######## odliczanie_n_cylindrow ########
$ cat src/rtl/odliczanie_n_cylindrow.sv
// ---------------------------------------------------------------------------
// odliczanie_n_cylindrow
//
// Crank-angle timebase for an N-cylinder four-stroke engine. A prescaler turns
// the clock into angle ticks. Cylinder 0 counts one 720 degree cycle of
// P = taktowanie_na_stopien * 720 ticks. Cylinder k starts counting once
// cylinder 0 reaches its phase offset off_k = (P * k) >> log2(N_CYL).
//
// Optional feature macro: ODLICZANIE_ZNACZNIK_GMP_EN
//   defined     - znacznik_gmp pulses for one clock after each cylinder wrap
//   not defined - znacznik_gmp is tied to 0 and no wrap-flag flops are built
//
// Ports:
//   clk                   - sole clock, rising edge
//   rst_n                 - asynchronous active-low reset; release is synchronised to clk
//   rozruch               - start request, level-sampled while idle
//   zatrzymanie           - stop request, highest priority
//   sygnal_zmiany_rpm     - relatch the period and restart all cylinders
//   taktowanie_na_stopien - angle ticks per degree
//   licznik               - packed angle counters, cylinder k at [k*TICK_W +: TICK_W]
//   zliczanie_obrotow     - packed completed-cycle counters, cylinder k at [k*REV_W +: REV_W]
//   aktywny               - per-cylinder "counter running" flags
//   znacznik_gmp          - per-cylinder one-clock cycle-wrap pulse
// ---------------------------------------------------------------------------
module odliczanie_n_cylindrow #(
  parameter int N_CYL  = 4,
  parameter int PRESC  = 1000,
  parameter int TPD_W  = 9,
  parameter int TICK_W = 29,
  parameter int REV_W  = 4
) (
  input  logic                      clk,
  input  logic                      rst_n,
  input  logic                      rozruch,
  input  logic                      zatrzymanie,
  input  logic                      sygnal_zmiany_rpm,
  input  logic [TPD_W-1:0]          taktowanie_na_stopien,
  output logic [N_CYL*TICK_W-1:0]   licznik,
  output logic [N_CYL*REV_W-1:0]    zliczanie_obrotow,
  output logic [N_CYL-1:0]          aktywny,
  output logic [N_CYL-1:0]          znacznik_gmp
);

  localparam int PER_W = TPD_W + 10;
  localparam int PS_W  = (PRESC > 1) ? $clog2(PRESC) : 1;
  localparam int SH    = (N_CYL > 1) ? $clog2(N_CYL) : 0;
  localparam int OFF_W = PER_W + SH + 1;

  localparam logic [PS_W-1:0]   PRESC_LAST = PS_W'(PRESC - 32'd1);
  localparam logic [PS_W-1:0]   PS_JEDEN   = PS_W'(1'b1);
  localparam logic [TICK_W-1:0] JEDEN      = TICK_W'(1'b1);
  localparam logic [REV_W-1:0]  REV_JEDEN  = REV_W'(1'b1);
  localparam logic [N_CYL-1:0]  AKT_START  = N_CYL'(1'b1);

  typedef enum logic [0:0] {
    STAN_IDLE = 1'b0,
    STAN_RUN  = 1'b1
  } stan_t;

  logic [1:0]                         rst_sync_d, rst_sync_q;
  logic                               rst_int_n;

  stan_t                              stan_d, stan_q;
  logic [PS_W-1:0]                    presc_d, presc_q;
  logic [PER_W-1:0]                   period_d, period_q;
  logic [N_CYL-1:0][TICK_W-1:0]       licz_d, licz_q;
  logic [N_CYL-1:0][REV_W-1:0]        rev_d, rev_q;
  logic [N_CYL-1:0]                   akt_d, akt_q;

  logic [PER_W-1:0]                   new_period_s;
  logic                               tps_nz_s;
  logic                               tick_s;
  logic [TICK_W-1:0]                  last_s;
  logic [N_CYL-1:0]                   wrap_s;
  logic [TICK_W-1:0]                  licz0_next_s;
  logic [N_CYL-1:0][TICK_W-1:0]       off_s;

  // Reset synchroniser: next value of the release shift chain.
  always_comb begin
    rst_sync_d = {rst_sync_q[0], 1'b1};
  end

  // Reset synchroniser flops: assert immediately, release after two edges.
  always_ff @(posedge clk or negedge rst_n) begin
    if (!rst_n) begin
      rst_sync_q <= 2'b00;
    end else begin
      rst_sync_q <= rst_sync_d;
    end
  end

  assign rst_int_n = rst_sync_q[1];

  // Period candidate, tick strobe, wrap detect and phase offsets.
  always_comb begin
    new_period_s = PER_W'(taktowanie_na_stopien) * PER_W'(10'd720);
    tps_nz_s     = (taktowanie_na_stopien != {TPD_W{1'b0}});
    // A tick landing on a stop or resync request is discarded.
    tick_s       = (stan_q == STAN_RUN) && !zatrzymanie && !sygnal_zmiany_rpm &&
                   (presc_q == PRESC_LAST);
    last_s       = TICK_W'(period_q) - JEDEN;
    for (int k = 0; k < N_CYL; k++) begin
      wrap_s[k] = akt_q[k] && (licz_q[k] == last_s);
      off_s[k]  = TICK_W'((OFF_W'(period_q) * OFF_W'(k)) >> SH);
    end
    // Value cylinder 0 takes on this tick; activation compares against it.
    licz0_next_s = wrap_s[0] ? {TICK_W{1'b0}} : (licz_q[0] + JEDEN);
  end

  // Next-state logic for the run/idle machine and all counters.
  always_comb begin
    stan_d   = stan_q;
    presc_d  = presc_q;
    period_d = period_q;
    licz_d   = licz_q;
    rev_d    = rev_q;
    akt_d    = akt_q;
    case (stan_q)
      STAN_IDLE: begin
        presc_d = '0;
        licz_d  = '0;
        rev_d   = '0;
        akt_d   = '0;
        if (rozruch && !zatrzymanie && tps_nz_s) begin
          stan_d   = STAN_RUN;
          period_d = new_period_s;
          akt_d    = AKT_START;
        end else begin
          stan_d   = STAN_IDLE;
        end
      end
      STAN_RUN: begin
        if (zatrzymanie) begin
          stan_d  = STAN_IDLE;
          presc_d = '0;
          licz_d  = '0;
          rev_d   = '0;
          akt_d   = '0;
        end else if (sygnal_zmiany_rpm) begin
          presc_d  = '0;
          licz_d   = '0;
          rev_d    = '0;
          period_d = new_period_s;
          if (tps_nz_s) begin
            stan_d = STAN_RUN;
            akt_d  = AKT_START;
          end else begin
            stan_d = STAN_IDLE;
            akt_d  = '0;
          end
        end else if (tick_s) begin
          presc_d = '0;
          for (int k = 0; k < N_CYL; k++) begin
            if (akt_q[k]) begin
              if (wrap_s[k]) begin
                licz_d[k] = '0;
                rev_d[k]  = rev_q[k] + REV_JEDEN;
              end else begin
                licz_d[k] = licz_q[k] + JEDEN;
              end
            end else if (licz0_next_s == off_s[k]) begin
              // Activation lands with counter 0 on the edge cylinder 0 hits off_k.
              akt_d[k]  = 1'b1;
              licz_d[k] = '0;
              rev_d[k]  = '0;
            end else begin
              akt_d[k]  = akt_q[k];
            end
          end
        end else begin
          presc_d = presc_q + PS_JEDEN;
        end
      end
      default: begin
        stan_d  = STAN_IDLE;
        presc_d = '0;
        licz_d  = '0;
        rev_d   = '0;
        akt_d   = '0;
      end
    endcase
  end

  // State machine and counter registers.
  always_ff @(posedge clk or negedge rst_int_n) begin
    if (!rst_int_n) begin
      stan_q   <= STAN_IDLE;
      presc_q  <= '0;
      period_q <= '0;
      licz_q   <= '0;
      rev_q    <= '0;
      akt_q    <= '0;
    end else begin
      stan_q   <= stan_d;
      presc_q  <= presc_d;
      period_q <= period_d;
      licz_q   <= licz_d;
      rev_q    <= rev_d;
      akt_q    <= akt_d;
    end
  end

  assign licznik           = licz_q;
  assign zliczanie_obrotow = rev_q;
  assign aktywny           = akt_q;

`ifdef ODLICZANIE_ZNACZNIK_GMP_EN
  logic [N_CYL-1:0] gmp_d, gmp_q;

  // Wrap flag: set on the tick that wraps a cylinder, cleared one clock later.
  always_comb begin
    for (int k = 0; k < N_CYL; k++) begin
      gmp_d[k] = tick_s && wrap_s[k];
    end
  end

  // Wrap flag registers.
  always_ff @(posedge clk or negedge rst_int_n) begin
    if (!rst_int_n) begin
      gmp_q <= '0;
    end else begin
      gmp_q <= gmp_d;
    end
  end

  assign znacznik_gmp = gmp_q;
`else
  assign znacznik_gmp = '0;
`endif

endmodule

$ cat config.mk
export PLATFORM = sky130hd
export DESIGN_NAME = odliczanie_n_cylindrow
export DESIGN_NICKNAME = d
export VERILOG_FILES = /design/src/rtl/odliczanie_n_cylindrow.sv
export SDC_FILE = /design/constraint.sdc
export NUM_CORES = 1
export LEC_CHECK = 0
export CORE_MARGIN = 2
export CORE_UTILIZATION = 48
export CTS_BUF_LIST = sky130_fd_sc_hd__clkbuf_16
export CTS_CLUSTER_DIAMETER = 200
export DETAILED_ROUTE_END_ITERATION = 8
export GPL_ROUTABILITY_DRIVEN = 1
export PLACE_DENSITY_LB_ADDON = 0.1
export REMOVE_ABC_BUFFERS = 1
export SLEW_MARGIN = 20
export SYNTH_ARGS = -nofsm -noshare
export SYNTH_HDL_FRONTEND = slang
export SYNTH_SLANG_ARGS = --single-unit
export TNS_END_PERCENT = 30
$ cat constraint.sdc
create_clock -name clk -period 4.7 [get_ports clk]
set_input_delay 0.94 -clock clk [delete_from_list [all_inputs] [get_ports clk]]
set_output_delay 0.94 -clock clk [all_outputs]
set_load 0.1 [all_outputs]
**odliczanie_n_cylindrow: supply network**

Scale: 3 px per um. Pins as bars on the die edge.
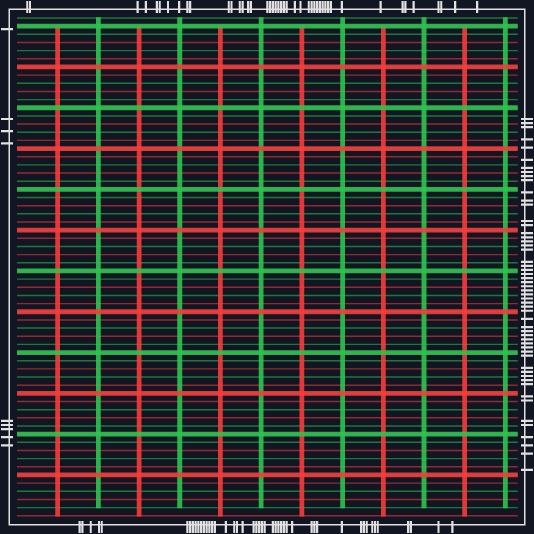
- green: VDD
- red: VSS
- met1 rails: 62
- met5 straps: 12
- signal pins: 154
maximum vdd ir drop: 0.328 mV
y dimension of the die: 171 um
die extent in x: 171 um
core footprint: 27700 um^2

==> run summary <==
flow finished, numbers: transition time at the pin with the least slew margin approximately 1.0 ns, overflow left after global routing 0, critical path endpoint category register, type of element launching the critical path register, main flop type after synthesis sky130_fd_sc_hd__dfrtp_1, Logic family by area simple AND/OR/NAND/NOR gates, Signal buffers approximately 250, number of remaining DRC errors 0, root cell of the clock tree sky130_fd_sc_hd__clkbuf_16, wire length of the first global-routing pass around 67000 um, final design utilization 0.590, Comb gate area roughly 8600 um^2, TritonCTS clock tree built, skew final approximately 0.016 ns, count of endpoints failing setup in the final report 0, number of optimization iterations in the first detailed-route pass 6, CP Capture Point licznik[54], clock buffer depth 2, result of the run finished clean, #FFs+latches synth 164, pre-CTS setup slack -0.195 ns, reported clock group power 1.42 mW, sequential-cell power consumption 1.49 mW, worst hold start rst_sync_q[0], Logic Gate Count about 1300, Final #Nets about 1900, number of top-level design ports 154, critical path, cell by cell inv_1 -> ha_1 -> nand4_2 -> buf_4 -> nor4_1 -> a2111oi_1 -> and4b_1 -> and3_4 -> nor3_2 -> o21ai_0 -> a2111o_1 -> and2_4 -> nand2b_1 -> buf_4 -> o41ai_1, via count of the first global-routing pass around 12000, commonest non-fill, non-tap cells in the layout sky130_fd_sc_hd__dfrtp_1 (163), sky130_fd_sc_hd__o21ai_0 (155), sky130_fd_sc_hd__clkdlybuf4s50_1 (149), sky130_fd_sc_hd__nand2_1 (130), sky130_fd_sc_hd__nor2_1 (127), total buffers and inverters traversed by the critical path 3, fraction of the mapped netlist area in adder cells 0.0818, final count of hold timing violations 0, Max-slew headroom 0.298
## kinds of logic after synthesis
group                      count (synthesis)
other                                      2
DFF                                      164
buffers and inverters                    184
and+or+nand+nor                          618
adders and majority gates                 80
muxes                                     33
AOI/OAI and AO/OA                        410
xor gates and xnor gates                 131
## metal layers
metal  share of wire  GRT usage
met5               0          0
met4           0.022     0.0730
met3           0.062     0.0456
met2            0.46      0.464
met1            0.45      0.412
## registers in the layout (all words and copies together), names as in the netlist
signal             flops
stan_q                 1
rst_sync_q             2
period_q              15
licznik              116
zliczanie_obrotow     16
presc_q               10
aktywny                4

######## bambu_mem_arbiter ########
**bambu_mem_arbiter: supply network**

Scale: 8 px per um. Pins as bars on the die edge.
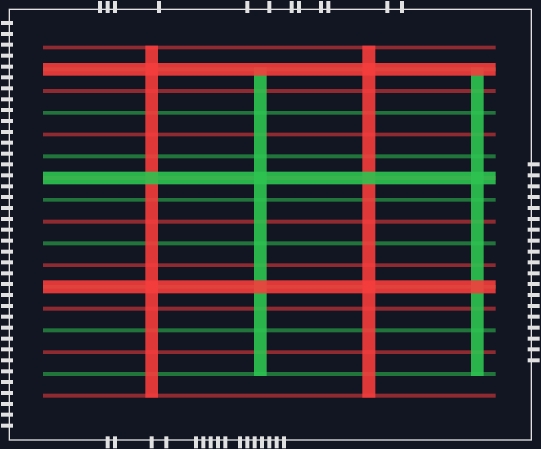
**bambu_mem_arbiter: wiring by layer**

Scale: 10 px per um. Two of the layers only.
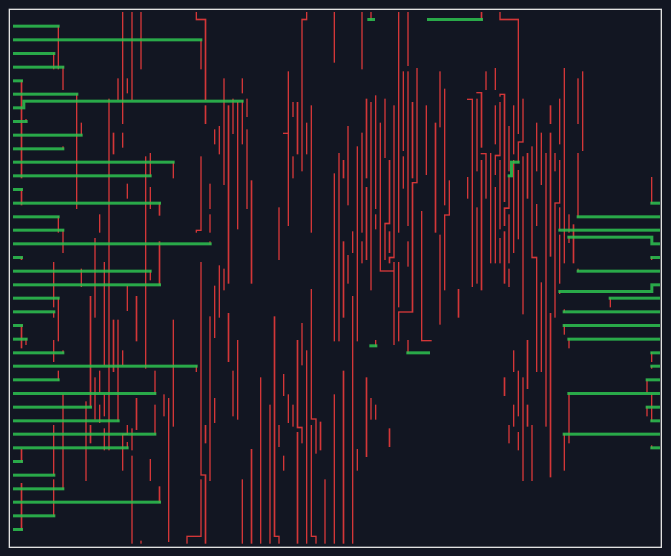
$ cat src/rtl/bambu_mem_arbiter_pkg.sv
// Shared types and width defaults for the Bambu memory-channel arbiter.
package bambu_mem_arbiter_pkg;

  typedef enum logic {
    IDLE = 1'b0,
    BUSY = 1'b1
  } arb_state_t;

  localparam int N_REQ_DEF  = 2;
  localparam int ADDR_W_DEF = 7;
  localparam int DATA_W_DEF = 8;
  localparam int SIZE_W_DEF = 4;
  localparam int CNT_W_DEF  = 16;

  // Grant index width; a 2-requester arbiter still needs one bit.
  function automatic int gnt_w(input int n);
    return (n <= 2) ? 1 : $clog2(n);
  endfunction

endpackage

$ cat src/rtl/bambu_mem_arbiter_rr_pick.sv
// Combinational round-robin priority encoder: first set request strictly after ptr, wrapping.
module bambu_mem_arbiter_rr_pick #(
  parameter int N = 2,
  parameter int W = 1
) (
  input  logic [N-1:0] req,
  input  logic [W-1:0] ptr,
  output logic [W-1:0] idx,
  output logic         found
);

  // Scan from farthest to nearest so the nearest hit after ptr wins.
  always_comb begin
    idx   = '0;
    found = 1'b0;
    for (int k = N; k >= 1; k--) begin
      if (req[(int'(ptr) + k) % N]) begin
        idx   = W'((int'(ptr) + k) % N);
        found = 1'b1;
      end
    end
  end

endmodule

$ cat src/rtl/bambu_mem_arbiter.sv
// Round-robin arbiter sharing one Bambu memory channel among N_REQ masters, one transaction at a time.
// Optional per-requester grant/wait statistics counters are built when MEMARB_STATS_EN is defined.
module bambu_mem_arbiter
  import bambu_mem_arbiter_pkg::*;
#(
  parameter int N_REQ  = N_REQ_DEF,
  parameter int ADDR_W = ADDR_W_DEF,
  parameter int DATA_W = DATA_W_DEF,
  parameter int SIZE_W = SIZE_W_DEF,
  parameter int CNT_W  = CNT_W_DEF
) (
  input  logic                       clock,
  input  logic                       reset,
  input  logic [N_REQ-1:0]           req_oe,
  input  logic [N_REQ-1:0]           req_we,
  input  logic [N_REQ*ADDR_W-1:0]    req_addr,
  input  logic [N_REQ*DATA_W-1:0]    req_wdata,
  input  logic [N_REQ*SIZE_W-1:0]    req_size,
  output logic [DATA_W-1:0]          req_rdata,
  output logic [N_REQ-1:0]           req_rdy,
  output logic                       mem_oe,
  output logic                       mem_we,
  output logic [ADDR_W-1:0]          mem_addr,
  output logic [DATA_W-1:0]          mem_wdata,
  output logic [SIZE_W-1:0]          mem_size,
  input  logic [DATA_W-1:0]          mem_rdata,
  input  logic                       mem_rdy,
  output logic                       proto_err
`ifdef MEMARB_STATS_EN
  ,
  output logic [N_REQ*CNT_W-1:0]     stat_grant,
  output logic [N_REQ*CNT_W-1:0]     stat_wait
`endif
);

  localparam int GNT_W = gnt_w(N_REQ);

  if (N_REQ < 2 || N_REQ > 8 || CNT_W < 1) begin : g_bad_cfg
    $error("bambu_mem_arbiter: unsupported N_REQ or CNT_W");
  end

  arb_state_t        state_q, state_d;
  logic [GNT_W-1:0]  gnt_q, gnt_d;
  logic [GNT_W-1:0]  rr_ptr_q, rr_ptr_d;
  logic              proto_err_q, proto_err_d;

  logic [N_REQ-1:0]  req_any;
  logic [GNT_W-1:0]  pick_idx;
  logic              pick_found;
  logic              active, owner_oe, owner_we;
  logic              err_now, drop_now, done_now;

  logic [ADDR_W-1:0] addr_a  [N_REQ];
  logic [DATA_W-1:0] wdata_a [N_REQ];
  logic [SIZE_W-1:0] size_a  [N_REQ];

  always_comb begin
    for (int i = 0; i < N_REQ; i++) begin
      addr_a[i]  = req_addr[i*ADDR_W +: ADDR_W];
      wdata_a[i] = req_wdata[i*DATA_W +: DATA_W];
      size_a[i]  = req_size[i*SIZE_W +: SIZE_W];
    end
  end

  assign req_any = req_oe | req_we;

  bambu_mem_arbiter_rr_pick #(
    .N (N_REQ),
    .W (GNT_W)
  ) u_rr_pick (
    .req   (req_any),
    .ptr   (rr_ptr_q),
    .idx   (pick_idx),
    .found (pick_found)
  );

  // Outputs are forced quiet while reset is held, even before the reset edge.
  assign active   = reset && (state_q == BUSY);
  assign owner_oe = req_oe[gnt_q];
  assign owner_we = req_we[gnt_q];
  assign err_now  = active && owner_oe && owner_we;
  assign drop_now = active && !owner_oe && !owner_we;
  assign done_now = active && !err_now && !drop_now && mem_rdy;

  always_ff @(posedge clock) begin
    if (!reset) begin
      state_q     <= IDLE;
      gnt_q       <= '0;
      rr_ptr_q    <= GNT_W'(N_REQ - 1);
      proto_err_q <= 1'b0;
    end else begin
      state_q     <= state_d;
      gnt_q       <= gnt_d;
      rr_ptr_q    <= rr_ptr_d;
      proto_err_q <= proto_err_d;
    end
  end

  always_comb begin
    state_d     = state_q;
    gnt_d       = gnt_q;
    rr_ptr_d    = rr_ptr_q;
    proto_err_d = proto_err_q | err_now;
    case (state_q)
      IDLE: begin
        if (pick_found) begin
          gnt_d   = pick_idx;
          state_d = BUSY;
        end
      end
      BUSY: begin
        if (err_now || drop_now || done_now) begin
          rr_ptr_d = gnt_q;
          state_d  = IDLE;
        end
      end
      default: state_d = IDLE;
    endcase
  end

  always_comb begin
    mem_oe    = 1'b0;
    mem_we    = 1'b0;
    mem_addr  = '0;
    mem_wdata = '0;
    mem_size  = '0;
    req_rdy   = '0;
    req_rdata = '0;
    if (active) begin
      mem_addr  = addr_a[gnt_q];
      mem_wdata = wdata_a[gnt_q];
      mem_size  = size_a[gnt_q];
      if (!err_now) begin
        mem_oe = owner_oe;
        mem_we = owner_we;
      end
      if (done_now) begin
        req_rdy[gnt_q] = 1'b1;
        req_rdata      = mem_rdata;
      end
    end
  end

  assign proto_err = proto_err_q && reset;

`ifdef MEMARB_STATS_EN
  logic [CNT_W-1:0] stat_grant_q [N_REQ];
  logic [CNT_W-1:0] stat_grant_d [N_REQ];
  logic [CNT_W-1:0] stat_wait_q  [N_REQ];
  logic [CNT_W-1:0] stat_wait_d  [N_REQ];

  always_comb begin
    for (int i = 0; i < N_REQ; i++) begin
      stat_grant_d[i] = stat_grant_q[i];
      stat_wait_d[i]  = stat_wait_q[i];
      if (done_now && gnt_q == GNT_W'(i) && stat_grant_q[i] != '1) begin
        stat_grant_d[i] = stat_grant_q[i] + 1'b1;
      end
      if (req_any[i] && !(state_q == BUSY && gnt_q == GNT_W'(i)) && stat_wait_q[i] != '1) begin
        stat_wait_d[i] = stat_wait_q[i] + 1'b1;
      end
    end
  end

  always_ff @(posedge clock) begin
    for (int i = 0; i < N_REQ; i++) begin
      if (!reset) begin
        stat_grant_q[i] <= '0;
        stat_wait_q[i]  <= '0;
      end else begin
        stat_grant_q[i] <= stat_grant_d[i];
        stat_wait_q[i]  <= stat_wait_d[i];
      end
    end
  end

  always_comb begin
    for (int i = 0; i < N_REQ; i++) begin
      stat_grant[i*CNT_W +: CNT_W] = reset ? stat_grant_q[i] : '0;
      stat_wait[i*CNT_W +: CNT_W]  = reset ? stat_wait_q[i]  : '0;
    end
  end
`endif

endmodule

$ cat config.mk
export PLATFORM = sky130hd
export DESIGN_NAME = bambu_mem_arbiter
export DESIGN_NICKNAME = d
export VERILOG_FILES = /design/src/rtl/bambu_mem_arbiter_pkg.sv /design/src/rtl/bambu_mem_arbiter_rr_pick.sv /design/src/rtl/bambu_mem_arbiter.sv
export SDC_FILE = /design/constraint.sdc
export NUM_CORES = 1
export LEC_CHECK = 0
export CAP_MARGIN = 20
export CORE_ASPECT_RATIO = 0.8
export CORE_MARGIN = 4
export CORE_UTILIZATION = 28
export CTS_BUF_LIST = sky130_fd_sc_hd__clkbuf_8
export CTS_CLUSTER_DIAMETER = 80
export DETAILED_ROUTE_END_ITERATION = 8
export PLACE_DENSITY = 0.83
export REMOVE_ABC_BUFFERS = 1
export SYNTH_ARGS = -nofsm -noshare
export SYNTH_HDL_FRONTEND = slang
export SYNTH_SLANG_ARGS = --single-unit
$ cat constraint.sdc
create_clock -name clock -period 2.1 [get_ports clock]
set_input_delay 0.63 -clock clock [delete_from_list [all_inputs] [get_ports clock]]
set_output_delay 0.63 -clock clock [all_outputs]
set_load 0.01 [all_outputs]
==> run summary <==
flow finished, numbers: Setup crit start req_we[0], half-perimeter wire length of the detailed placement result between 2000 and 3000 um, #FFs+latches synth 4, critical path endpoint category output port, tally of unique sky130hd cells used after synthesis 28, number of placed cells counting well taps 229, post-synthesis average cell area 7.22 um^2, P&R area growth vs syn 126%, Clock H-tree levels 1, XOR/XNOR Area Share 0.0240, worst-skew pair later-pin latency 0.22 ns, largest fanout on the critical path 6, total of max-cap violations 0, sequential-cell power consumption about 0.091 mW, number of remaining DRC errors 0, Avg Vias per Cell between 4 and 5, DP Area roughly 1700 um^2, leakage dissipation roughly 0.8 nW, leading cell type in the layout, fill and taps excluded sky130_fd_sc_hd__clkdlybuf4s50_1, count of endpoints failing setup in the final report 8, netlist area before placement 729 um^2, critical path, cell by cell buf_6 -> xor2_2 -> mux2i_1 -> buf_4 -> nor3_2 -> buf_2, biggest area consumer among synthesized cells sky130_fd_sc_hd__mux2i_1, logic gate share of total power 0.558, fraction of layout instances using a drive strength above 1 0.374, Top-area cell share 0.288, number of optimization iterations in the first detailed-route pass 4, Syn. warnings 0, library cell with the highest instance count after synthesis sky130_fd_sc_hd__nor2_1, power density cells around 350 nW/um^2, non-filler instance count after layout roughly 230, Worst Hold Depth 2, number of flops mapped to enable cells by yosys 0, fill cell total of the finished layout about 230, Simple Share, Synth 0.350, skew final between 0.005 and 0.006 ns, Seq/Total Area, Yosys 0.110, layer with the highest usage after global routing met2, most used standard cells in the synthesized netlist sky130_fd_sc_hd__nor2_1 (22), sky130_fd_sc_hd__mux2i_1 (21), sky130_fd_sc_hd__inv_1 (10), sky130_fd_sc_hd__nor3_2 (10), sky130_fd_sc_hd__dfxtp_1 (4), Reg-to-Reg End proto_err_q, slowest cell on the critical path sky130_fd_sc_hd__buf_4, result of the run finished, violations left, TritonCTS clock tree built, fin worst setup slack -0.0239 ns, failing checks negative setup slack
## Picture notes: 'supply network' of bambu_mem_arbiter
- red: VSS
- green: VDD
- signal pins: 85
- met4 straps: 4
maximum vdd ir drop: 0.144 mV
die extent in x: 65.1 um
y dimension of the die: 53.7 um

## Picture notes: 'wiring by layer' of bambu_mem_arbiter
- red: M2 (wire length 1590 um)
- green: M3 (wire length 414 um)
total routed wirelength: 3130 um
global-route usage over all layers: 0.190
routed vias: 1072
DR WL/cell: 13.4 um

how the worst min path moves through the flow:
stage               slack (ns)           to        start
finish                    0.58  proto_err_q  proto_err_q
global route              0.60     rr_ptr_q     rr_ptr_q
CTS                       0.56     rr_ptr_q     rr_ptr_q
detailed placement        0.55     rr_ptr_q     rr_ptr_q
global placement          0.53     rr_ptr_q     rr_ptr_q
floorplan                 0.51     rr_ptr_q     rr_ptr_q
area by class of cell:
type / instances / share of cell area
multi-input combinational: 78 / 0.357
inverter: 11 / 0.0251
tap: 36 / 0.0274
timing repair buffer: 102 / 0.516
clock buffer: 3 / 0.0251
sequential: 4 / 0.0487

######## lsu_dmem_flat ########
===== config.mk =====
export PLATFORM = sky130hd
export DESIGN_NAME = lsu_dmem_flat
export DESIGN_NICKNAME = d
export VERILOG_FILES = /design/src/rtl/lsu_dmem_if.sv /design/src/rtl/lsu_dmem.sv /design/src/flat_wrapper.sv
export SDC_FILE = /design/constraint.sdc
export NUM_CORES = 1
export LEC_CHECK = 0
export CORE_ASPECT_RATIO = 0.6
export CORE_MARGIN = 2
export CORE_UTILIZATION = 44
export CTS_BUF_LIST = sky130_fd_sc_hd__clkbuf_8 sky130_fd_sc_hd__clkbuf_16
export CTS_CLUSTER_SIZE = 8
export DETAILED_ROUTE_END_ITERATION = 10
export GPL_TIMING_DRIVEN = 0
export PLACE_DENSITY_LB_ADDON = 0.2
export SYNTH_ARGS = -nofsm -noshare
export SYNTH_HDL_FRONTEND = slang
export SYNTH_SLANG_ARGS = --single-unit

===== constraint.sdc =====
create_clock -name clk -period 2.6 [get_ports clk]
set_input_delay 0.26 -clock clk [delete_from_list [all_inputs] [get_ports clk]]
set_output_delay 0.26 -clock clk [all_outputs]
set_load 0.03 [all_outputs]

===== src/rtl/lsu_dmem_if.sv =====
// Bus bundle for the load/store unit: execute-side request, memory
// request/grant/rvalid channel, and the writeback response.
interface lsu_dmem_if #(
    parameter int XLEN = 32,
    parameter int RD_W = 5
);
    logic            req_valid;
    logic            req_ready;
    logic [XLEN-1:0] req_addr;
    logic [XLEN-1:0] req_wdata;
    logic            req_we;
    logic [2:0]      req_funct3;
    logic [RD_W-1:0] req_rd;

    logic            mem_req;
    logic            mem_gnt;
    logic [XLEN-1:0] mem_addr;
    logic            mem_we;
    logic [3:0]      mem_be;
    logic [XLEN-1:0] mem_wdata;
    logic            mem_rvalid;
    logic [XLEN-1:0] mem_rdata;

    logic            rsp_valid;
    logic [XLEN-1:0] rsp_rdata;
    logic [RD_W-1:0] rsp_rd;
    logic            rsp_err;

    // The LSU masters the memory channel and answers the execute stage.
    modport master (
        input  req_valid, req_addr, req_wdata, req_we, req_funct3, req_rd,
        output req_ready,
        output mem_req, mem_addr, mem_we, mem_be, mem_wdata,
        input  mem_gnt, mem_rvalid, mem_rdata,
        output rsp_valid, rsp_rdata, rsp_rd, rsp_err
    );

    modport slave (
        output req_valid, req_addr, req_wdata, req_we, req_funct3, req_rd,
        input  req_ready,
        input  mem_req, mem_addr, mem_we, mem_be, mem_wdata,
        output mem_gnt, mem_rvalid, mem_rdata,
        input  rsp_valid, rsp_rdata, rsp_rd, rsp_err
    );
endinterface


===== src/rtl/lsu_dmem.sv =====
// Single-outstanding load/store unit: checks alignment/legality, runs one
// req/gnt/rvalid memory transaction and returns an extended load result.
module lsu_dmem #(
    parameter int XLEN = 32,
    parameter int RD_W = 5
) (
    input  logic        clk,
    input  logic        rst_n,
    lsu_dmem_if.master  bus
);

    typedef enum logic [1:0] {
        IDLE,
        REQ,
        WAIT,
        RSP
    } state_t;

    state_t state, state_nx;

    logic            mem_req_q,   mem_req_nx;
    logic [XLEN-1:0] mem_addr_q,  mem_addr_nx;
    logic            mem_we_q,    mem_we_nx;
    logic [3:0]      mem_be_q,    mem_be_nx;
    logic [XLEN-1:0] mem_wdata_q, mem_wdata_nx;
    logic            rsp_valid_q, rsp_valid_nx;
    logic [XLEN-1:0] rsp_rdata_q, rsp_rdata_nx;
    logic [RD_W-1:0] rsp_rd_q,    rsp_rd_nx;
    logic            rsp_err_q,   rsp_err_nx;

    logic [2:0]      lat_f3,  lat_f3_nx;
    logic [1:0]      lat_lo,  lat_lo_nx;
    logic [RD_W-1:0] lat_rd,  lat_rd_nx;
    logic            lat_we,  lat_we_nx;

    logic            req_bad;
    logic [3:0]      be_dec;
    logic [XLEN-1:0] wdata_rep;
    logic [XLEN-1:0] lane;
    logic [XLEN-1:0] load_ext;

    assign bus.req_ready = (state == IDLE);
    assign bus.mem_req   = mem_req_q;
    assign bus.mem_addr  = mem_addr_q;
    assign bus.mem_we    = mem_we_q;
    assign bus.mem_be    = mem_be_q;
    assign bus.mem_wdata = mem_wdata_q;
    assign bus.rsp_valid = rsp_valid_q;
    assign bus.rsp_rdata = rsp_rdata_q;
    assign bus.rsp_rd    = rsp_rd_q;
    assign bus.rsp_err   = rsp_err_q;

    // Request-side decode: anything illegal or misaligned never reaches memory.
    always_comb begin
        req_bad   = 1'b0;
        be_dec    = 4'b1111;
        wdata_rep = bus.req_wdata;
        if (bus.req_funct3 == 3'b011 || bus.req_funct3[2:1] == 2'b11 ||
            (bus.req_we && bus.req_funct3[2]))
            req_bad = 1'b1;
        if (bus.req_funct3[1:0] == 2'b01 && bus.req_addr[0])
            req_bad = 1'b1;
        if (bus.req_funct3[1:0] == 2'b10 && bus.req_addr[1:0] != 2'b00)
            req_bad = 1'b1;
        case (bus.req_funct3[1:0])
            2'b00: begin
                be_dec    = 4'b0001 << bus.req_addr[1:0];
                wdata_rep = {(XLEN/8){bus.req_wdata[7:0]}};
            end
            2'b01: begin
                be_dec    = 4'b0011 << bus.req_addr[1:0];
                wdata_rep = {(XLEN/16){bus.req_wdata[15:0]}};
            end
            default: begin
                be_dec    = 4'b1111;
                wdata_rep = bus.req_wdata;
            end
        endcase
    end

    always_comb begin
        lane     = bus.mem_rdata >> {lat_lo, 3'b000};
        load_ext = lane;
        case (lat_f3)
            3'b000:  load_ext = {{(XLEN-8){lane[7]}}, lane[7:0]};
            3'b100:  load_ext = {{(XLEN-8){1'b0}}, lane[7:0]};
            3'b001:  load_ext = {{(XLEN-16){lane[15]}}, lane[15:0]};
            3'b101:  load_ext = {{(XLEN-16){1'b0}}, lane[15:0]};
            default: load_ext = lane;
        endcase
    end

    // Next-state logic; every registered output defaults to holding its value
    // except rsp_valid, which is a one-cycle pulse.
    always_comb begin
        state_nx     = state;
        mem_req_nx   = mem_req_q;
        mem_addr_nx  = mem_addr_q;
        mem_we_nx    = mem_we_q;
        mem_be_nx    = mem_be_q;
        mem_wdata_nx = mem_wdata_q;
        rsp_valid_nx = 1'b0;
        rsp_rdata_nx = rsp_rdata_q;
        rsp_rd_nx    = rsp_rd_q;
        rsp_err_nx   = rsp_err_q;
        lat_f3_nx    = lat_f3;
        lat_lo_nx    = lat_lo;
        lat_rd_nx    = lat_rd;
        lat_we_nx    = lat_we;
        case (state)
            IDLE: begin
                if (bus.req_valid) begin
                    lat_f3_nx = bus.req_funct3;
                    lat_lo_nx = bus.req_addr[1:0];
                    lat_rd_nx = bus.req_rd;
                    lat_we_nx = bus.req_we;
                    if (req_bad) begin
                        state_nx     = RSP;
                        rsp_valid_nx = 1'b1;
                        rsp_err_nx   = 1'b1;
                        rsp_rdata_nx = '0;
                        rsp_rd_nx    = bus.req_rd;
                    end else begin
                        state_nx     = REQ;
                        mem_req_nx   = 1'b1;
                        mem_addr_nx  = {bus.req_addr[XLEN-1:2], 2'b00};
                        mem_we_nx    = bus.req_we;
                        mem_be_nx    = be_dec;
                        mem_wdata_nx = wdata_rep;
                    end
                end
            end
            REQ: begin
                if (bus.mem_gnt) begin
                    mem_req_nx = 1'b0;
                    if (lat_we) begin
                        state_nx     = RSP;
                        rsp_valid_nx = 1'b1;
                        rsp_err_nx   = 1'b0;
                        rsp_rdata_nx = '0;
                        rsp_rd_nx    = lat_rd;
                    end else begin
                        state_nx = WAIT;
                    end
                end
            end
            WAIT: begin
                if (bus.mem_rvalid) begin
                    state_nx     = RSP;
                    rsp_valid_nx = 1'b1;
                    rsp_err_nx   = 1'b0;
                    rsp_rdata_nx = load_ext;
                    rsp_rd_nx    = lat_rd;
                end
            end
            RSP: begin
                state_nx = IDLE;
            end
            default: begin
                state_nx   = IDLE;
                mem_req_nx = 1'b0;
            end
        endcase
    end

    always_ff @(posedge clk) begin
        if (!rst_n) begin
            state       <= IDLE;
            mem_req_q   <= 1'b0;
            mem_addr_q  <= '0;
            mem_we_q    <= 1'b0;
            mem_be_q    <= 4'b0;
            mem_wdata_q <= '0;
            rsp_valid_q <= 1'b0;
            rsp_rdata_q <= '0;
            rsp_rd_q    <= '0;
            rsp_err_q   <= 1'b0;
            lat_f3      <= 3'b0;
            lat_lo      <= 2'b0;
            lat_rd      <= '0;
            lat_we      <= 1'b0;
        end else begin
            state       <= state_nx;
            mem_req_q   <= mem_req_nx;
            mem_addr_q  <= mem_addr_nx;
            mem_we_q    <= mem_we_nx;
            mem_be_q    <= mem_be_nx;
            mem_wdata_q <= mem_wdata_nx;
            rsp_valid_q <= rsp_valid_nx;
            rsp_rdata_q <= rsp_rdata_nx;
            rsp_rd_q    <= rsp_rd_nx;
            rsp_err_q   <= rsp_err_nx;
            lat_f3      <= lat_f3_nx;
            lat_lo      <= lat_lo_nx;
            lat_rd      <= lat_rd_nx;
            lat_we      <= lat_we_nx;
        end
    end

endmodule


===== src/flat_wrapper.sv =====
// flat-port wrapper written by rule: the top's interface ports become plain ports
module lsu_dmem_flat 
#(
    parameter int XLEN = 32,
    parameter int RD_W = 5
)
  (clk, rst_n, bus_req_valid, bus_req_addr, bus_req_wdata, bus_req_we, bus_req_funct3, bus_req_rd, bus_req_ready, bus_mem_req, bus_mem_addr, bus_mem_we, bus_mem_be, bus_mem_wdata, bus_mem_gnt, bus_mem_rvalid, bus_mem_rdata, bus_rsp_valid, bus_rsp_rdata, bus_rsp_rd, bus_rsp_err);
  lsu_dmem_if #(.XLEN(XLEN), .RD_W(RD_W)) bus_i ();
  input  logic clk;
  input  logic rst_n;
  input wire logic [$bits(bus_i.req_valid)-1:0] bus_req_valid;
  input wire logic [$bits(bus_i.req_addr)-1:0] bus_req_addr;
  input wire logic [$bits(bus_i.req_wdata)-1:0] bus_req_wdata;
  input wire logic [$bits(bus_i.req_we)-1:0] bus_req_we;
  input wire logic [$bits(bus_i.req_funct3)-1:0] bus_req_funct3;
  input wire logic [$bits(bus_i.req_rd)-1:0] bus_req_rd;
  output wire logic [$bits(bus_i.req_ready)-1:0] bus_req_ready;
  output wire logic [$bits(bus_i.mem_req)-1:0] bus_mem_req;
  output wire logic [$bits(bus_i.mem_addr)-1:0] bus_mem_addr;
  output wire logic [$bits(bus_i.mem_we)-1:0] bus_mem_we;
  output wire logic [$bits(bus_i.mem_be)-1:0] bus_mem_be;
  output wire logic [$bits(bus_i.mem_wdata)-1:0] bus_mem_wdata;
  input wire logic [$bits(bus_i.mem_gnt)-1:0] bus_mem_gnt;
  input wire logic [$bits(bus_i.mem_rvalid)-1:0] bus_mem_rvalid;
  input wire logic [$bits(bus_i.mem_rdata)-1:0] bus_mem_rdata;
  output wire logic [$bits(bus_i.rsp_valid)-1:0] bus_rsp_valid;
  output wire logic [$bits(bus_i.rsp_rdata)-1:0] bus_rsp_rdata;
  output wire logic [$bits(bus_i.rsp_rd)-1:0] bus_rsp_rd;
  output wire logic [$bits(bus_i.rsp_err)-1:0] bus_rsp_err;
  assign bus_i.req_valid = bus_req_valid;
  assign bus_i.req_addr = bus_req_addr;
  assign bus_i.req_wdata = bus_req_wdata;
  assign bus_i.req_we = bus_req_we;
  assign bus_i.req_funct3 = bus_req_funct3;
  assign bus_i.req_rd = bus_req_rd;
  assign bus_req_ready = bus_i.req_ready;
  assign bus_mem_req = bus_i.mem_req;
  assign bus_mem_addr = bus_i.mem_addr;
  assign bus_mem_we = bus_i.mem_we;
  assign bus_mem_be = bus_i.mem_be;
  assign bus_mem_wdata = bus_i.mem_wdata;
  assign bus_i.mem_gnt = bus_mem_gnt;
  assign bus_i.mem_rvalid = bus_mem_rvalid;
  assign bus_i.mem_rdata = bus_mem_rdata;
  assign bus_rsp_valid = bus_i.rsp_valid;
  assign bus_rsp_rdata = bus_i.rsp_rdata;
  assign bus_rsp_rd = bus_i.rsp_rd;
  assign bus_rsp_err = bus_i.rsp_err;
  lsu_dmem #(.XLEN(XLEN), .RD_W(RD_W)) u_core (.clk(clk), .rst_n(rst_n), .bus(bus_i));
endmodule

**lsu_dmem_flat: cell density map**

Scale: 2 px per um. 15 x 9 tiles, from white (low) to dark blue (high), 0 to 100% covered.
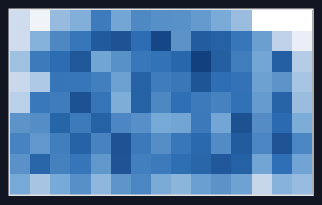
- emptiest ninth of the die: upper right
- mean over tiles: 61%
- nearly empty tiles: 2.2%
- fullest tile: 93%
- tiles over 75% full: 23%

-- power breakdown --
part | leakage (nW) | switching, mW | internal (mW)
clock network | 0.298 | 0.853 | 1.52
registers | 0.976 | 0.152 | 2.10
logic | 1.83 | 1.77 | 1.11
-- metal layers --
layer | part of all wire | global-route usage | up-vias
met5 | 0 | 0 | -
met4 | 0.014 | 0.0794 | 0
met3 | 0.11 | 0.0876 | 31
met2 | 0.43 | 0.423 | 337
met1 | 0.45 | 0.412 | 2827
li1 | - | - | 2886
==> run summary <==
flow finished, numbers: result of the run finished clean, critical path endpoint category register, TritonCTS clock tree built, global-route usage over all layers 0.290, post-layout period usage 0.949, floorplan utilization 0.447, Syn. warnings 0, number of placed cells counting well taps ~1100, Seq cells about 120, Reg-to-Reg Start u_core.state[0], drt first-iter violations approximately 500, final design utilization 0.683, largest net degree at the start of global routing 17, fill cell total of the finished layout 990, CP Capture Point u_core.bus.rsp_rdata[9], via count of the first global-routing pass about 5800, DP Area between 8000 and 9000 um^2, IO Port Bufs about 220, Clock H-tree levels 4, Worst Hold Depth 3, worst-skew pair later-pin latency 0.41 ns, area-dominant cell class after layout multi-input combinational cells, total number of warnings across the stage logs 30, Signal buffers 278, achievable frequency 0.405 GHz, TritonCTS buffer count 17, number of optimization iterations in the first detailed-route pass 5, root cell of the clock tree sky130_fd_sc_hd__clkbuf_16, arrival time worst endpoint approximately 2.8 ns, logic share of the area 0.340, y dimension of the die just over 90 um, required time at the endpoint of the critical path around 2.9 ns, number of diodes 0, worst hold start rst_n, most used standard cells in the synthesized netlist sky130_fd_sc_hd__nand2_1 (144), sky130_fd_sc_hd__dfxtp_1 (120), sky130_fd_sc_hd__a21oi_1 (85)

######## adder_rr_arbiter_flat ########
**adder_rr_arbiter_flat: clock network drawn from the DEF**

Scale: 6 px per um.
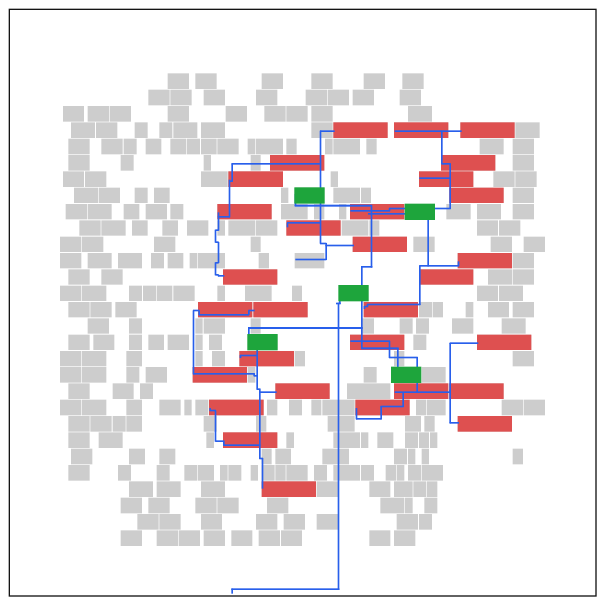
**adder_rr_arbiter_flat: supply network**

Scale: 4 px per um. Pins as bars on the die edge.
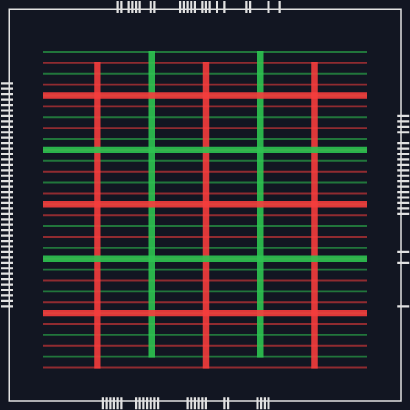
**adder_rr_arbiter_flat: congestion heat map**

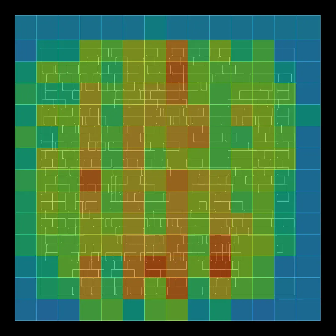
## src/rtl/adder_rr_arbiter_if.sv

```systemverilog
// ---------------------------------------------------------------------------
// adder_rr_arbiter_if
//
// Bundles the requester handshake, the shared-adder operand/result path and
// the result handshake of adder_rr_arbiter.
//
//   req_valid [NREQ]    per-requester request valid
//   req_a     [NREQ*W]  operand A, requester i at bits [i*W +: W]
//   req_b     [NREQ*W]  operand B, same packing
//   req_ready [NREQ]    one-hot grant from the arbiter
//   adder_a   [W]       registered operand A to the shared adder
//   adder_b   [W]       registered operand B to the shared adder
//   adder_y   [W]       shared adder result (combinational in adder_a/b)
//   res_valid           result valid
//   res_id    [IDW]     index of the requester owning the result
//   res_sum   [W]       registered sum, modulo 2^W
//   res_ready           downstream accepts result
//
// slave  : the arbiter side
// master : the requesters / adder / result consumer side
// ---------------------------------------------------------------------------
interface adder_rr_arbiter_if #(
    parameter int NREQ = 4,
    parameter int W    = 8,
    parameter int IDW  = 2
);
    logic [NREQ-1:0]   req_valid;
    logic [NREQ*W-1:0] req_a;
    logic [NREQ*W-1:0] req_b;
    logic [NREQ-1:0]   req_ready;
    logic [W-1:0]      adder_a;
    logic [W-1:0]      adder_b;
    logic [W-1:0]      adder_y;
    logic              res_valid;
    logic [IDW-1:0]    res_id;
    logic [W-1:0]      res_sum;
    logic              res_ready;

    modport slave (
        input  req_valid, req_a, req_b, adder_y, res_ready,
        output req_ready, adder_a, adder_b, res_valid, res_id, res_sum
    );

    modport master (
        output req_valid, req_a, req_b, adder_y, res_ready,
        input  req_ready, adder_a, adder_b, res_valid, res_id, res_sum
    );
endinterface

```

## src/rtl/adder_rr_arbiter.sv

```systemverilog
// ---------------------------------------------------------------------------
// adder_rr_arbiter
//
// Shares one combinational W-bit adder among NREQ requesters. One requester
// is granted at a time (round-robin), its operands are registered onto the
// adder inputs, the adder output is registered as the sum and returned with
// the requester index. One transaction is outstanding at a time.
//
// Ports:
//   clk    rising-edge clock
//   rst_n  asynchronous active-low reset
//   bus    adder_rr_arbiter_if.slave (request, adder and result signals)
//
// Timing: accept in cycle T, adder operands valid from T+1, result valid
// from T+2 and held until res_ready is sampled high.
// ---------------------------------------------------------------------------
module adder_rr_arbiter #(
    parameter int NREQ = 4,
    parameter int W    = 8,
    parameter int IDW  = 2
) (
    input  logic              clk,
    input  logic              rst_n,
    adder_rr_arbiter_if.slave bus
);

    typedef enum logic [1:0] {
        IDLE = 2'd0,
        CALC = 2'd1,
        DONE = 2'd2
    } state_t;

    state_t         state_q, state_d;
    logic [IDW-1:0] prio_ptr_q, prio_ptr_d;
    logic [W-1:0]   adder_a_q, adder_a_d;
    logic [W-1:0]   adder_b_q, adder_b_d;
    logic [W-1:0]   res_sum_q, res_sum_d;
    logic [IDW-1:0] res_id_q, res_id_d;

    logic           found;
    logic [IDW-1:0] winner;
    logic [IDW-1:0] idx;
    logic [NREQ-1:0] grant_vec;

    // Round-robin search: first asserted request at or above prio_ptr,
    // wrapping back to index 0.
    always_comb begin
        found  = 1'b0;
        winner = '0;
        idx    = '0;
        for (int k = 0; k < NREQ; k++) begin
            idx = IDW'((int'(prio_ptr_q) + k) % NREQ);
            if (!found && bus.req_valid[idx]) begin
                found  = 1'b1;
                winner = idx;
            end
        end
    end

    always_comb begin
        state_d    = state_q;
        prio_ptr_d = prio_ptr_q;
        adder_a_d  = adder_a_q;
        adder_b_d  = adder_b_q;
        res_sum_d  = res_sum_q;
        res_id_d   = res_id_q;
        grant_vec  = '0;

        case (state_q)
            IDLE: begin
                if (found) begin
                    grant_vec[winner] = 1'b1;
                    for (int i = 0; i < NREQ; i++) begin
                        if (IDW'(i) == winner) begin
                            adder_a_d = bus.req_a[i*W +: W];
                            adder_b_d = bus.req_b[i*W +: W];
                        end
                    end
                    res_id_d   = winner;
                    prio_ptr_d = IDW'((int'(winner) + 1) % NREQ);
                    state_d    = CALC;
                end
            end
            CALC: begin
                // Carry-out of the shared adder is simply not captured.
                res_sum_d = bus.adder_y;
                state_d   = DONE;
            end
            DONE: begin
                if (bus.res_ready) begin
                    state_d = IDLE;
                end
            end
            default: begin
                state_d = IDLE;
            end
        endcase
    end

    always_ff @(posedge clk or negedge rst_n) begin
        if (!rst_n) begin
            state_q    <= IDLE;
            prio_ptr_q <= '0;
            adder_a_q  <= '0;
            adder_b_q  <= '0;
            res_sum_q  <= '0;
            res_id_q   <= '0;
        end else begin
            state_q    <= state_d;
            prio_ptr_q <= prio_ptr_d;
            adder_a_q  <= adder_a_d;
            adder_b_q  <= adder_b_d;
            res_sum_q  <= res_sum_d;
            res_id_q   <= res_id_d;
        end
    end

    // The grant is suppressed while reset is held so nothing is accepted
    // during reset even though the state register already reads IDLE.
    assign bus.req_ready = rst_n ? grant_vec : '0;
    assign bus.adder_a   = adder_a_q;
    assign bus.adder_b   = adder_b_q;
    assign bus.res_valid = (state_q == DONE);
    assign bus.res_id    = res_id_q;
    assign bus.res_sum   = res_sum_q;

endmodule

```

## src/flat_wrapper.sv

```systemverilog
// flat-port wrapper written by rule: the top's interface ports become plain ports
module adder_rr_arbiter_flat 
#(
    parameter int NREQ = 4,
    parameter int W    = 8,
    parameter int IDW  = 2
)
  (clk, rst_n, bus_req_valid, bus_req_a, bus_req_b, bus_adder_y, bus_res_ready, bus_req_ready, bus_adder_a, bus_adder_b, bus_res_valid, bus_res_id, bus_res_sum);
  adder_rr_arbiter_if #(.NREQ(NREQ), .W(W), .IDW(IDW)) bus_i ();
  input  logic clk;
  input  logic rst_n;
  input wire logic [$bits(bus_i.req_valid)-1:0] bus_req_valid;
  input wire logic [$bits(bus_i.req_a)-1:0] bus_req_a;
  input wire logic [$bits(bus_i.req_b)-1:0] bus_req_b;
  input wire logic [$bits(bus_i.adder_y)-1:0] bus_adder_y;
  input wire logic [$bits(bus_i.res_ready)-1:0] bus_res_ready;
  output wire logic [$bits(bus_i.req_ready)-1:0] bus_req_ready;
  output wire logic [$bits(bus_i.adder_a)-1:0] bus_adder_a;
  output wire logic [$bits(bus_i.adder_b)-1:0] bus_adder_b;
  output wire logic [$bits(bus_i.res_valid)-1:0] bus_res_valid;
  output wire logic [$bits(bus_i.res_id)-1:0] bus_res_id;
  output wire logic [$bits(bus_i.res_sum)-1:0] bus_res_sum;
  assign bus_i.req_valid = bus_req_valid;
  assign bus_i.req_a = bus_req_a;
  assign bus_i.req_b = bus_req_b;
  assign bus_i.adder_y = bus_adder_y;
  assign bus_i.res_ready = bus_res_ready;
  assign bus_req_ready = bus_i.req_ready;
  assign bus_adder_a = bus_i.adder_a;
  assign bus_adder_b = bus_i.adder_b;
  assign bus_res_valid = bus_i.res_valid;
  assign bus_res_id = bus_i.res_id;
  assign bus_res_sum = bus_i.res_sum;
  adder_rr_arbiter #(.NREQ(NREQ), .W(W), .IDW(IDW)) u_core (.clk(clk), .rst_n(rst_n), .bus(bus_i));
endmodule
```

## config.mk

```make
export PLATFORM = sky130hd
export DESIGN_NAME = adder_rr_arbiter_flat
export DESIGN_NICKNAME = d
export VERILOG_FILES = /design/src/rtl/adder_rr_arbiter_if.sv /design/src/rtl/adder_rr_arbiter.sv /design/src/flat_wrapper.sv
export SDC_FILE = /design/constraint.sdc
export NUM_CORES = 1
export LEC_CHECK = 0
export ABC_CLOCK_PERIOD_IN_PS = 6100
export CAP_MARGIN = 40
export CORE_MARGIN = 8
export CORE_UTILIZATION = 29
export CTS_CLUSTER_SIZE = 40
export DETAILED_ROUTE_END_ITERATION = 10
export SLEW_MARGIN = 15
export SYNTH_ARGS = -nofsm -noshare
export SYNTH_HDL_FRONTEND = slang
export SYNTH_SLANG_ARGS = --single-unit
```

## constraint.sdc

```tcl
create_clock -name clk -period 6.1 [get_ports clk]
set_input_delay 0.61 -clock clk [delete_from_list [all_inputs] [get_ports clk]]
set_output_delay 0.61 -clock clk [all_outputs]
set_load 0.03 [all_outputs]
```

==> run summary <==
flow finished, numbers: core footprint 6390 um^2, Inverters, non-clock 5, total of max-cap violations 0, critical path endpoint category output port, fin worst setup slack a little over 2 ns, TritonCTS clock tree built, hold crit path type input port to asynchronous set/reset pin, fraction of area in registers 0.240, critical path, cell by cell clkdlybuf4s50_1 -> nor2b_1 -> a221oi_1 -> or2_2 -> ha_1 -> and3_1 -> clkdlybuf4s50_1, fraction of area in non-clock buffers 0.349, Seq cells 30, uppermost metal layer occupied by signal nets met4, Reg-to-Reg Start u_core.prio_ptr_q[1], number of antenna violations at the first check in global routing 0, TritonCTS buffer count 5, largest net degree at the start of global routing 35, Setup crit start bus_req_valid[2], Worst-path clk slew about 0.060 ns, library cell with the highest instance count after synthesis sky130_fd_sc_hd__dfrtp_1, post-synthesis compound-gate area fraction 0.219, XOR/XNOR Area Share 0, result of the run finished clean, leading cell type in the layout, fill and taps excluded sky130_fd_sc_hd__clkdlybuf4s50_1, Setup Buffers After CTS 0, y dimension of the die ~98 um, clock buffer depth 2, fraction of layout instances using a drive strength above 1 0.142, number of placed cells counting well taps between 300 and 400, Antenna Nets Post-Route 0, Signal buffers between 100 and 150, leakage dissipation 1.18 nW, gate family responsible for the most delay along the worst path buffers and inverters, net switching fraction of the power 0.447
Notes on 'clock network drawn from the DEF' of adder_rr_arbiter_flat above:
- green: clock-net drivers (count 5)
- blue: clock wires (length 449 um)
- red: flip-flops (count 30)
- routed clock nets: 6
reported clock group power: 0.163 mW
share of total power in the clock network: 0.111
skew final: 0.00512 ns
worst-skew pair later-pin latency: 0.28 ns

Notes on 'supply network' of adder_rr_arbiter_flat above:
- red: VSS
- green: VDD
- met5 straps: 5
- met1 rails: 30
- rows: 29
- signal pins: 110
- met4 straps: 5

Notes on 'congestion heat map' of adder_rr_arbiter_flat above:
final design utilization: 0.490
met2 Resource Use GR: 0.191
GR met1 Demand/Resource: 0.152
layer with the highest usage after global routing: met2

==> through the flow <==
step                total power, mW  cell area (um^2)
floorplan                      1.00              1930
global placement               1.33              3040
detailed placement             1.33              3040
CTS                            1.50              3130
global route                   1.59              3130
finish                         1.48              3130
==> final timing paths <==
check | to | slack (ns) | cells past startpoint
max | bus_req_ready[1] | 2.06 | 7
max in group asynchronous | u_core.bus.adder_b[0] | 5.25 | 1
min | u_core.bus.adder_b[5] | 0.39 | 1
max reg2reg | u_core.bus.adder_b[7] | 3.32 | 7
min in group clk | u_core.bus.res_sum[1] | 0.49 | 1
min reg2reg | u_core.bus.res_sum[1] | 0.49 | 1

######## uart_char_rx ########
**uart_char_rx: clock network drawn from the DEF**

Scale: 8 px per um.
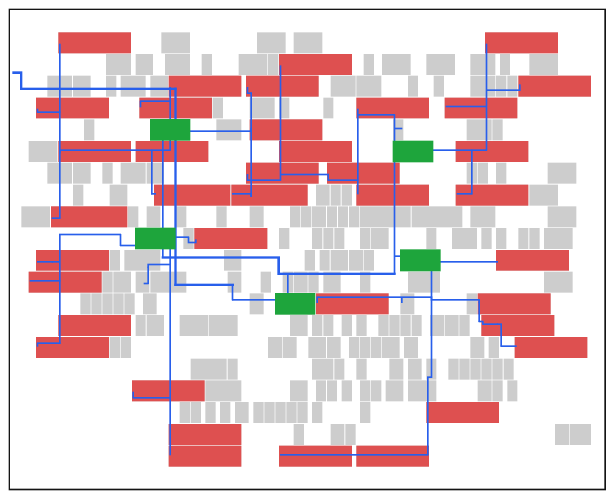
**uart_char_rx: congestion heat map**

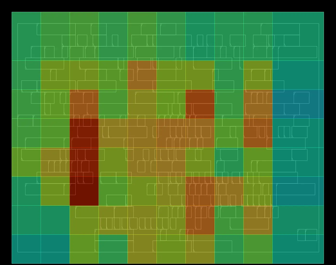
--- src/rtl/uart_char_rx.sv ---
// UART 8N1 receiver: synchronises rx, deserialises LSB-first frames and holds each
// character in a one-entry valid/ready register, flagging framing errors and overruns.
module uart_char_rx #(
    parameter int CLK_DIV = 868
) (
    input  logic clk,
    input  logic rst_n,
    input  logic rx,
    output logic a0,
    output logic a1,
    output logic a2,
    output logic a3,
    output logic a4,
    output logic a5,
    output logic a6,
    output logic a7,
    output logic out_valid,
    input  logic out_ready,
    output logic frame_err,
    output logic overrun,
    output logic busy
);

    localparam int CW = (CLK_DIV > 1) ? $clog2(CLK_DIV) : 1;
    localparam logic [CW-1:0] HALF_LIM = CW'(CLK_DIV / 2 - 1);
    localparam logic [CW-1:0] FULL_LIM = CW'(CLK_DIV - 1);

    typedef enum logic [1:0] {
        ST_IDLE  = 2'd0,
        ST_START = 2'd1,
        ST_DATA  = 2'd2,
        ST_STOP  = 2'd3
    } state_t;

    state_t          state_r, state_nxt_s;
    logic            rx_meta_r, rx_sync_r, rx_prev_r;
    logic [CW-1:0]   cnt_r, cnt_nxt_s;
    logic [2:0]      bit_r, bit_nxt_s;
    logic [7:0]      shift_r, shift_nxt_s;
    logic [7:0]      data_r, data_nxt_s;
    logic            valid_r, valid_nxt_s;
    logic            ferr_r, ferr_nxt_s;
    logic            ovr_r, ovr_nxt_s;
    logic            busy_r;
    logic            fall_s;

    assign fall_s = rx_prev_r & ~rx_sync_r;

    // Two-flop synchroniser plus a history flop for falling-edge detection; idles high.
    always_ff @(posedge clk or negedge rst_n) begin
        if (!rst_n) begin
            rx_meta_r <= 1'b1;
            rx_sync_r <= 1'b1;
            rx_prev_r <= 1'b1;
        end else begin
            rx_meta_r <= rx;
            rx_sync_r <= rx_meta_r;
            rx_prev_r <= rx_sync_r;
        end
    end

    // Next-state, counters, shift register, holding register and status pulses.
    always_comb begin
        state_nxt_s = state_r;
        cnt_nxt_s   = cnt_r;
        bit_nxt_s   = bit_r;
        shift_nxt_s = shift_r;
        data_nxt_s  = data_r;
        ferr_nxt_s  = 1'b0;
        ovr_nxt_s   = 1'b0;
        if (valid_r && out_ready) begin
            valid_nxt_s = 1'b0;
        end else begin
            valid_nxt_s = valid_r;
        end

        case (state_r)
            ST_IDLE: begin
                cnt_nxt_s = '0;
                bit_nxt_s = 3'd0;
                if (fall_s) begin
                    state_nxt_s = ST_START;
                end else begin
                    state_nxt_s = ST_IDLE;
                end
            end
            ST_START: begin
                if (cnt_r == HALF_LIM) begin
                    cnt_nxt_s = '0;
                    bit_nxt_s = 3'd0;
                    if (!rx_sync_r) begin
                        state_nxt_s = ST_DATA;
                    end else begin
                        state_nxt_s = ST_IDLE;
                    end
                end else begin
                    cnt_nxt_s = cnt_r + CW'(1);
                end
            end
            ST_DATA: begin
                if (cnt_r == FULL_LIM) begin
                    cnt_nxt_s   = '0;
                    shift_nxt_s = {rx_sync_r, shift_r[7:1]};
                    if (bit_r == 3'd7) begin
                        state_nxt_s = ST_STOP;
                    end else begin
                        bit_nxt_s = bit_r + 3'd1;
                    end
                end else begin
                    cnt_nxt_s = cnt_r + CW'(1);
                end
            end
            ST_STOP: begin
                if (cnt_r == FULL_LIM) begin
                    cnt_nxt_s   = '0;
                    state_nxt_s = ST_IDLE;
                    if (!rx_sync_r) begin
                        ferr_nxt_s = 1'b1;
                    end else if (!valid_r || out_ready) begin
                        // A load on the handshake edge keeps out_valid high with the new data.
                        data_nxt_s  = shift_r;
                        valid_nxt_s = 1'b1;
                    end else begin
                        ovr_nxt_s = 1'b1;
                    end
                end else begin
                    cnt_nxt_s = cnt_r + CW'(1);
                end
            end
            default: begin
                state_nxt_s = ST_IDLE;
                cnt_nxt_s   = '0;
                bit_nxt_s   = 3'd0;
            end
        endcase
    end

    // State and datapath registers; all outputs are driven from these flops.
    always_ff @(posedge clk or negedge rst_n) begin
        if (!rst_n) begin
            state_r <= ST_IDLE;
            cnt_r   <= '0;
            bit_r   <= 3'd0;
            shift_r <= 8'd0;
            data_r  <= 8'd0;
            valid_r <= 1'b0;
            ferr_r  <= 1'b0;
            ovr_r   <= 1'b0;
            busy_r  <= 1'b0;
        end else begin
            state_r <= state_nxt_s;
            cnt_r   <= cnt_nxt_s;
            bit_r   <= bit_nxt_s;
            shift_r <= shift_nxt_s;
            data_r  <= data_nxt_s;
            valid_r <= valid_nxt_s;
            ferr_r  <= ferr_nxt_s;
            ovr_r   <= ovr_nxt_s;
            busy_r  <= (state_nxt_s != ST_IDLE);
        end
    end

    assign {a7, a6, a5, a4, a3, a2, a1, a0} = data_r;
    assign out_valid = valid_r;
    assign frame_err = ferr_r;
    assign overrun   = ovr_r;
    assign busy      = busy_r;

endmodule
--- config.mk ---
export PLATFORM = sky130hd
export DESIGN_NAME = uart_char_rx
export DESIGN_NICKNAME = d
export VERILOG_FILES = /design/src/rtl/uart_char_rx.sv
export SDC_FILE = /design/constraint.sdc
export NUM_CORES = 1
export LEC_CHECK = 0
export ABC_AREA = 1
export CAP_MARGIN = 30
export CORE_ASPECT_RATIO = 0.8
export CORE_UTILIZATION = 44
export DETAILED_ROUTE_END_ITERATION = 8
export SYNTH_ARGS = -nofsm -noshare
export SYNTH_HDL_FRONTEND = slang
export SYNTH_SLANG_ARGS = --single-unit
--- constraint.sdc ---
create_clock -name clk -period 2.3 [get_ports clk]
set_clock_uncertainty 0.1 [all_clocks]
set_input_delay 0.575 -clock clk [delete_from_list [all_inputs] [get_ports clk]]
set_output_delay 0.575 -clock clk [all_outputs]
set_load 0.03 [all_outputs]
==> run summary <==
flow finished, numbers: Top-area cell share 0.476, unrepaired setup endpoints after global routing false, Max Slew Vio Count 0, leading registers by flop count cnt_r x10, data_r x8, shift_r x8, final count of hold timing violations 0, Reg-to-Reg Start bit_r[0], clock buffer depth 2, Setup crit start data_r[7], XOR/XNOR Area Share 0, flop-to-flop setup slack about 0.53 ns, Levels on crit path 1, Final #Nets 234, drt first-iter violations ~71, result of the run finished clean, largest fanout on the critical path 2, reported clock group power between 0.4 and 0.5 mW, Reg-to-Reg End bit_r[2], Worst-path clk slew around 0.070 ns, maximum vdd ir drop 0.338 mV, routed vias between 1000 and 1500, Reg2Reg Depth 6, count of endpoints failing setup in the final report 0, total number of warnings across the stage logs 27, arrival time worst endpoint between 1 and 1.5 ns, fraction of layout instances using a drive strength above 1 0.216, root cell of the clock tree sky130_fd_sc_hd__clkbuf_8, fraction of synthesized area in multiplexers 0, required time at the endpoint of the critical path around 1.6 ns, total routed wirelength between 3000 and 4000 um, overflow left after global routing 0, Clock H-tree levels 2, post-layout period usage 0.878, netlist area before placement around 1800 um^2
About 'clock network drawn from the DEF' of uart_char_rx:
- blue: clock wires (length 475 um)
- green: clock-net drivers (count 5)
- red: flip-flops (count 38)
- flops lie: all over the die

About 'congestion heat map' of uart_char_rx:
layer with the highest usage after global routing: met2
Global Route met3 Usage: 0.0472
DR WL/cell: 11.7 um
final design utilization: 0.542

==> routing by layer <==
layer	share of wire	routed length, um	global-route usage	vias up
met4	0.0073	24	0.0836	0
li1	-	-	-	685
met1	0.50	1660	0.230	606
met5	0	0	0	-
met2	0.44	1470	0.261	25
met3	0.045	148	0.0472	2
==> cell type report <==
type	count	area (um^2)	share of cell area
sequential	38	955	0.451
inverter	33	124	0.0586
tap	55	68.8	0.0325
clock buffer	6	72.6	0.0343
multi-input combinational	132	732	0.346
clock inverter	2	10.0	0.00473
timing repair buffer	16	153	0.0722

######## seg7_scan_driver_flat ########
**seg7_scan_driver_flat: cell density map**

Scale: 4 px per um. 8 x 8 tiles, from white (low) to dark blue (high), 0 to 100% covered.
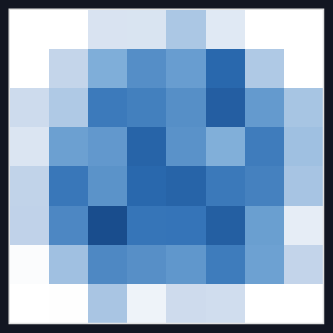
`config.mk`:
```
export PLATFORM = sky130hd
export DESIGN_NAME = seg7_scan_driver_flat
export DESIGN_NICKNAME = d
export VERILOG_FILES = /design/src/rtl/seg7_scan_driver_if.sv /design/src/rtl/seg7_scan_driver.sv /design/src/flat_wrapper.sv
export SDC_FILE = /design/constraint.sdc
export NUM_CORES = 1
export LEC_CHECK = 0
export CAP_MARGIN = 0
export CORE_MARGIN = 4
export CORE_UTILIZATION = 42
export DETAILED_ROUTE_END_ITERATION = 7
export PLACE_DENSITY = 0.66
export SLEW_MARGIN = 5
export SYNTH_ARGS = -nofsm -noshare
export SYNTH_HDL_FRONTEND = slang
export SYNTH_SLANG_ARGS = --single-unit
```
`constraint.sdc`:
```
create_clock -name clk -period 2.6 [get_ports clk]
set_clock_uncertainty 0.15 [all_clocks]
set_input_delay 0.52 -clock clk [delete_from_list [all_inputs] [get_ports clk]]
set_output_delay 0.52 -clock clk [all_outputs]
set_load 0.01 [all_outputs]
```
`src/rtl/seg7_scan_driver_if.sv`:
```
// Bundle of the data, control and display signals of seg7_scan_driver.
// master: the datapath/testbench side; slave: the scan driver.
interface seg7_scan_driver_if #(
    parameter int NUM_DIGITS = 4
);
    logic [4*NUM_DIGITS-1:0] d;
    logic [NUM_DIGITS-1:0]   dp_in;
    logic                    le;
    logic                    bl_n;
    logic                    lt_n;
    logic                    lzb_en;
    logic [6:0]              seg;
    logic                    dp;
    logic [NUM_DIGITS-1:0]   dig_sel;

    modport master (
        output d, dp_in, le, bl_n, lt_n, lzb_en,
        input  seg, dp, dig_sel
    );

    modport slave (
        input  d, dp_in, le, bl_n, lt_n, lzb_en,
        output seg, dp, dig_sel
    );
endinterface

```
`src/rtl/seg7_scan_driver.sv`:
```
// Multiplexed multi-digit BCD-to-7-segment driver with 4511-style controls.
// Latches NUM_DIGITS nibbles plus decimal points, scans one digit every
// SCAN_DIV clocks and drives registered, polarity-adjusted seg/dp/dig_sel.
module seg7_scan_driver #(
    parameter int NUM_DIGITS   = 4,
    parameter int SCAN_DIV     = 1000,
    parameter int COMMON_ANODE = 0
) (
    input logic              clk,
    input logic              rst,
    seg7_scan_driver_if.slave bus
);
    localparam int   CNT_W = (SCAN_DIV > 1) ? $clog2(SCAN_DIV) : 1;
    localparam int   IDX_W = (NUM_DIGITS > 1) ? $clog2(NUM_DIGITS) : 1;
    localparam int   LAT_W = 5 * NUM_DIGITS;
    localparam logic INV   = (COMMON_ANODE != 0);

    logic [LAT_W-1:0]      latch_q, latch_d;
    logic [CNT_W-1:0]      cnt_q, cnt_d;
    logic [IDX_W-1:0]      idx_q, idx_d;
    logic [6:0]            seg_q, seg_d;
    logic                  dp_q, dp_d;
    logic [NUM_DIGITS-1:0] dig_sel_q, dig_sel_d;

    // 4511 decode; codes 10..15 blank.
    function automatic logic [6:0] bcd_to_seg(input logic [3:0] n);
        logic [6:0] s;
        case (n)
            4'd0:    s = 7'h3F;
            4'd1:    s = 7'h06;
            4'd2:    s = 7'h5B;
            4'd3:    s = 7'h4F;
            4'd4:    s = 7'h66;
            4'd5:    s = 7'h6D;
            4'd6:    s = 7'h7C;
            4'd7:    s = 7'h07;
            4'd8:    s = 7'h7F;
            4'd9:    s = 7'h67;
            default: s = 7'h00;
        endcase
        return s;
    endfunction

    // Latch load/hold and scan counter/digit index advance.
    always_comb begin
        latch_d = bus.le ? latch_q : {bus.dp_in, bus.d};
        cnt_d   = cnt_q + CNT_W'(1);
        idx_d   = idx_q;
        if (cnt_q == CNT_W'(SCAN_DIV - 1)) begin
            cnt_d = '0;
            if (idx_q == IDX_W'(NUM_DIGITS - 1)) begin
                idx_d = '0;
            end else begin
                idx_d = idx_q + IDX_W'(1);
            end
        end
    end

    // Select the active digit, apply lamp test/blank/leading-zero priority
    // and output polarity.
    always_comb begin
        logic [3:0] nib;
        logic       dp_sel;
        logic       lz_blank;
        logic [6:0] seg_l;
        logic       dp_l;

        nib       = '0;
        dp_sel    = 1'b0;
        lz_blank  = (idx_q != '0);
        dig_sel_d = '0;
        for (int unsigned j = 0; j < NUM_DIGITS; j++) begin
            if (IDX_W'(j) == idx_q) begin
                nib          = latch_q[4*j +: 4];
                dp_sel       = latch_q[4*NUM_DIGITS + j];
                dig_sel_d[j] = 1'b1;
            end
            // Any non-zero nibble at or above the active digit cancels blanking.
            if (IDX_W'(j) >= idx_q && latch_q[4*j +: 4] != 4'd0) begin
                lz_blank = 1'b0;
            end
        end

        if (!bus.lt_n) begin
            seg_l = 7'h7F;
            dp_l  = 1'b1;
        end else if (!bus.bl_n) begin
            seg_l = 7'h00;
            dp_l  = 1'b0;
        end else if (bus.lzb_en && lz_blank) begin
            seg_l = 7'h00;
            dp_l  = dp_sel;
        end else begin
            seg_l = bcd_to_seg(nib);
            dp_l  = dp_sel;
        end

        seg_d     = seg_l ^ {7{INV}};
        dp_d      = dp_l ^ INV;
        dig_sel_d = dig_sel_d ^ {NUM_DIGITS{INV}};
    end

    // State and output registers with synchronous reset.
    always_ff @(posedge clk) begin
        if (rst) begin
            latch_q   <= '0;
            cnt_q     <= '0;
            idx_q     <= '0;
            seg_q     <= {7{INV}};
            dp_q      <= INV;
            dig_sel_q <= {NUM_DIGITS{INV}};
        end else begin
            latch_q   <= latch_d;
            cnt_q     <= cnt_d;
            idx_q     <= idx_d;
            seg_q     <= seg_d;
            dp_q      <= dp_d;
            dig_sel_q <= dig_sel_d;
        end
    end

    assign bus.seg     = seg_q;
    assign bus.dp      = dp_q;
    assign bus.dig_sel = dig_sel_q;
endmodule

```
`src/flat_wrapper.sv`:
```
// flat-port wrapper written by rule: the top's interface ports become plain ports
module seg7_scan_driver_flat 
#(
    parameter int NUM_DIGITS   = 4,
    parameter int SCAN_DIV     = 1000,
    parameter int COMMON_ANODE = 0
)
  (clk, rst, bus_d, bus_dp_in, bus_le, bus_bl_n, bus_lt_n, bus_lzb_en, bus_seg, bus_dp, bus_dig_sel);
  seg7_scan_driver_if #(.NUM_DIGITS(NUM_DIGITS)) bus_i ();
  input logic clk;
  input logic rst;
  input wire logic [$bits(bus_i.d)-1:0] bus_d;
  input wire logic [$bits(bus_i.dp_in)-1:0] bus_dp_in;
  input wire logic [$bits(bus_i.le)-1:0] bus_le;
  input wire logic [$bits(bus_i.bl_n)-1:0] bus_bl_n;
  input wire logic [$bits(bus_i.lt_n)-1:0] bus_lt_n;
  input wire logic [$bits(bus_i.lzb_en)-1:0] bus_lzb_en;
  output wire logic [$bits(bus_i.seg)-1:0] bus_seg;
  output wire logic [$bits(bus_i.dp)-1:0] bus_dp;
  output wire logic [$bits(bus_i.dig_sel)-1:0] bus_dig_sel;
  assign bus_i.d = bus_d;
  assign bus_i.dp_in = bus_dp_in;
  assign bus_i.le = bus_le;
  assign bus_i.bl_n = bus_bl_n;
  assign bus_i.lt_n = bus_lt_n;
  assign bus_i.lzb_en = bus_lzb_en;
  assign bus_seg = bus_i.seg;
  assign bus_dp = bus_i.dp;
  assign bus_dig_sel = bus_i.dig_sel;
  seg7_scan_driver #(.NUM_DIGITS(NUM_DIGITS), .SCAN_DIV(SCAN_DIV), .COMMON_ANODE(COMMON_ANODE)) u_core (.clk(clk), .rst(rst), .bus(bus_i));
endmodule
```
==> run summary <==
flow finished, numbers: clock sink count roughly 44, Logic Gate Count 149, half-perimeter wire length of the detailed placement result roughly 3200 um, Reg2Reg Depth 8, critical path endpoint category register, Die Outline Area about 6100 um^2, share of total power in the clock network 0.323, min cycle time layout 2.38 ns, Setup crit start u_core.idx_q[0], slowest cell on the critical path sky130_fd_sc_hd__or4b_1, number of standard cells reported by yosys 214, Simple Share, Synth 0.210, drt first-iter violations about 49, fraction of the mapped netlist area in adder cells 0.0665, total routed wirelength roughly 4100 um, final design utilization 0.551, global-route usage over all layers 0.147, fraction of synthesized area in multiplexers 0.116, total number of warnings across the stage logs 34, Top-area cell share 0.425, result of the run finished clean, netlist area before placement approximately 2100 um^2, power after layout 1.34 mW, number of optimization iterations in the first detailed-route pass 4, maximum vdd ir drop approximately 0.33 mV, core footprint 4750 um^2, die extent in x ~78 um, yosys-reported design area after synthesis between 2000 and 2500 um^2, post-layout period usage 0.917, floorplan utilization 0.436, clock buffer depth 2, Comb gate area ~1100 um^2, fraction of area in registers 0.337, Seq cells between 40 and 50, TritonCTS buffer count 5, number of antenna violations at the first check in global routing 0, dominant cells by area after synthesis sky130_fd_sc_hd__dfxtp_1 (43%), sky130_fd_sc_hd__mux2i_1 (12%), sky130_fd_sc_hd__ha_1 (6.6%), flop-to-flop setup slack 0.22 ns, #FFs+latches synth around 44, Post-Synthesis Net Count ~250, number of diodes 0, net switching component of the power between 0.3 and 0.4 mW, reported clock group power 0.432 mW, total of max-cap violations 0, Int Power 1.03 mW
## Picture notes: 'cell density map' of seg7_scan_driver_flat
- tiles over 75% full: 11%
- fullest tile: 89%
- emptiest ninth of the die: upper left
- mean over tiles: 41%
- densest ninth of the die: center

-- layer usage --
metal | wire (um) | global-route usage
met1 | 2050 | 0.201
met2 | 1820 | 0.222
met4 | 66 | 0.0577
met5 | 0 | 0
met3 | 197 | 0.0390
-- through the flow --
step                      setup slack, ns  instance area (um^2)  hold WS (ns)
after detailed placement           0.0522                  2510         0.290
final                               0.216                  2620         0.307
after global routing               0.0357                  2620         0.352
after CTS                          0.0322                  2610         0.309
after floorplan                     0.223                  2070         0.268
after global placement              0.155                  2510         0.285

######## csa12_share_arb_flat ########
**csa12_share_arb_flat: cell density map**

Scale: 3 px per um. 9 x 10 tiles, from white (low) to dark blue (high), 0 to 100% covered.
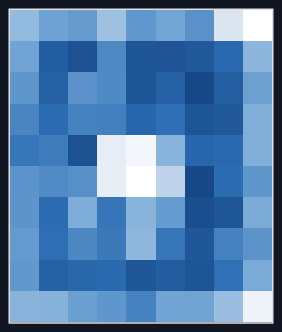
**src/rtl/csa12_share_arb_if.sv**
```systemverilog
// Requester and response channels of the shared-adder arbiter.
// The master side is the requester/consumer; the slave side is the arbiter.
interface csa12_share_arb_if #(
   parameter int NREQ = 4,
   parameter int W    = 12
) ();
   localparam int IDW = $clog2(NREQ);

   logic [NREQ-1:0]   req_valid;
   logic [NREQ-1:0]   req_ready;
   logic [NREQ*W-1:0] req_a;
   logic [NREQ*W-1:0] req_b;
   logic              rsp_valid;
   logic              rsp_ready;
   logic [IDW-1:0]    rsp_id;
   logic [W-1:0]      rsp_sum;
   logic              rsp_cout;

   modport master (
      output req_valid, req_a, req_b, rsp_ready,
      input  req_ready, rsp_valid, rsp_id, rsp_sum, rsp_cout
   );

   modport slave (
      input  req_valid, req_a, req_b, rsp_ready,
      output req_ready, rsp_valid, rsp_id, rsp_sum, rsp_cout
   );
endinterface

```
**src/rtl/csa12_share_arb.sv**
```systemverilog
// Round-robin arbiter sharing one external 12-bit carry-select adder among NREQ
// requesters, with one registered, backpressured response channel.
module csa12_share_arb #(
   parameter int NREQ = 4,
   parameter int W    = 12
) (
   input  logic                 clk,
   input  logic                 rst,
   csa12_share_arb_if.slave     bus,
   output logic [W-1:0]         add_a,
   output logic [W-1:0]         add_b,
   input  logic [W-1:0]         add_sum,
   input  logic                 add_cout,
   output logic                 busy,
   output logic [15:0]          done_cnt
);
   localparam int             IDW    = $clog2(NREQ);
   localparam logic [IDW:0]   NREQ_W = (IDW+1)'(NREQ);

   typedef enum logic [1:0] {
      ST_IDLE  = 2'd0,
      ST_ISSUE = 2'd1,
      ST_RESP  = 2'd2
   } state_t;

   state_t          state_q,     state_d;
   logic [IDW-1:0]  ptr_q,       ptr_d;
   logic [W-1:0]    op_a_q,      op_a_d;
   logic [W-1:0]    op_b_q,      op_b_d;
   logic [IDW-1:0]  cur_id_q,    cur_id_d;
   logic [W-1:0]    rsp_sum_q,   rsp_sum_d;
   logic            rsp_cout_q,  rsp_cout_d;
   logic [IDW-1:0]  rsp_id_q,    rsp_id_d;
   logic            rsp_valid_q, rsp_valid_d;
   logic            busy_q,      busy_d;
   logic [15:0]     done_cnt_q,  done_cnt_d;

   logic            gnt_found_s;
   logic [IDW-1:0]  gnt_idx_s;
   logic [IDW-1:0]  cand_s;
   logic [IDW:0]    wide_s;
   logic [IDW:0]    ptr_inc_s;
   logic            can_accept_s;
   logic            accept_s;
   logic [NREQ-1:0] req_ready_s;

   // Round-robin search: first valid requester at or after ptr, wrapping modulo NREQ.
   always_comb begin
      gnt_found_s = 1'b0;
      gnt_idx_s   = '0;
      cand_s      = '0;
      wide_s      = '0;
      for (int k = 0; k < NREQ; k++) begin
         wide_s = {1'b0, ptr_q} + (IDW+1)'(k);
         if (wide_s >= NREQ_W) begin
            wide_s = wide_s - NREQ_W;
         end else begin
            wide_s = wide_s;
         end
         cand_s = wide_s[IDW-1:0];
         if (!gnt_found_s && bus.req_valid[cand_s]) begin
            gnt_found_s = 1'b1;
            gnt_idx_s   = cand_s;
         end else begin
            gnt_found_s = gnt_found_s;
         end
      end
   end

   // Accept window and the one-hot ready vector; reset forces all readies low.
   always_comb begin
      can_accept_s = ~rst & ((state_q == ST_IDLE) | ((state_q == ST_RESP) & bus.rsp_ready));
      accept_s     = can_accept_s & gnt_found_s;
      if (accept_s) begin
         req_ready_s = {{(NREQ-1){1'b0}}, 1'b1} << gnt_idx_s;
      end else begin
         req_ready_s = '0;
      end
   end

   // Next-state and datapath register updates.
   always_comb begin
      state_d     = state_q;
      ptr_d       = ptr_q;
      op_a_d      = op_a_q;
      op_b_d      = op_b_q;
      cur_id_d    = cur_id_q;
      rsp_sum_d   = rsp_sum_q;
      rsp_cout_d  = rsp_cout_q;
      rsp_id_d    = rsp_id_q;
      done_cnt_d  = done_cnt_q;
      ptr_inc_s   = {1'b0, gnt_idx_s} + {{IDW{1'b0}}, 1'b1};

      if (accept_s) begin
         op_a_d   = bus.req_a[gnt_idx_s*W +: W];
         op_b_d   = bus.req_b[gnt_idx_s*W +: W];
         cur_id_d = gnt_idx_s;
         if (ptr_inc_s >= NREQ_W) begin
            ptr_d = '0;
         end else begin
            ptr_d = ptr_inc_s[IDW-1:0];
         end
      end else begin
         ptr_d = ptr_q;
      end

      case (state_q)
         ST_IDLE: begin
            if (accept_s) begin
               state_d = ST_ISSUE;
            end else begin
               state_d = ST_IDLE;
            end
         end
         ST_ISSUE: begin
            // The adder has had the whole ISSUE cycle to settle on op_a/op_b.
            rsp_sum_d  = add_sum;
            rsp_cout_d = add_cout;
            rsp_id_d   = cur_id_q;
            state_d    = ST_RESP;
         end
         ST_RESP: begin
            if (bus.rsp_ready) begin
               if (done_cnt_q != 16'hFFFF) begin
                  done_cnt_d = done_cnt_q + 16'd1;
               end else begin
                  done_cnt_d = done_cnt_q;
               end
               state_d = accept_s ? ST_ISSUE : ST_IDLE;
            end else begin
               state_d = ST_RESP;
            end
         end
         default: begin
            state_d = ST_IDLE;
         end
      endcase

      rsp_valid_d = (state_d == ST_RESP);
      busy_d      = (state_d != ST_IDLE);
   end

   // State and datapath registers with synchronous reset.
   always_ff @(posedge clk) begin
      if (rst) begin
         state_q     <= ST_IDLE;
         ptr_q       <= '0;
         op_a_q      <= '0;
         op_b_q      <= '0;
         cur_id_q    <= '0;
         rsp_sum_q   <= '0;
         rsp_cout_q  <= 1'b0;
         rsp_id_q    <= '0;
         rsp_valid_q <= 1'b0;
         busy_q      <= 1'b0;
         done_cnt_q  <= 16'd0;
      end else begin
         state_q     <= state_d;
         ptr_q       <= ptr_d;
         op_a_q      <= op_a_d;
         op_b_q      <= op_b_d;
         cur_id_q    <= cur_id_d;
         rsp_sum_q   <= rsp_sum_d;
         rsp_cout_q  <= rsp_cout_d;
         rsp_id_q    <= rsp_id_d;
         rsp_valid_q <= rsp_valid_d;
         busy_q      <= busy_d;
         done_cnt_q  <= done_cnt_d;
      end
   end

   assign bus.req_ready = req_ready_s;
   assign bus.rsp_valid = rsp_valid_q;
   assign bus.rsp_id    = rsp_id_q;
   assign bus.rsp_sum   = rsp_sum_q;
   assign bus.rsp_cout  = rsp_cout_q;
   assign add_a         = op_a_q;
   assign add_b         = op_b_q;
   assign busy          = busy_q;
   assign done_cnt      = done_cnt_q;
endmodule

```
**src/flat_wrapper.sv**
```systemverilog
// flat-port wrapper written by rule: the top's interface ports become plain ports
module csa12_share_arb_flat 
#(
   parameter int NREQ = 4,
   parameter int W    = 12
)
  (clk, rst, add_a, add_b, add_sum, add_cout, busy, done_cnt, bus_req_valid, bus_req_a, bus_req_b, bus_rsp_ready, bus_req_ready, bus_rsp_valid, bus_rsp_id, bus_rsp_sum, bus_rsp_cout);
  csa12_share_arb_if #(.NREQ(NREQ), .W(W)) bus_i ();
  input  logic clk;
  input  logic rst;
  output logic [W-1:0] add_a;
  output logic [W-1:0] add_b;
  input  logic [W-1:0] add_sum;
  input  logic add_cout;
  output logic busy;
  output logic [15:0] done_cnt;
  input wire logic [$bits(bus_i.req_valid)-1:0] bus_req_valid;
  input wire logic [$bits(bus_i.req_a)-1:0] bus_req_a;
  input wire logic [$bits(bus_i.req_b)-1:0] bus_req_b;
  input wire logic [$bits(bus_i.rsp_ready)-1:0] bus_rsp_ready;
  output wire logic [$bits(bus_i.req_ready)-1:0] bus_req_ready;
  output wire logic [$bits(bus_i.rsp_valid)-1:0] bus_rsp_valid;
  output wire logic [$bits(bus_i.rsp_id)-1:0] bus_rsp_id;
  output wire logic [$bits(bus_i.rsp_sum)-1:0] bus_rsp_sum;
  output wire logic [$bits(bus_i.rsp_cout)-1:0] bus_rsp_cout;
  assign bus_i.req_valid = bus_req_valid;
  assign bus_i.req_a = bus_req_a;
  assign bus_i.req_b = bus_req_b;
  assign bus_i.rsp_ready = bus_rsp_ready;
  assign bus_req_ready = bus_i.req_ready;
  assign bus_rsp_valid = bus_i.rsp_valid;
  assign bus_rsp_id = bus_i.rsp_id;
  assign bus_rsp_sum = bus_i.rsp_sum;
  assign bus_rsp_cout = bus_i.rsp_cout;
  csa12_share_arb #(.NREQ(NREQ), .W(W)) u_core (.clk(clk), .rst(rst), .bus(bus_i), .add_a(add_a), .add_b(add_b), .add_sum(add_sum), .add_cout(add_cout), .busy(busy), .done_cnt(done_cnt));
endmodule
```
**config.mk**
```make
export PLATFORM = sky130hd
export DESIGN_NAME = csa12_share_arb_flat
export DESIGN_NICKNAME = d
export VERILOG_FILES = /design/src/rtl/csa12_share_arb_if.sv /design/src/rtl/csa12_share_arb.sv /design/src/flat_wrapper.sv
export SDC_FILE = /design/constraint.sdc
export NUM_CORES = 1
export LEC_CHECK = 0
export CAP_MARGIN = 30
export CORE_ASPECT_RATIO = 1.2
export CORE_MARGIN = 2
export CORE_UTILIZATION = 39
export DETAILED_ROUTE_END_ITERATION = 10
export PLACE_DENSITY = 0.8
export SLEW_MARGIN = 10
export SYNTH_ARGS = -nofsm -noshare
export SYNTH_HDL_FRONTEND = slang
export SYNTH_SLANG_ARGS = --single-unit
```
**constraint.sdc**
```tcl
create_clock -name clk -period 2.1 [get_ports clk]
set_input_delay 0.42 -clock clk [delete_from_list [all_inputs] [get_ports clk]]
set_output_delay 0.42 -clock clk [all_outputs]
set_load 0.03 [all_outputs]
```
==> run summary <==
flow finished, numbers: result of the run finished, violations left, failing checks negative setup slack, Post-Synthesis Net Count 504, skew final 0.0134 ns, floorplan row count 36, clock sink count around 63, slowest cell on the critical path sky130_fd_sc_hd__dfxtp_4, post-synthesis compound-gate area fraction 0.210, fin worst setup slack -0.239 ns, IO Port Bufs between 150 and 200, max FFs per register 16, post-layout period usage 1.11, Reg-to-Reg End u_core.add_b[8], flop-to-flop setup slack around 0.12 ns, Syn. warnings 0, sum of negative setup slack -0.919 ns, count of endpoints failing setup in the final report 4, post-synthesis async set-or-reset flop share 0, power density cells ~730 nW/um^2, metal1 wirelength 3930 um, layer with the highest usage after global routing met2, net switching component of the power around 1.3 mW, net switching fraction of the power 0.307, XOR/XNOR Area Share 0.0323, total number of warnings across the stage logs 31, final standard cell area without fillers roughly 5700 um^2, fraction of layout instances using a drive strength above 1 0.135, TritonCTS buffer count 9, CP Capture Point bus_req_ready[0], Setup crit start u_core.ptr_q[1], DR WL met2 between 5000 and 6000 um, Final #Nets between 700 and 800, tally of unique sky130hd cells used after synthesis ~45, TritonCTS clock tree built, critical path, cell by cell nand2b_1 -> a21oi_2 -> or3_4 -> buf_4 -> ha_4 -> and2_1 -> buf_6, number of antenna violations at the first check in global routing 0, heaviest power group combinational logic, hold crit path type register to register, final count of hold timing violations 0, drt first-iter violations approximately 75, Setup Buffers After CTS 8, worst-case hold slack 0.451 ns, half-perimeter wire length of the detailed placement result around 7500 um, required time at the endpoint of the critical path between 1.5 and 2 ns
About 'cell density map' of csa12_share_arb_flat:
- mean over tiles: 62%
- fullest tile: 91%
- emptiest ninth of the die: center

-- worst min-delay path, stage by stage, from the launching register on --
cell and delay (ns):
sky130_fd_sc_hd__dfxtp_1 0.31, sky130_fd_sc_hd__nand2_1 0.05, sky130_fd_sc_hd__nand2_1 0.04
-- layout make-up --
type                            count  share of cell area
Clock buffer                       10              0.0241
Clock inverter                      6              0.0189
Inverter                            6             0.00526
Multi-Input combinational cell    290               0.339
Sequential cell                    63               0.222
Tap cell                           95              0.0208
Timing Repair Buffer              210               0.371

######## fetch_unit ########
File: src/rtl/fetch_unit_pkg.sv
// Shared types and constants for the instruction fetch unit.
package fetch_unit_pkg;

  localparam int unsigned XLEN    = 32;
  localparam int unsigned OPC_MSB = 6;
  localparam int unsigned OPC_LSB = 0;
  localparam int unsigned OPC_W   = OPC_MSB - OPC_LSB + 1;

  localparam logic [XLEN-1:0] PC_INC = XLEN'(4);

  typedef enum logic {
    ST_IDLE = 1'b0,
    ST_RUN  = 1'b1
  } fetch_state_e;

  typedef struct packed {
    logic [XLEN-1:0] pc;
    logic [XLEN-1:0] instr;
  } fetch_entry_t;

  function automatic logic [OPC_W-1:0] opcode_of(input logic [XLEN-1:0] instr);
    return instr[OPC_MSB:OPC_LSB];
  endfunction

endpackage

File: src/rtl/fetch_buffer.sv
// Circular instruction/PC FIFO between the memory response port and decode.
module fetch_buffer
  import fetch_unit_pkg::*;
#(
  parameter int unsigned DEPTH = 2,
  parameter int unsigned CNT_W = $clog2(DEPTH + 1)
) (
  input  logic               clk_w_i,
  input  logic               rst_w_i_l,
  input  logic               push_w_i_h,
  input  fetch_entry_t       push_entry_w_i,
  input  logic               pop_w_i_h,
  input  logic               flush_w_i_h,
  output fetch_entry_t       head_w_o,
  output logic               full_w_o_h,
  output logic               empty_w_o_h,
  output logic [CNT_W-1:0]   count_w_o
);

  localparam int unsigned PTR_W = (DEPTH > 1) ? $clog2(DEPTH) : 1;

  fetch_entry_t           mem_q [DEPTH];
  fetch_entry_t           mem_d [DEPTH];
  logic [PTR_W-1:0]       wr_ptr_q, wr_ptr_d;
  logic [PTR_W-1:0]       rd_ptr_q, rd_ptr_d;
  logic [CNT_W-1:0]       count_q, count_d;
  logic                   do_push, do_pop;

  function automatic logic [PTR_W-1:0] ptr_inc(input logic [PTR_W-1:0] p);
    return (p == PTR_W'(DEPTH - 1)) ? '0 : p + PTR_W'(1);
  endfunction

  assign full_w_o_h  = (count_q == CNT_W'(DEPTH));
  assign empty_w_o_h = (count_q == '0);
  assign count_w_o   = count_q;
  assign head_w_o    = mem_q[rd_ptr_q];

  // Flush wins over push/pop; a push into a full buffer is only taken alongside a pop.
  always_comb begin
    mem_d    = mem_q;
    wr_ptr_d = wr_ptr_q;
    rd_ptr_d = rd_ptr_q;
    count_d  = count_q;
    do_pop   = pop_w_i_h && !empty_w_o_h;
    do_push  = push_w_i_h && (!full_w_o_h || do_pop);
    if (flush_w_i_h) begin
      wr_ptr_d = '0;
      rd_ptr_d = '0;
      count_d  = '0;
    end else begin
      if (do_push) begin
        mem_d[wr_ptr_q] = push_entry_w_i;
        wr_ptr_d        = ptr_inc(wr_ptr_q);
      end
      if (do_pop) begin
        rd_ptr_d = ptr_inc(rd_ptr_q);
      end
      count_d = count_q + CNT_W'(do_push) - CNT_W'(do_pop);
    end
  end

  always_ff @(posedge clk_w_i or negedge rst_w_i_l) begin
    if (!rst_w_i_l) begin
      for (int i = 0; i < int'(DEPTH); i++) begin
        mem_q[i] <= '0;
      end
      wr_ptr_q <= '0;
      rd_ptr_q <= '0;
      count_q  <= '0;
    end else begin
      mem_q    <= mem_d;
      wr_ptr_q <= wr_ptr_d;
      rd_ptr_q <= rd_ptr_d;
      count_q  <= count_d;
    end
  end

endmodule

File: src/rtl/fetch_unit.sv
// Instruction fetch: credit-limited request issue, in-order response buffering,
// and redirect flush with stale-response dropping.
module fetch_unit
  import fetch_unit_pkg::*;
#(
  parameter logic [31:0] RESET_PC = 32'h0000_0000,
  parameter int unsigned DEPTH    = 2
) (
  input  logic        clk_w_i,
  input  logic        rst_w_i_l,
  output logic        imem_req_w_o_h,
  output logic [31:0] imem_addr_w_o,
  input  logic        imem_gnt_w_i_h,
  input  logic        imem_rvalid_w_i_h,
  input  logic [31:0] imem_rdata_w_i,
  input  logic        redirect_w_i_h,
  input  logic [31:0] redirect_pc_w_i,
  input  logic        if_ready_w_i_h,
  output logic        if_valid_w_o_h,
  output logic [31:0] if_instr_w_o,
  output logic [31:0] if_pc_w_o,
  output logic [6:0]  if_opcode_w_o,
  output logic        misalign_w_o_h
);

  localparam int unsigned CNT_W = $clog2(DEPTH + 1);
  localparam int unsigned SUM_W = CNT_W + 1;

  fetch_state_e       state_q, state_d;
  logic [XLEN-1:0]    pc_q, pc_d;
  logic [CNT_W-1:0]   out_q, out_d;
  logic [CNT_W-1:0]   drop_q, drop_d;
  logic               misalign_q, misalign_d;

  logic               req_c, grant_c, keep_c, pop_c;
  logic [SUM_W-1:0]   credit_sum_c;
  fetch_entry_t       push_entry, head;
  logic               buf_full, buf_empty;
  logic [CNT_W-1:0]   buf_count;

  // Requests and buffered entries together never exceed the buffer depth.
  assign credit_sum_c = SUM_W'(out_q) + SUM_W'(buf_count);
  assign req_c   = (state_q == ST_RUN) && !buf_full && (credit_sum_c < SUM_W'(DEPTH));
  assign grant_c = req_c && imem_gnt_w_i_h;
  assign keep_c  = imem_rvalid_w_i_h && (drop_q == '0) && !redirect_w_i_h;
  assign pop_c   = !buf_empty && if_ready_w_i_h;

  assign push_entry.pc    = {pc_unused_guard(), 2'b00} | '0;
  assign push_entry.instr = imem_rdata_w_i;

  always_comb begin
    state_d    = state_q;
    pc_d       = pc_q;
    out_d      = out_q + CNT_W'(grant_c) - CNT_W'(imem_rvalid_w_i_h);
    drop_d     = drop_q;
    misalign_d = misalign_q;
    case (state_q)
      ST_IDLE: state_d = ST_RUN;
      ST_RUN:  state_d = ST_RUN;
      default: state_d = ST_IDLE;
    endcase
    if (grant_c) begin
      pc_d = pc_q + PC_INC;
    end
    if (imem_rvalid_w_i_h && (drop_q != '0)) begin
      drop_d = drop_q - CNT_W'(1);
    end
    // Everything still in flight after this edge belongs to the abandoned stream.
    if (redirect_w_i_h) begin
      pc_d   = {redirect_pc_w_i[31:2], 2'b00};
      drop_d = out_d;
      if (redirect_pc_w_i[1:0] != 2'b00) begin
        misalign_d = 1'b1;
      end
    end
  end

  always_ff @(posedge clk_w_i or negedge rst_w_i_l) begin
    if (!rst_w_i_l) begin
      state_q    <= ST_IDLE;
      pc_q       <= RESET_PC;
      out_q      <= '0;
      drop_q     <= '0;
      misalign_q <= 1'b0;
    end else begin
      state_q    <= state_d;
      pc_q       <= pc_d;
      out_q      <= out_d;
      drop_q     <= drop_d;
      misalign_q <= misalign_d;
    end
  end

  // Response PC tracking: responses arrive in request order.
  logic [XLEN-1:0] rsp_pc_q [DEPTH];
  logic [XLEN-1:0] rsp_pc_d [DEPTH];
  logic [CNT_W-1:0] rsp_wr_q, rsp_wr_d, rsp_rd_q, rsp_rd_d;

  function automatic logic [CNT_W-1:0] slot_inc(input logic [CNT_W-1:0] p);
    return (p == CNT_W'(DEPTH - 1)) ? '0 : p + CNT_W'(1);
  endfunction

  function automatic logic [XLEN-3:0] pc_unused_guard();
    return rsp_pc_q[rsp_rd_q][XLEN-1:2];
  endfunction

  always_comb begin
    rsp_pc_d = rsp_pc_q;
    rsp_wr_d = rsp_wr_q;
    rsp_rd_d = rsp_rd_q;
    if (grant_c) begin
      rsp_pc_d[rsp_wr_q] = pc_q;
      rsp_wr_d           = slot_inc(rsp_wr_q);
    end
    if (imem_rvalid_w_i_h) begin
      rsp_rd_d = slot_inc(rsp_rd_q);
    end
  end

  always_ff @(posedge clk_w_i or negedge rst_w_i_l) begin
    if (!rst_w_i_l) begin
      for (int i = 0; i < int'(DEPTH); i++) begin
        rsp_pc_q[i] <= '0;
      end
      rsp_wr_q <= '0;
      rsp_rd_q <= '0;
    end else begin
      rsp_pc_q <= rsp_pc_d;
      rsp_wr_q <= rsp_wr_d;
      rsp_rd_q <= rsp_rd_d;
    end
  end

  fetch_buffer #(
    .DEPTH (DEPTH),
    .CNT_W (CNT_W)
  ) u_fetch_buffer (
    .clk_w_i        (clk_w_i),
    .rst_w_i_l      (rst_w_i_l),
    .push_w_i_h     (keep_c),
    .push_entry_w_i (push_entry),
    .pop_w_i_h      (pop_c),
    .flush_w_i_h    (redirect_w_i_h),
    .head_w_o       (head),
    .full_w_o_h     (buf_full),
    .empty_w_o_h    (buf_empty),
    .count_w_o      (buf_count)
  );

  assign imem_req_w_o_h = req_c;
  assign imem_addr_w_o  = pc_q;
  assign if_valid_w_o_h = !buf_empty;
  assign if_instr_w_o   = head.instr;
  assign if_pc_w_o      = head.pc;
  assign if_opcode_w_o  = opcode_of(head.instr);
  assign misalign_w_o_h = misalign_q;

endmodule
File: config.mk
export PLATFORM = sky130hd
export DESIGN_NAME = fetch_unit
export DESIGN_NICKNAME = d
export VERILOG_FILES = /design/src/rtl/fetch_unit_pkg.sv /design/src/rtl/fetch_buffer.sv /design/src/rtl/fetch_unit.sv
export SDC_FILE = /design/constraint.sdc
export NUM_CORES = 1
export LEC_CHECK = 0
export ABC_AREA = 1
export ABC_CLOCK_PERIOD_IN_PS = 2650
export CAP_MARGIN = 25
export CORE_AREA = 2 2 197 121
export DETAILED_ROUTE_END_ITERATION = 16
export DIE_AREA = 0 0 199 123
export PLACE_DENSITY = 0.78
export SYNTH_ARGS = -nofsm -noshare
export SYNTH_HDL_FRONTEND = slang
export SYNTH_SLANG_ARGS = --single-unit
File: constraint.sdc
create_clock -name clk_w_i -period 2.65 [get_ports clk_w_i]
set_input_delay 0.265 -clock clk_w_i [delete_from_list [all_inputs] [get_ports clk_w_i]]
set_output_delay 0.265 -clock clk_w_i [all_outputs]
set_load 0.01 [all_outputs]
==> run summary <==
flow finished, numbers: result of the run finished clean, Signal buffers about 190, flop-to-flop setup slack approximately 0.22 ns, worst-skew pair later-pin latency 0.50 ns, Max-slew headroom 0.534, fraction of synthesized area in multiplexers 0.0308, CTS-repair resized insts 2, tap cells ~320, DR WL/cell ~15 um, floorplan utilization 0.482, Comb gate area ~4300 um^2, maximum vdd ir drop approximately 0.6 mV, endpoint of the worst hold-timing path u_fetch_buffer.mem_q[7], fraction of area in non-clock buffers 0.142, XOR/XNOR Area Share 0.0104, Post-Synthesis Cells 1355, net switching component of the power approximately 5.2 mW, GR met1 Demand/Resource 0.352, Reg-to-Reg Start u_fetch_buffer.count_w_o[0], via count of the first global-routing pass 8626, worst hold start imem_rdata_w_i[7], commonest non-fill, non-tap cells in the layout sky130_fd_sc_hd__nand2_1 (516), sky130_fd_sc_hd__dfrtp_1 (226), sky130_fd_sc_hd__clkdlybuf4s50_1 (169), sky130_fd_sc_hd__o21ai_0 (135), sky130_fd_sc_hd__inv_1 (130), Logic family by area simple AND/OR/NAND/NOR gates, Logic Gate Count around 900, Int Power 9.76 mW, total routed wirelength ~27000 um, hold crit path type input port to register, Worst Hold Depth 3, IO Port Bufs 171, core footprint about 23000 um^2, fraction of the mapped netlist area in adder cells 0.00868
-- through the flow --
step | utilization | setup WS, ns | std cells | instance area (um^2) | hold slack [ns]
floorplan | - | 0.181 | 1358 | 11000 | -0.0306
global placement | 0.563 | 0.336 | 1782 | 12800 | 0.322
detailed placement | 0.563 | 0.261 | 1782 | 12800 | 0.322
CTS | 0.601 | 0.0468 | 1823 | 13700 | 0.314
global route | 0.603 | 0.00265 | 1824 | 13700 | 0.336
finish | 0.603 | 0.0521 | 1824 | 13700 | 0.329
**fetch_unit: metal 4**

Scale: 2 px per um.
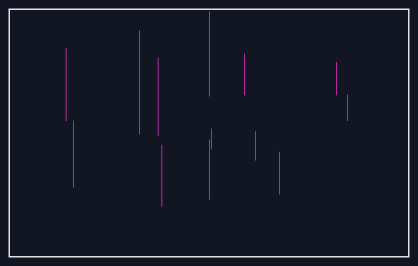
- share of all routed wire: 1.3%
- main direction: vertical
- nets with wire on the layer: 6
- wire length on this layer: 358 um


######## spi_master_rx_fifo ########
**spi_master_rx_fifo: cell density map**

Scale: 1.5 px per um. 12 x 17 tiles, from white (low) to dark blue (high), 0 to 100% covered.
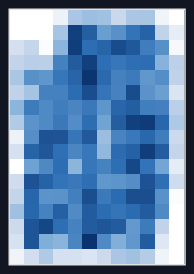
**spi_master_rx_fifo: clock network drawn from the DEF**

Scale: 3 px per um.
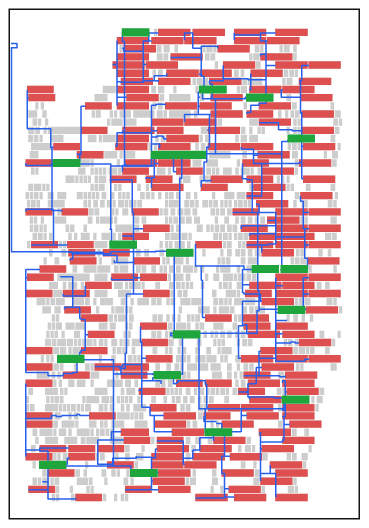
## config.mk

```make
export PLATFORM = sky130hd
export DESIGN_NAME = spi_master_rx_fifo
export DESIGN_NICKNAME = d
export VERILOG_FILES = /design/src/rtl/spi_master_rx_fifo.sv
export SDC_FILE = /design/constraint.sdc
export NUM_CORES = 1
export LEC_CHECK = 0
export ABC_AREA = 1
export CORE_ASPECT_RATIO = 1.5
export CORE_MARGIN = 5
export CORE_UTILIZATION = 60
export CTS_CLUSTER_DIAMETER = 150
export DETAILED_ROUTE_END_ITERATION = 16
export DONT_BUFFER_PORTS = 1
export GPL_TIMING_DRIVEN = 0
export MAX_ROUTING_LAYER = met4
export PLACE_DENSITY = 0.74
export SLEW_MARGIN = 20
export SYNTH_ARGS = -nofsm -noshare
export SYNTH_HDL_FRONTEND = slang
export SYNTH_SLANG_ARGS = --single-unit
```

## constraint.sdc

```tcl
create_clock -name clk -period 15.49 [get_ports clk]
set_input_delay 3.8725 -clock clk [delete_from_list [all_inputs] [get_ports clk]]
set_output_delay 3.8725 -clock clk [all_outputs]
set_load 0.02 [all_outputs]
```

## src/rtl/spi_master_rx_fifo.sv

```systemverilog
// SPI receive path: serial-to-parallel assembly over 1/2/4 lanes feeding a small word FIFO.
// Optional macro SPI_RX_LSB_FIRST_EN selects LSB-first (right-shift) word assembly.
module spi_master_rx_fifo #(
    parameter int DATA_WIDTH = 32,
    parameter int CNT_WIDTH  = 16,
    parameter int FIFO_DEPTH = 4
) (
    input  logic                          clk,
    input  logic                          rstn,
    input  logic                          en,
    input  logic                          rx_edge,
    input  logic [3:0]                    sdi,
    input  logic [1:0]                    mode,
    input  logic [CNT_WIDTH-1:0]          counter_in,
    input  logic                          counter_in_upd,
    output logic [DATA_WIDTH-1:0]         data,
    output logic                          data_valid,
    input  logic                          data_ready,
    output logic                          rx_done,
    output logic                          clk_en_o,
    output logic [$clog2(FIFO_DEPTH):0]   fifo_level
);

    localparam int PW  = $clog2(FIFO_DEPTH);
    localparam int LW  = PW + 1;
    localparam int WCW = $clog2(DATA_WIDTH + 1);
    localparam int BW  = CNT_WIDTH + 1;

    typedef enum logic [1:0] {IDLE, RECV, HOLD} state_t;

    state_t                r_state, w_state_nxt;
    logic [1:0]            r_mode;
    logic [CNT_WIDTH-1:0]  r_bit_cnt, r_target;
    logic [WCW-1:0]        r_word_cnt, w_word_cnt_nxt, w_lanes;
    logic [BW-1:0]         w_bit_cnt_nxt;
    logic [DATA_WIDTH-1:0] r_shift, w_shift_nxt, w_grp, w_push_data;
    logic [DATA_WIDTH-1:0] r_mem [FIFO_DEPTH];
    logic [PW-1:0]         r_wptr, r_rptr;
    logic [LW-1:0]         r_level, w_level_nxt;
    logic                  w_full, w_sample, w_done, w_word_full, w_push, w_pop, w_hold;

    // Lane count and the incoming bit group, ordered so the earliest bit lands first in the word.
    always_comb begin
        w_grp   = '0;
        w_lanes = WCW'(1);
        case (r_mode)
            2'b01: begin
                w_lanes = WCW'(2);
`ifdef SPI_RX_LSB_FIRST_EN
                w_grp[1:0] = {sdi[0], sdi[1]};
`else
                w_grp[1:0] = sdi[1:0];
`endif
            end
            2'b10: begin
                w_lanes = WCW'(4);
`ifdef SPI_RX_LSB_FIRST_EN
                w_grp[3:0] = {sdi[0], sdi[1], sdi[2], sdi[3]};
`else
                w_grp[3:0] = sdi[3:0];
`endif
            end
            default: begin
                w_lanes  = WCW'(1);
                w_grp[0] = sdi[0];
            end
        endcase
    end

`ifdef SPI_RX_LSB_FIRST_EN
    logic [WCW-1:0] w_rshamt;
    assign w_shift_nxt = (r_shift >> w_lanes) | (w_grp << (WCW'(DATA_WIDTH) - w_lanes));
    assign w_rshamt    = WCW'(DATA_WIDTH) - w_word_cnt_nxt;
    // Partial word sits at the top of the register; move it down to bit 0.
    assign w_push_data = w_shift_nxt >> w_rshamt;
`else
    assign w_shift_nxt = (r_shift << w_lanes) | w_grp;
    assign w_push_data = w_shift_nxt;
`endif

    assign w_full         = (r_level == LW'(FIFO_DEPTH));
    assign w_sample       = (r_state == RECV) && rx_edge && !w_full;
    assign w_word_cnt_nxt = r_word_cnt + w_lanes;
    assign w_bit_cnt_nxt  = {1'b0, r_bit_cnt} + BW'(w_lanes);
    assign w_done         = w_sample && (w_bit_cnt_nxt >= {1'b0, r_target});
    assign w_word_full    = (w_word_cnt_nxt == WCW'(DATA_WIDTH));
    assign w_push         = w_sample && (w_word_full || w_done);
    assign w_pop          = data_valid && data_ready;
    assign w_hold         = w_push && !w_done && (w_level_nxt == LW'(FIFO_DEPTH));

    always_comb begin
        w_level_nxt = r_level;
        case ({w_push, w_pop})
            2'b10:   w_level_nxt = r_level + LW'(1);
            2'b01:   w_level_nxt = r_level - LW'(1);
            default: w_level_nxt = r_level;
        endcase
    end

    always_comb begin
        w_state_nxt = r_state;
        case (r_state)
            IDLE: if (en) w_state_nxt = RECV;
            RECV: begin
                if (w_done) begin
                    w_state_nxt = IDLE;
                end else if (w_hold || w_full) begin
                    w_state_nxt = HOLD;
                end
            end
            HOLD:    if (!w_full) w_state_nxt = RECV;
            default: w_state_nxt = IDLE;
        endcase
    end

    always_ff @(posedge clk or negedge rstn) begin
        if (!rstn) begin
            r_state    <= IDLE;
            r_mode     <= 2'b00;
            r_bit_cnt  <= '0;
            r_word_cnt <= '0;
            r_shift    <= '0;
        end else begin
            r_state <= w_state_nxt;
            if (r_state == IDLE && en) begin
                r_mode     <= mode;
                r_bit_cnt  <= '0;
                r_word_cnt <= '0;
                r_shift    <= '0;
            end else if (w_sample) begin
                r_bit_cnt <= w_bit_cnt_nxt[CNT_WIDTH-1:0];
                if (w_push) begin
                    r_word_cnt <= '0;
                    r_shift    <= '0;
                end else begin
                    r_word_cnt <= w_word_cnt_nxt;
                    r_shift    <= w_shift_nxt;
                end
            end
        end
    end

    always_ff @(posedge clk or negedge rstn) begin
        if (!rstn) begin
            r_target <= CNT_WIDTH'(8);
        end else if (counter_in_upd) begin
            r_target <= counter_in;
        end
    end

    always_ff @(posedge clk or negedge rstn) begin
        if (!rstn) begin
            r_wptr  <= '0;
            r_rptr  <= '0;
            r_level <= '0;
        end else begin
            if (w_push) r_wptr <= r_wptr + PW'(1);
            if (w_pop)  r_rptr <= r_rptr + PW'(1);
            r_level <= w_level_nxt;
        end
    end

    always_ff @(posedge clk) begin
        if (w_push) r_mem[r_wptr] <= w_push_data;
    end

    assign data       = r_mem[r_rptr];
    assign data_valid = (r_level != '0);
    assign fifo_level = r_level;
    assign rx_done    = w_done;
    // Drop the clock request in the very cycle a push fills the FIFO.
    assign clk_en_o   = (r_state == RECV) && !w_hold && !w_full;

endmodule
```

==> run summary <==
flow finished, numbers: result of the run finished clean, IO Port Bufs 0, required time at the endpoint of the critical path approximately 12 ns, total of max-cap violations 0, Antenna Nets Post-Route 0, core footprint 16700 um^2, leading cell type in the layout, fill and taps excluded sky130_fd_sc_hd__o21ai_0, y dimension of the die 169 um, Reg2Reg Depth 34, Largest Register r_mem, tally of unique sky130hd cells used after synthesis ~45, worst-skew pair later-pin latency a little under 0.5 ns, post-synthesis async set-or-reset flop share 0.388, most used standard cells in the synthesized netlist sky130_fd_sc_hd__o21ai_0 (172), sky130_fd_sc_hd__nand2_1 (157), sky130_fd_sc_hd__edfxtp_1 (128), TritonCTS clock tree built, CP Capture Point clk_en_o, Clock H-tree levels 1, via count of the first global-routing pass ~7700, total number of warnings across the stage logs 32, clock buffer depth 3, sum of negative setup slack 0 ns, floorplan row count just under 60, area occupied by registers just under 6000 um^2, dominant cells by area after synthesis sky130_fd_sc_hd__edfxtp_1 (38%), sky130_fd_sc_hd__dfrtp_1 (20%), sky130_fd_sc_hd__o21ai_0 (8.5%), overflow left after global routing 0, CTS-repair resized insts 0, Reg-to-Reg Start r_mode[0], Max-slew headroom 0.390, largest fanout on the critical path 10, P&R area growth vs syn 9.61%, fraction of synthesized area in multiplexers 0.0267, sequential-cell power consumption 0.794 mW
Notes on 'cell density map' of spi_master_rx_fifo above:
- emptiest ninth of the die: upper left
- tiles over 75% full: 28%
- mean over tiles: 55%

Notes on 'clock network drawn from the DEF' of spi_master_rx_fifo above:
- blue: clock wires (length 2380 um)
- red: flip-flops (count 209)
- green: clock-net drivers (count 19)
- flops lie: all over the die
- routed clock nets: 20
skew final: 0.0134 ns
share of total power in the clock network: 0.202
reported clock group power: 0.464 mW

## metal layers
layer | track usage | part of all wire
met1 | 0.293 | 0.38
met5 | - | 0
met4 | 0.0984 | 0.036
met3 | 0.0285 | 0.053
met2 | 0.460 | 0.53
## area by class of cell
cell class	instances	share of cell area
flip-flops and latches	209	0.528
multi-input cells	652	0.327
clock buffers	23	0.0450
inverters	122	0.0412
well taps	210	0.0236
plain buffers	49	0.0195
clock inverters	10	0.00922
repair buffers	4	0.00720

######## hsv_blob_tracker ########
[src/rtl/hsv_blob_tracker_pkg.sv]
// Shared types, fixed-point helpers and window compares for the HSV blob tracker.
package hsv_blob_tracker_pkg;
    localparam int Q_FULL = 32;
    localparam int Q_HALF = 16;

    typedef enum logic [2:0] {IDLE, ACCUM, DIV_X, DIV_Y, DONE} state_t;
    typedef logic [Q_FULL-1:0] q_t;

    function automatic q_t q_one();
        return q_t'(1) << Q_HALF;
    endfunction

    function automatic q_t q_frac_mask();
        return q_one() - q_t'(1);
    endfunction

    function automatic q_t int_to_q(input int unsigned val);
        return q_t'(val) << Q_HALF;
    endfunction

    // Inclusive hue window; lo > hi wraps through zero (e.g. red 170..10).
    function automatic logic hue_in_window(input q_t h, input q_t lo, input q_t hi);
        if (lo <= hi) return (h >= lo) && (h <= hi);
        return (h >= lo) || (h <= hi);
    endfunction

    function automatic logic in_range(input q_t val, input q_t lo, input q_t hi);
        return (val >= lo) && (val <= hi);
    endfunction
endpackage

[src/rtl/division.sv]
// Sequential restoring divider: quotient = (dividend << floating_bits) / divisor.
// No reset; one quotient bit per clock, busy while bits remain.
module division #(
    parameter int width         = 48,
    parameter int floating_bits = 16
) (
    input  logic             clk,
    input  logic             start,
    input  logic [width-1:0] dividend,
    input  logic [width-1:0] divisor,
    output logic             busy,
    output logic             valid,
    output logic             ovf,
    output logic [width-1:0] quotient
);
    localparam int nw = width + floating_bits;
    localparam int cw = $clog2(nw + 1);

    logic [nw-1:0]    num;
    logic [nw-1:0]    quo;
    logic [width-1:0] rem;
    logic [width-1:0] den;
    logic [cw-1:0]    cnt;
    logic             div_zero;
    logic [width:0]   trial;
    logic [width:0]   diff;
    logic             fits;

    assign trial = {rem, num[nw-1]};
    assign diff  = trial - {1'b0, den};
    assign fits  = trial >= {1'b0, den};

    always_ff @(posedge clk) begin
        if (start) begin
            num      <= {dividend, {floating_bits{1'b0}}};
            quo      <= '0;
            rem      <= '0;
            den      <= divisor;
            div_zero <= (divisor == '0);
            cnt      <= cw'(nw);
        end else if (cnt != '0) begin
            num <= num << 1;
            rem <= fits ? diff[width-1:0] : trial[width-1:0];
            quo <= {quo[nw-2:0], fits};
            cnt <= cnt - cw'(1);
        end
    end

    assign busy     = (cnt != '0);
    assign valid    = !div_zero;
    assign ovf      = |quo[nw-1:width];
    assign quotient = quo[width-1:0];
endmodule

[src/rtl/hsv_window_compare.sv]
// HSV window classifier: bounds latched on frame start, combinational hit, registered mask.
module hsv_window_compare
    import hsv_blob_tracker_pkg::*;
(
    input  logic clk,
    input  logic reset,
    input  logic latch,
    input  logic in_valid,
    input  q_t   h,
    input  q_t   s,
    input  q_t   v,
    input  q_t   h_lo,
    input  q_t   h_hi,
    input  q_t   s_lo,
    input  q_t   s_hi,
    input  q_t   v_lo,
    input  q_t   v_hi,
    output logic hit,
    output logic mask_bit,
    output logic mask_valid
);
    q_t h_lo_q, h_hi_q, s_lo_q, s_hi_q, v_lo_q, v_hi_q;
    q_t h_lo_e, h_hi_e, s_lo_e, s_hi_e, v_lo_e, v_hi_e;

    // A pixel arriving with frame_start is judged against the new window.
    always_comb begin
        h_lo_e = latch ? h_lo : h_lo_q;
        h_hi_e = latch ? h_hi : h_hi_q;
        s_lo_e = latch ? s_lo : s_lo_q;
        s_hi_e = latch ? s_hi : s_hi_q;
        v_lo_e = latch ? v_lo : v_lo_q;
        v_hi_e = latch ? v_hi : v_hi_q;
    end

    assign hit = hue_in_window(h, h_lo_e, h_hi_e) && in_range(s, s_lo_e, s_hi_e)
                 && in_range(v, v_lo_e, v_hi_e);

    always_ff @(posedge clk or posedge reset) begin
        if (reset) begin
            h_lo_q     <= '0;
            h_hi_q     <= '0;
            s_lo_q     <= '0;
            s_hi_q     <= '0;
            v_lo_q     <= '0;
            v_hi_q     <= '0;
            mask_bit   <= 1'b0;
            mask_valid <= 1'b0;
        end else begin
            if (latch) begin
                h_lo_q <= h_lo;
                h_hi_q <= h_hi;
                s_lo_q <= s_lo;
                s_hi_q <= s_hi;
                v_lo_q <= v_lo;
                v_hi_q <= v_hi;
            end
            mask_valid <= in_valid;
            if (in_valid) mask_bit <= hit;
        end
    end
endmodule

[src/rtl/hsv_blob_tracker.sv]
// Per-frame colour blob tracker: mask, count, bounding box, and centroid via a shared divider.
// state  | meaning
// IDLE   | after reset, waiting for first frame_start
// ACCUM  | accepting pixels into count/sums/bbox
// DIV_X  | dividing sum_x by count (waits for divider idle before starting)
// DIV_Y  | dividing sum_y by count
// DONE   | results valid and held until next frame_start
module hsv_blob_tracker
    import hsv_blob_tracker_pkg::*;
#(
    parameter int q_full  = 32,
    parameter int q_half  = 16,
    parameter int coord_w = 10,
    parameter int acc_w   = 48,
    parameter int verbose = 0
) (
    input  logic                 clk,
    input  logic                 reset,
    input  logic                 frame_start,
    input  logic                 frame_end,
    input  logic                 pixel_valid,
    input  logic [q_full-1:0]    h,
    input  logic [q_full-1:0]    s,
    input  logic [q_full-1:0]    v,
    input  logic [coord_w-1:0]   x,
    input  logic [coord_w-1:0]   y,
    input  logic [q_full-1:0]    h_lo,
    input  logic [q_full-1:0]    h_hi,
    input  logic [q_full-1:0]    s_lo,
    input  logic [q_full-1:0]    s_hi,
    input  logic [q_full-1:0]    v_lo,
    input  logic [q_full-1:0]    v_hi,
    output logic                 mask_bit,
    output logic                 mask_valid,
    output logic [2*coord_w-1:0] blob_count,
    output logic [coord_w-1:0]   min_x,
    output logic [coord_w-1:0]   min_y,
    output logic [coord_w-1:0]   max_x,
    output logic [coord_w-1:0]   max_y,
    output logic [q_full-1:0]    cx,
    output logic [q_full-1:0]    cy,
    output logic                 result_valid,
    output logic                 empty,
    output logic                 div_error,
    output logic                 busy
);
    state_t state, state_next;
    logic issued, div_start, div_busy, div_busy_q, div_done, div_valid, div_ovf;
    logic hit, px_acc;
    logic [acc_w-1:0] sum_x, sum_y, sx_n, sy_n, dividend, divisor, quotient;
    logic [2*coord_w-1:0] cnt_n;
    logic [coord_w-1:0] mnx_n, mny_n, mxx_n, mxy_n;
    logic unused_ok;

    assign px_acc       = pixel_valid && (frame_start || state == ACCUM);
    assign busy         = (state == DIV_X) || (state == DIV_Y);
    assign result_valid = (state == DONE);
    assign div_done     = issued && div_busy_q && !div_busy;
    assign dividend     = ((state == DIV_Y) ? sum_y : sum_x) << q_half;
    assign divisor      = acc_w'(blob_count) << q_half;
    assign unused_ok    = ^{quotient[acc_w-1:q_full], verbose != 0};

    hsv_window_compare u_cmp (
        .clk(clk), .reset(reset), .latch(frame_start), .in_valid(px_acc),
        .h(h), .s(s), .v(v),
        .h_lo(h_lo), .h_hi(h_hi), .s_lo(s_lo), .s_hi(s_hi), .v_lo(v_lo), .v_hi(v_hi),
        .hit(hit), .mask_bit(mask_bit), .mask_valid(mask_valid)
    );

    division #(.width(acc_w), .floating_bits(q_half)) u_div (
        .clk(clk), .start(div_start), .dividend(dividend), .divisor(divisor),
        .busy(div_busy), .valid(div_valid), .ovf(div_ovf), .quotient(quotient)
    );

    // Clear happens before the same-cycle pixel is folded in; saturated count freezes sums.
    always_comb begin
        cnt_n = frame_start ? '0 : blob_count;
        sx_n  = frame_start ? '0 : sum_x;
        sy_n  = frame_start ? '0 : sum_y;
        mnx_n = frame_start ? '1 : min_x;
        mny_n = frame_start ? '1 : min_y;
        mxx_n = frame_start ? '0 : max_x;
        mxy_n = frame_start ? '0 : max_y;
        if (px_acc && hit) begin
            if (cnt_n != '1) begin
                cnt_n = cnt_n + (2*coord_w)'(1);
                sx_n  = sx_n + acc_w'(x);
                sy_n  = sy_n + acc_w'(y);
            end
            if (x < mnx_n) mnx_n = x;
            if (y < mny_n) mny_n = y;
            if (x > mxx_n) mxx_n = x;
            if (y > mxy_n) mxy_n = y;
        end
    end

    always_comb begin
        state_next = state;
        div_start  = 1'b0;
        case (state)
            ACCUM: if (frame_end) state_next = (cnt_n == '0) ? DONE : DIV_X;
            DIV_X: begin
                if (!issued && !div_busy) div_start = 1'b1;
                else if (div_done) state_next = DIV_Y;
            end
            DIV_Y: begin
                if (!issued && !div_busy) div_start = 1'b1;
                else if (div_done) state_next = DONE;
            end
            default: state_next = state;
        endcase
        if (frame_start) begin
            state_next = ACCUM;
            div_start  = 1'b0;
        end
    end

    always_ff @(posedge clk or posedge reset) begin
        if (reset) begin
            state      <= IDLE;
            issued     <= 1'b0;
            div_busy_q <= 1'b0;
        end else begin
            state      <= state_next;
            div_busy_q <= div_busy;
            if (state_next != state) issued <= 1'b0;
            else if (div_start) issued <= 1'b1;
        end
    end

    always_ff @(posedge clk or posedge reset) begin
        if (reset) begin
            blob_count <= '0;
            sum_x      <= '0;
            sum_y      <= '0;
            min_x      <= '1;
            min_y      <= '1;
            max_x      <= '0;
            max_y      <= '0;
            cx         <= '0;
            cy         <= '0;
            empty      <= 1'b0;
            div_error  <= 1'b0;
        end else begin
            blob_count <= cnt_n;
            sum_x      <= sx_n;
            sum_y      <= sy_n;
            min_x      <= mnx_n;
            min_y      <= mny_n;
            max_x      <= mxx_n;
            max_y      <= mxy_n;
            if (frame_start) begin
                cx        <= '0;
                cy        <= '0;
                empty     <= 1'b0;
                div_error <= 1'b0;
            end else begin
                if (state == ACCUM && frame_end && cnt_n == '0) empty <= 1'b1;
                if (div_done && state == DIV_X) cx <= quotient[q_full-1:0];
                if (div_done && state == DIV_Y) cy <= quotient[q_full-1:0];
                if (div_done) div_error <= div_error | div_ovf | !div_valid;
            end
        end
    end
endmodule

[config.mk]
export PLATFORM = sky130hd
export DESIGN_NAME = hsv_blob_tracker
export DESIGN_NICKNAME = d
export VERILOG_FILES = /design/src/rtl/hsv_blob_tracker_pkg.sv /design/src/rtl/division.sv /design/src/rtl/hsv_window_compare.sv /design/src/rtl/hsv_blob_tracker.sv
export SDC_FILE = /design/constraint.sdc
export NUM_CORES = 2
export LEC_CHECK = 0
export CORE_ASPECT_RATIO = 0.8
export CORE_MARGIN = 2
export CORE_UTILIZATION = 60
export CTS_CLUSTER_SIZE = 16
export DETAILED_ROUTE_END_ITERATION = 16
export PLACE_DENSITY = 0.87
export SLEW_MARGIN = 10
export SYNTH_ARGS = -nofsm -noshare
export SYNTH_HDL_FRONTEND = slang
export SYNTH_SLANG_ARGS = --single-unit
[constraint.sdc]
create_clock -name clk -period 21.9 [get_ports clk]
set_input_delay 4.38 -clock clk [delete_from_list [all_inputs] [get_ports clk]]
set_output_delay 4.38 -clock clk [all_outputs]
set_load 0.01 [all_outputs]
**hsv_blob_tracker: flops by top-level scope**

Scale: 2 px per um. Other sequential cells in the stronger gray, the rest of the logic in the fainter gray.
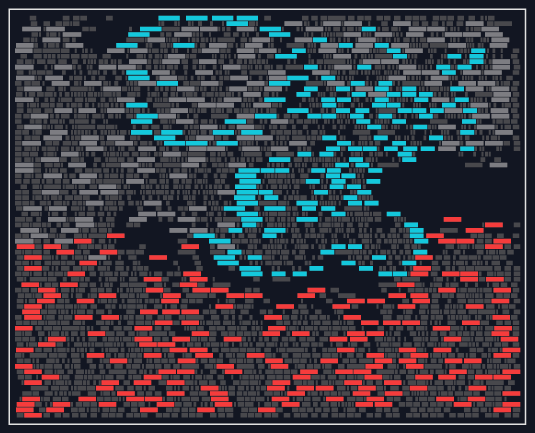
- red: `u_cmp` (flops 194)
- cyan: `u_div` (flops 172)
final design utilization: 0.739
Die Outline Area: 53200 um^2
non-filler instance count after layout: 4356

==> run summary <==
flow finished, numbers: Syn. warnings 0, sequential-cell power consumption 1.16 mW, total of max-cap violations 0, heaviest power group sequential cells, tally of unique sky130hd cells used after synthesis approximately 80, dominant cells by area after synthesis sky130_fd_sc_hd__dfrtp_1 (30%), sky130_fd_sc_hd__ha_1 (12%), sky130_fd_sc_hd__mux2i_1 (8.5%), number of top-level design ports between 400 and 500, number of placed cells counting well taps about 4200, Clock H-tree levels 2, commonest non-fill, non-tap cells in the layout sky130_fd_sc_hd__clkdlybuf4s50_1 (441), sky130_fd_sc_hd__nand2_1 (423), sky130_fd_sc_hd__dfrtp_1 (369), sky130_fd_sc_hd__ha_1 (304), sky130_fd_sc_hd__inv_1 (275), post-layout period usage 0.490, Top-area cell share 0.300, Reg2Reg Depth 12, total number of warnings across the stage logs 30, maximum single-stage delay on the critical path 0.99 ns, fraction of layout instances using a drive strength above 1 0.0462, post-synthesis async set-or-reset flop share 0.693, core footprint around 51000 um^2, Signal buffers roughly 460, hold crit path type register to register, IO Port Bufs about 440, flop-to-flop setup slack 17.06 ns, DR WL/cell between 15 and 20 um, floorplan utilization 0.605, pre-CTS setup slack 10.68 ns, net switching component of the power around 0.75 mW, Post-Synthesis Cells 3218, yosys-reported design area after synthesis a little over 30000 um^2, Levels on crit path 15, Seq cells 561, area occupied by registers between 10000 and 15000 um^2, result of the run finished clean, logic gate share of total power 0.200, Seq/Total Area, Yosys 0.446, overflow left after global routing 0, floorplan row count between 70 and 80, most used standard cells in the synthesized netlist sky130_fd_sc_hd__nand2_1 (423), sky130_fd_sc_hd__dfrtp_1 (369), sky130_fd_sc_hd__ha_1 (304), clock sink count 561, layout clock buffer count about 90, number of diodes 12
**hsv_blob_tracker: clock network drawn from the DEF**

Scale: 2 px per um.
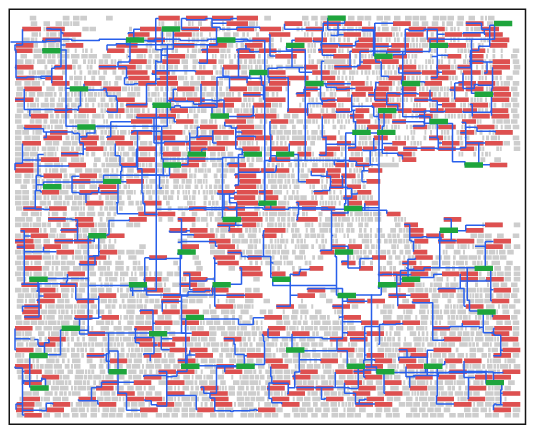
- red: flip-flops (count 561)
- blue: clock wires (length 7170 um)
- green: clock-net drivers (count 57)
- routed clock nets: 58
reported clock group power: 0.969 mW
worst-skew pair later-pin latency: 0.63 ns
share of total power in the clock network: 0.364
skew final: 0.0435 ns

==> cell families after synthesis <==
logic type	synth area share
muxes	0.0906
DFF	0.446
AOI/OAI and AO/OA	0.107
xor gates and xnor gates	0.0239
and+or+nand+nor	0.157
adders and majority gates	0.125
buffers and inverters	0.0501
==> metal layers <==
metal	part of all wire	GRT usage	vias to the layer above
li1	-	-	11999
met1	0.43	0.415	11972
met2	0.45	0.475	925
met3	0.075	0.0590	185
met4	0.039	0.119	0
met5	0	0	-


## Gallery

Clock network drawn from the DEF.
panel A
Scale: 4 px per um.
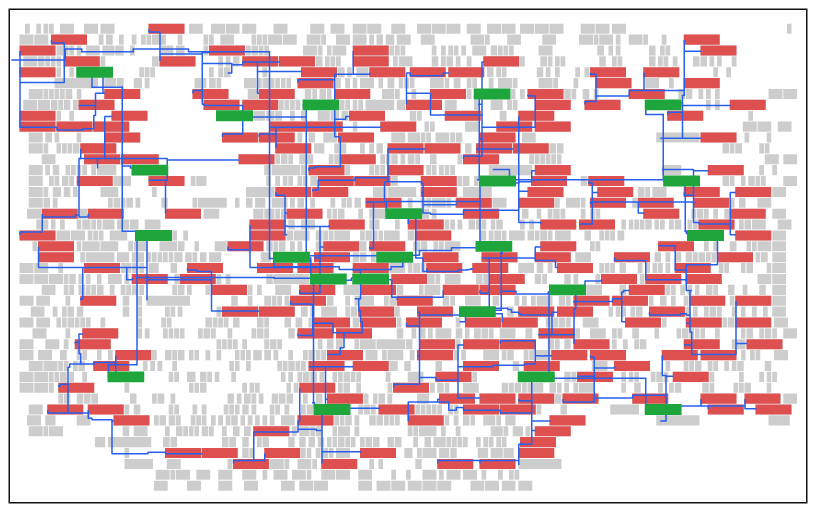
panel B
Scale: 6 px per um.
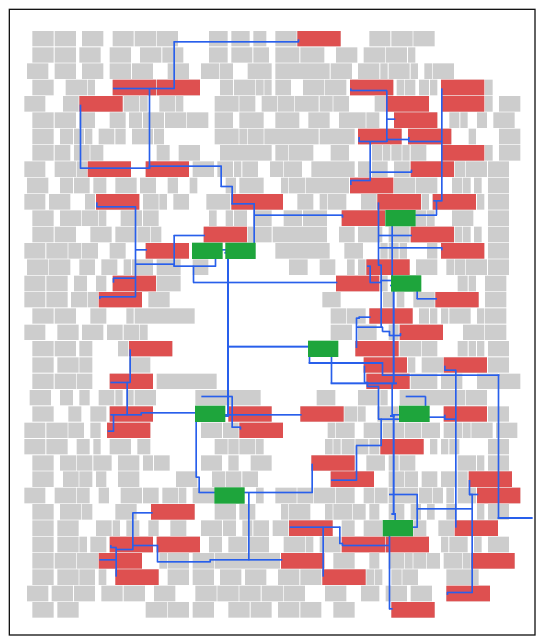
panel C
Scale: 10 px per um.
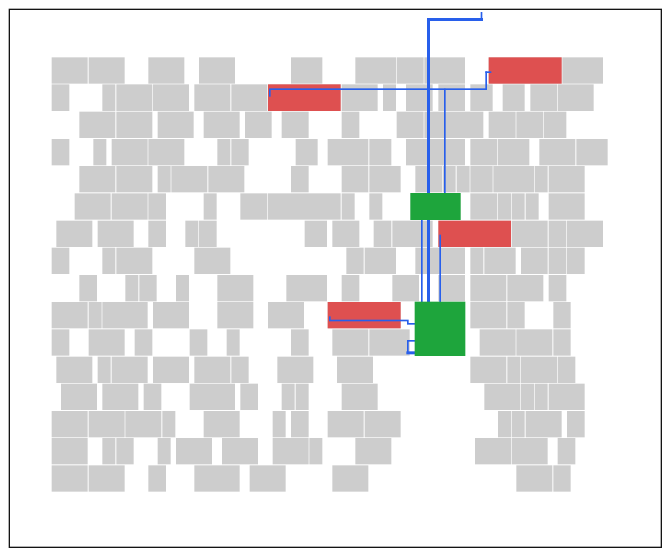
panel D
Scale: 3 px per um.
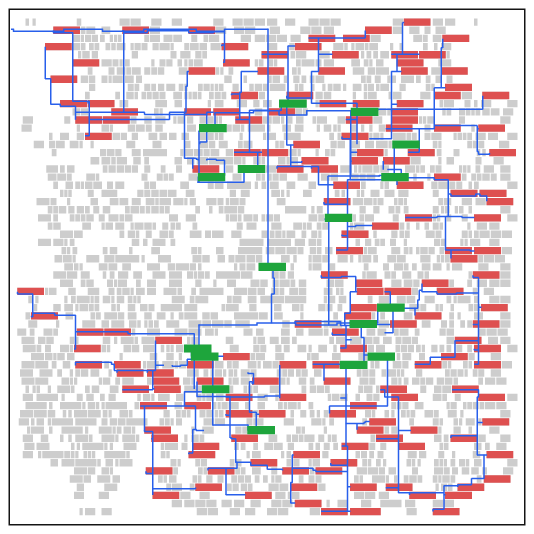
panel E
Scale: 4 px per um.
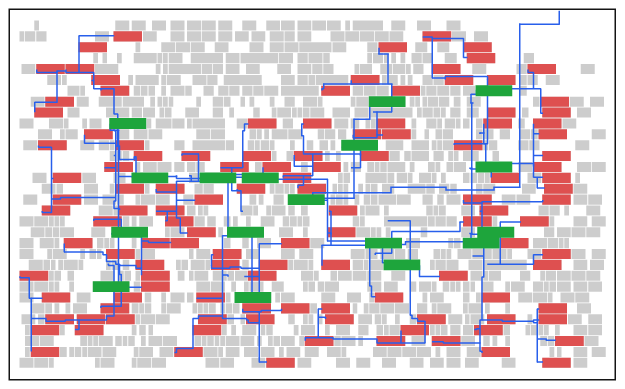
panel F
Scale: 8 px per um.
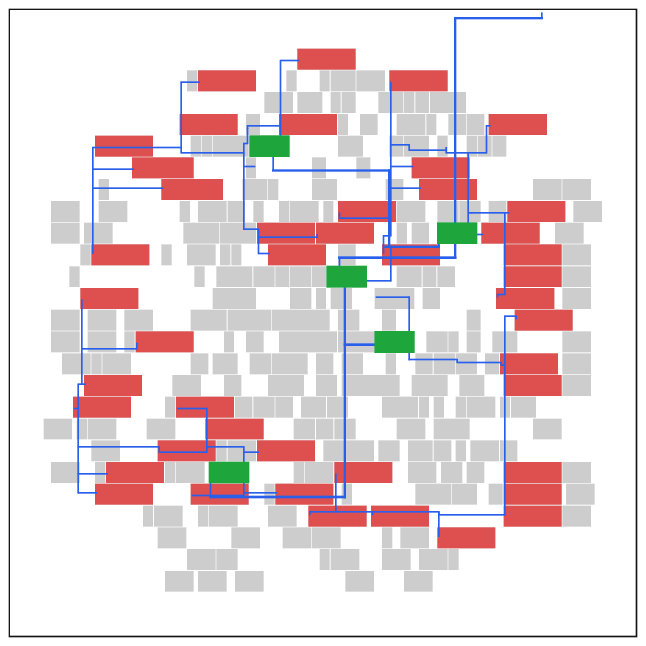
Of these, fewest sequential cells: panel C
Of these, most sequential cells: panel A
| from | picture |
|---|---|
| bambu_mem_arbiter | panel C |
| csa12_share_arb_flat | panel B |
| odliczanie_n_cylindrow | panel D |
| fetch_unit | panel A |
| lsu_dmem_flat | panel E |
| seg7_scan_driver_flat | panel F |

Key to panel A:
- green: clock-net drivers (count 22)
- blue: clock wires (length 2680 um)
- red: flip-flops (count 227)
- routed clock nets: 23


==> screenshots <==
Congestion heat map.
Plate I
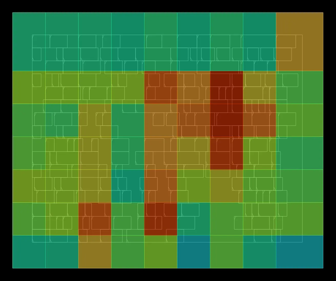
Plate II
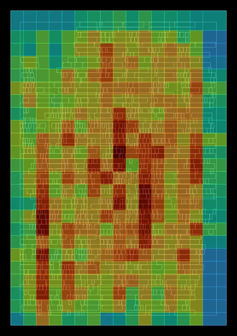
Plate III
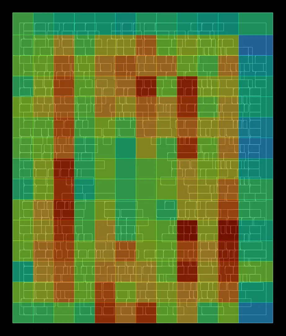
Plate IV
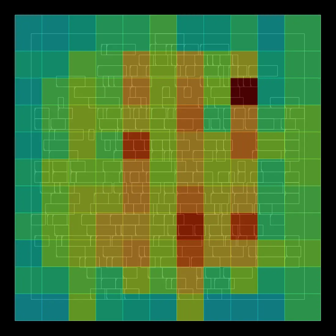
Plate V
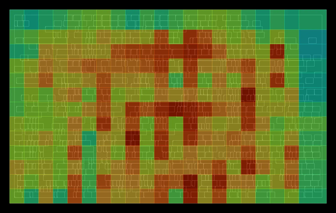
Plate VI
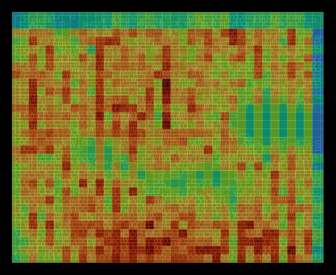
csa12_share_arb_flat -> Plate III
bambu_mem_arbiter -> Plate I
seg7_scan_driver_flat -> Plate IV
lsu_dmem_flat -> Plate V
spi_master_rx_fifo -> Plate II
hsv_blob_tracker -> Plate VI
- lowest track usage: Plate IV

Power and IR drop assume default switching activity.
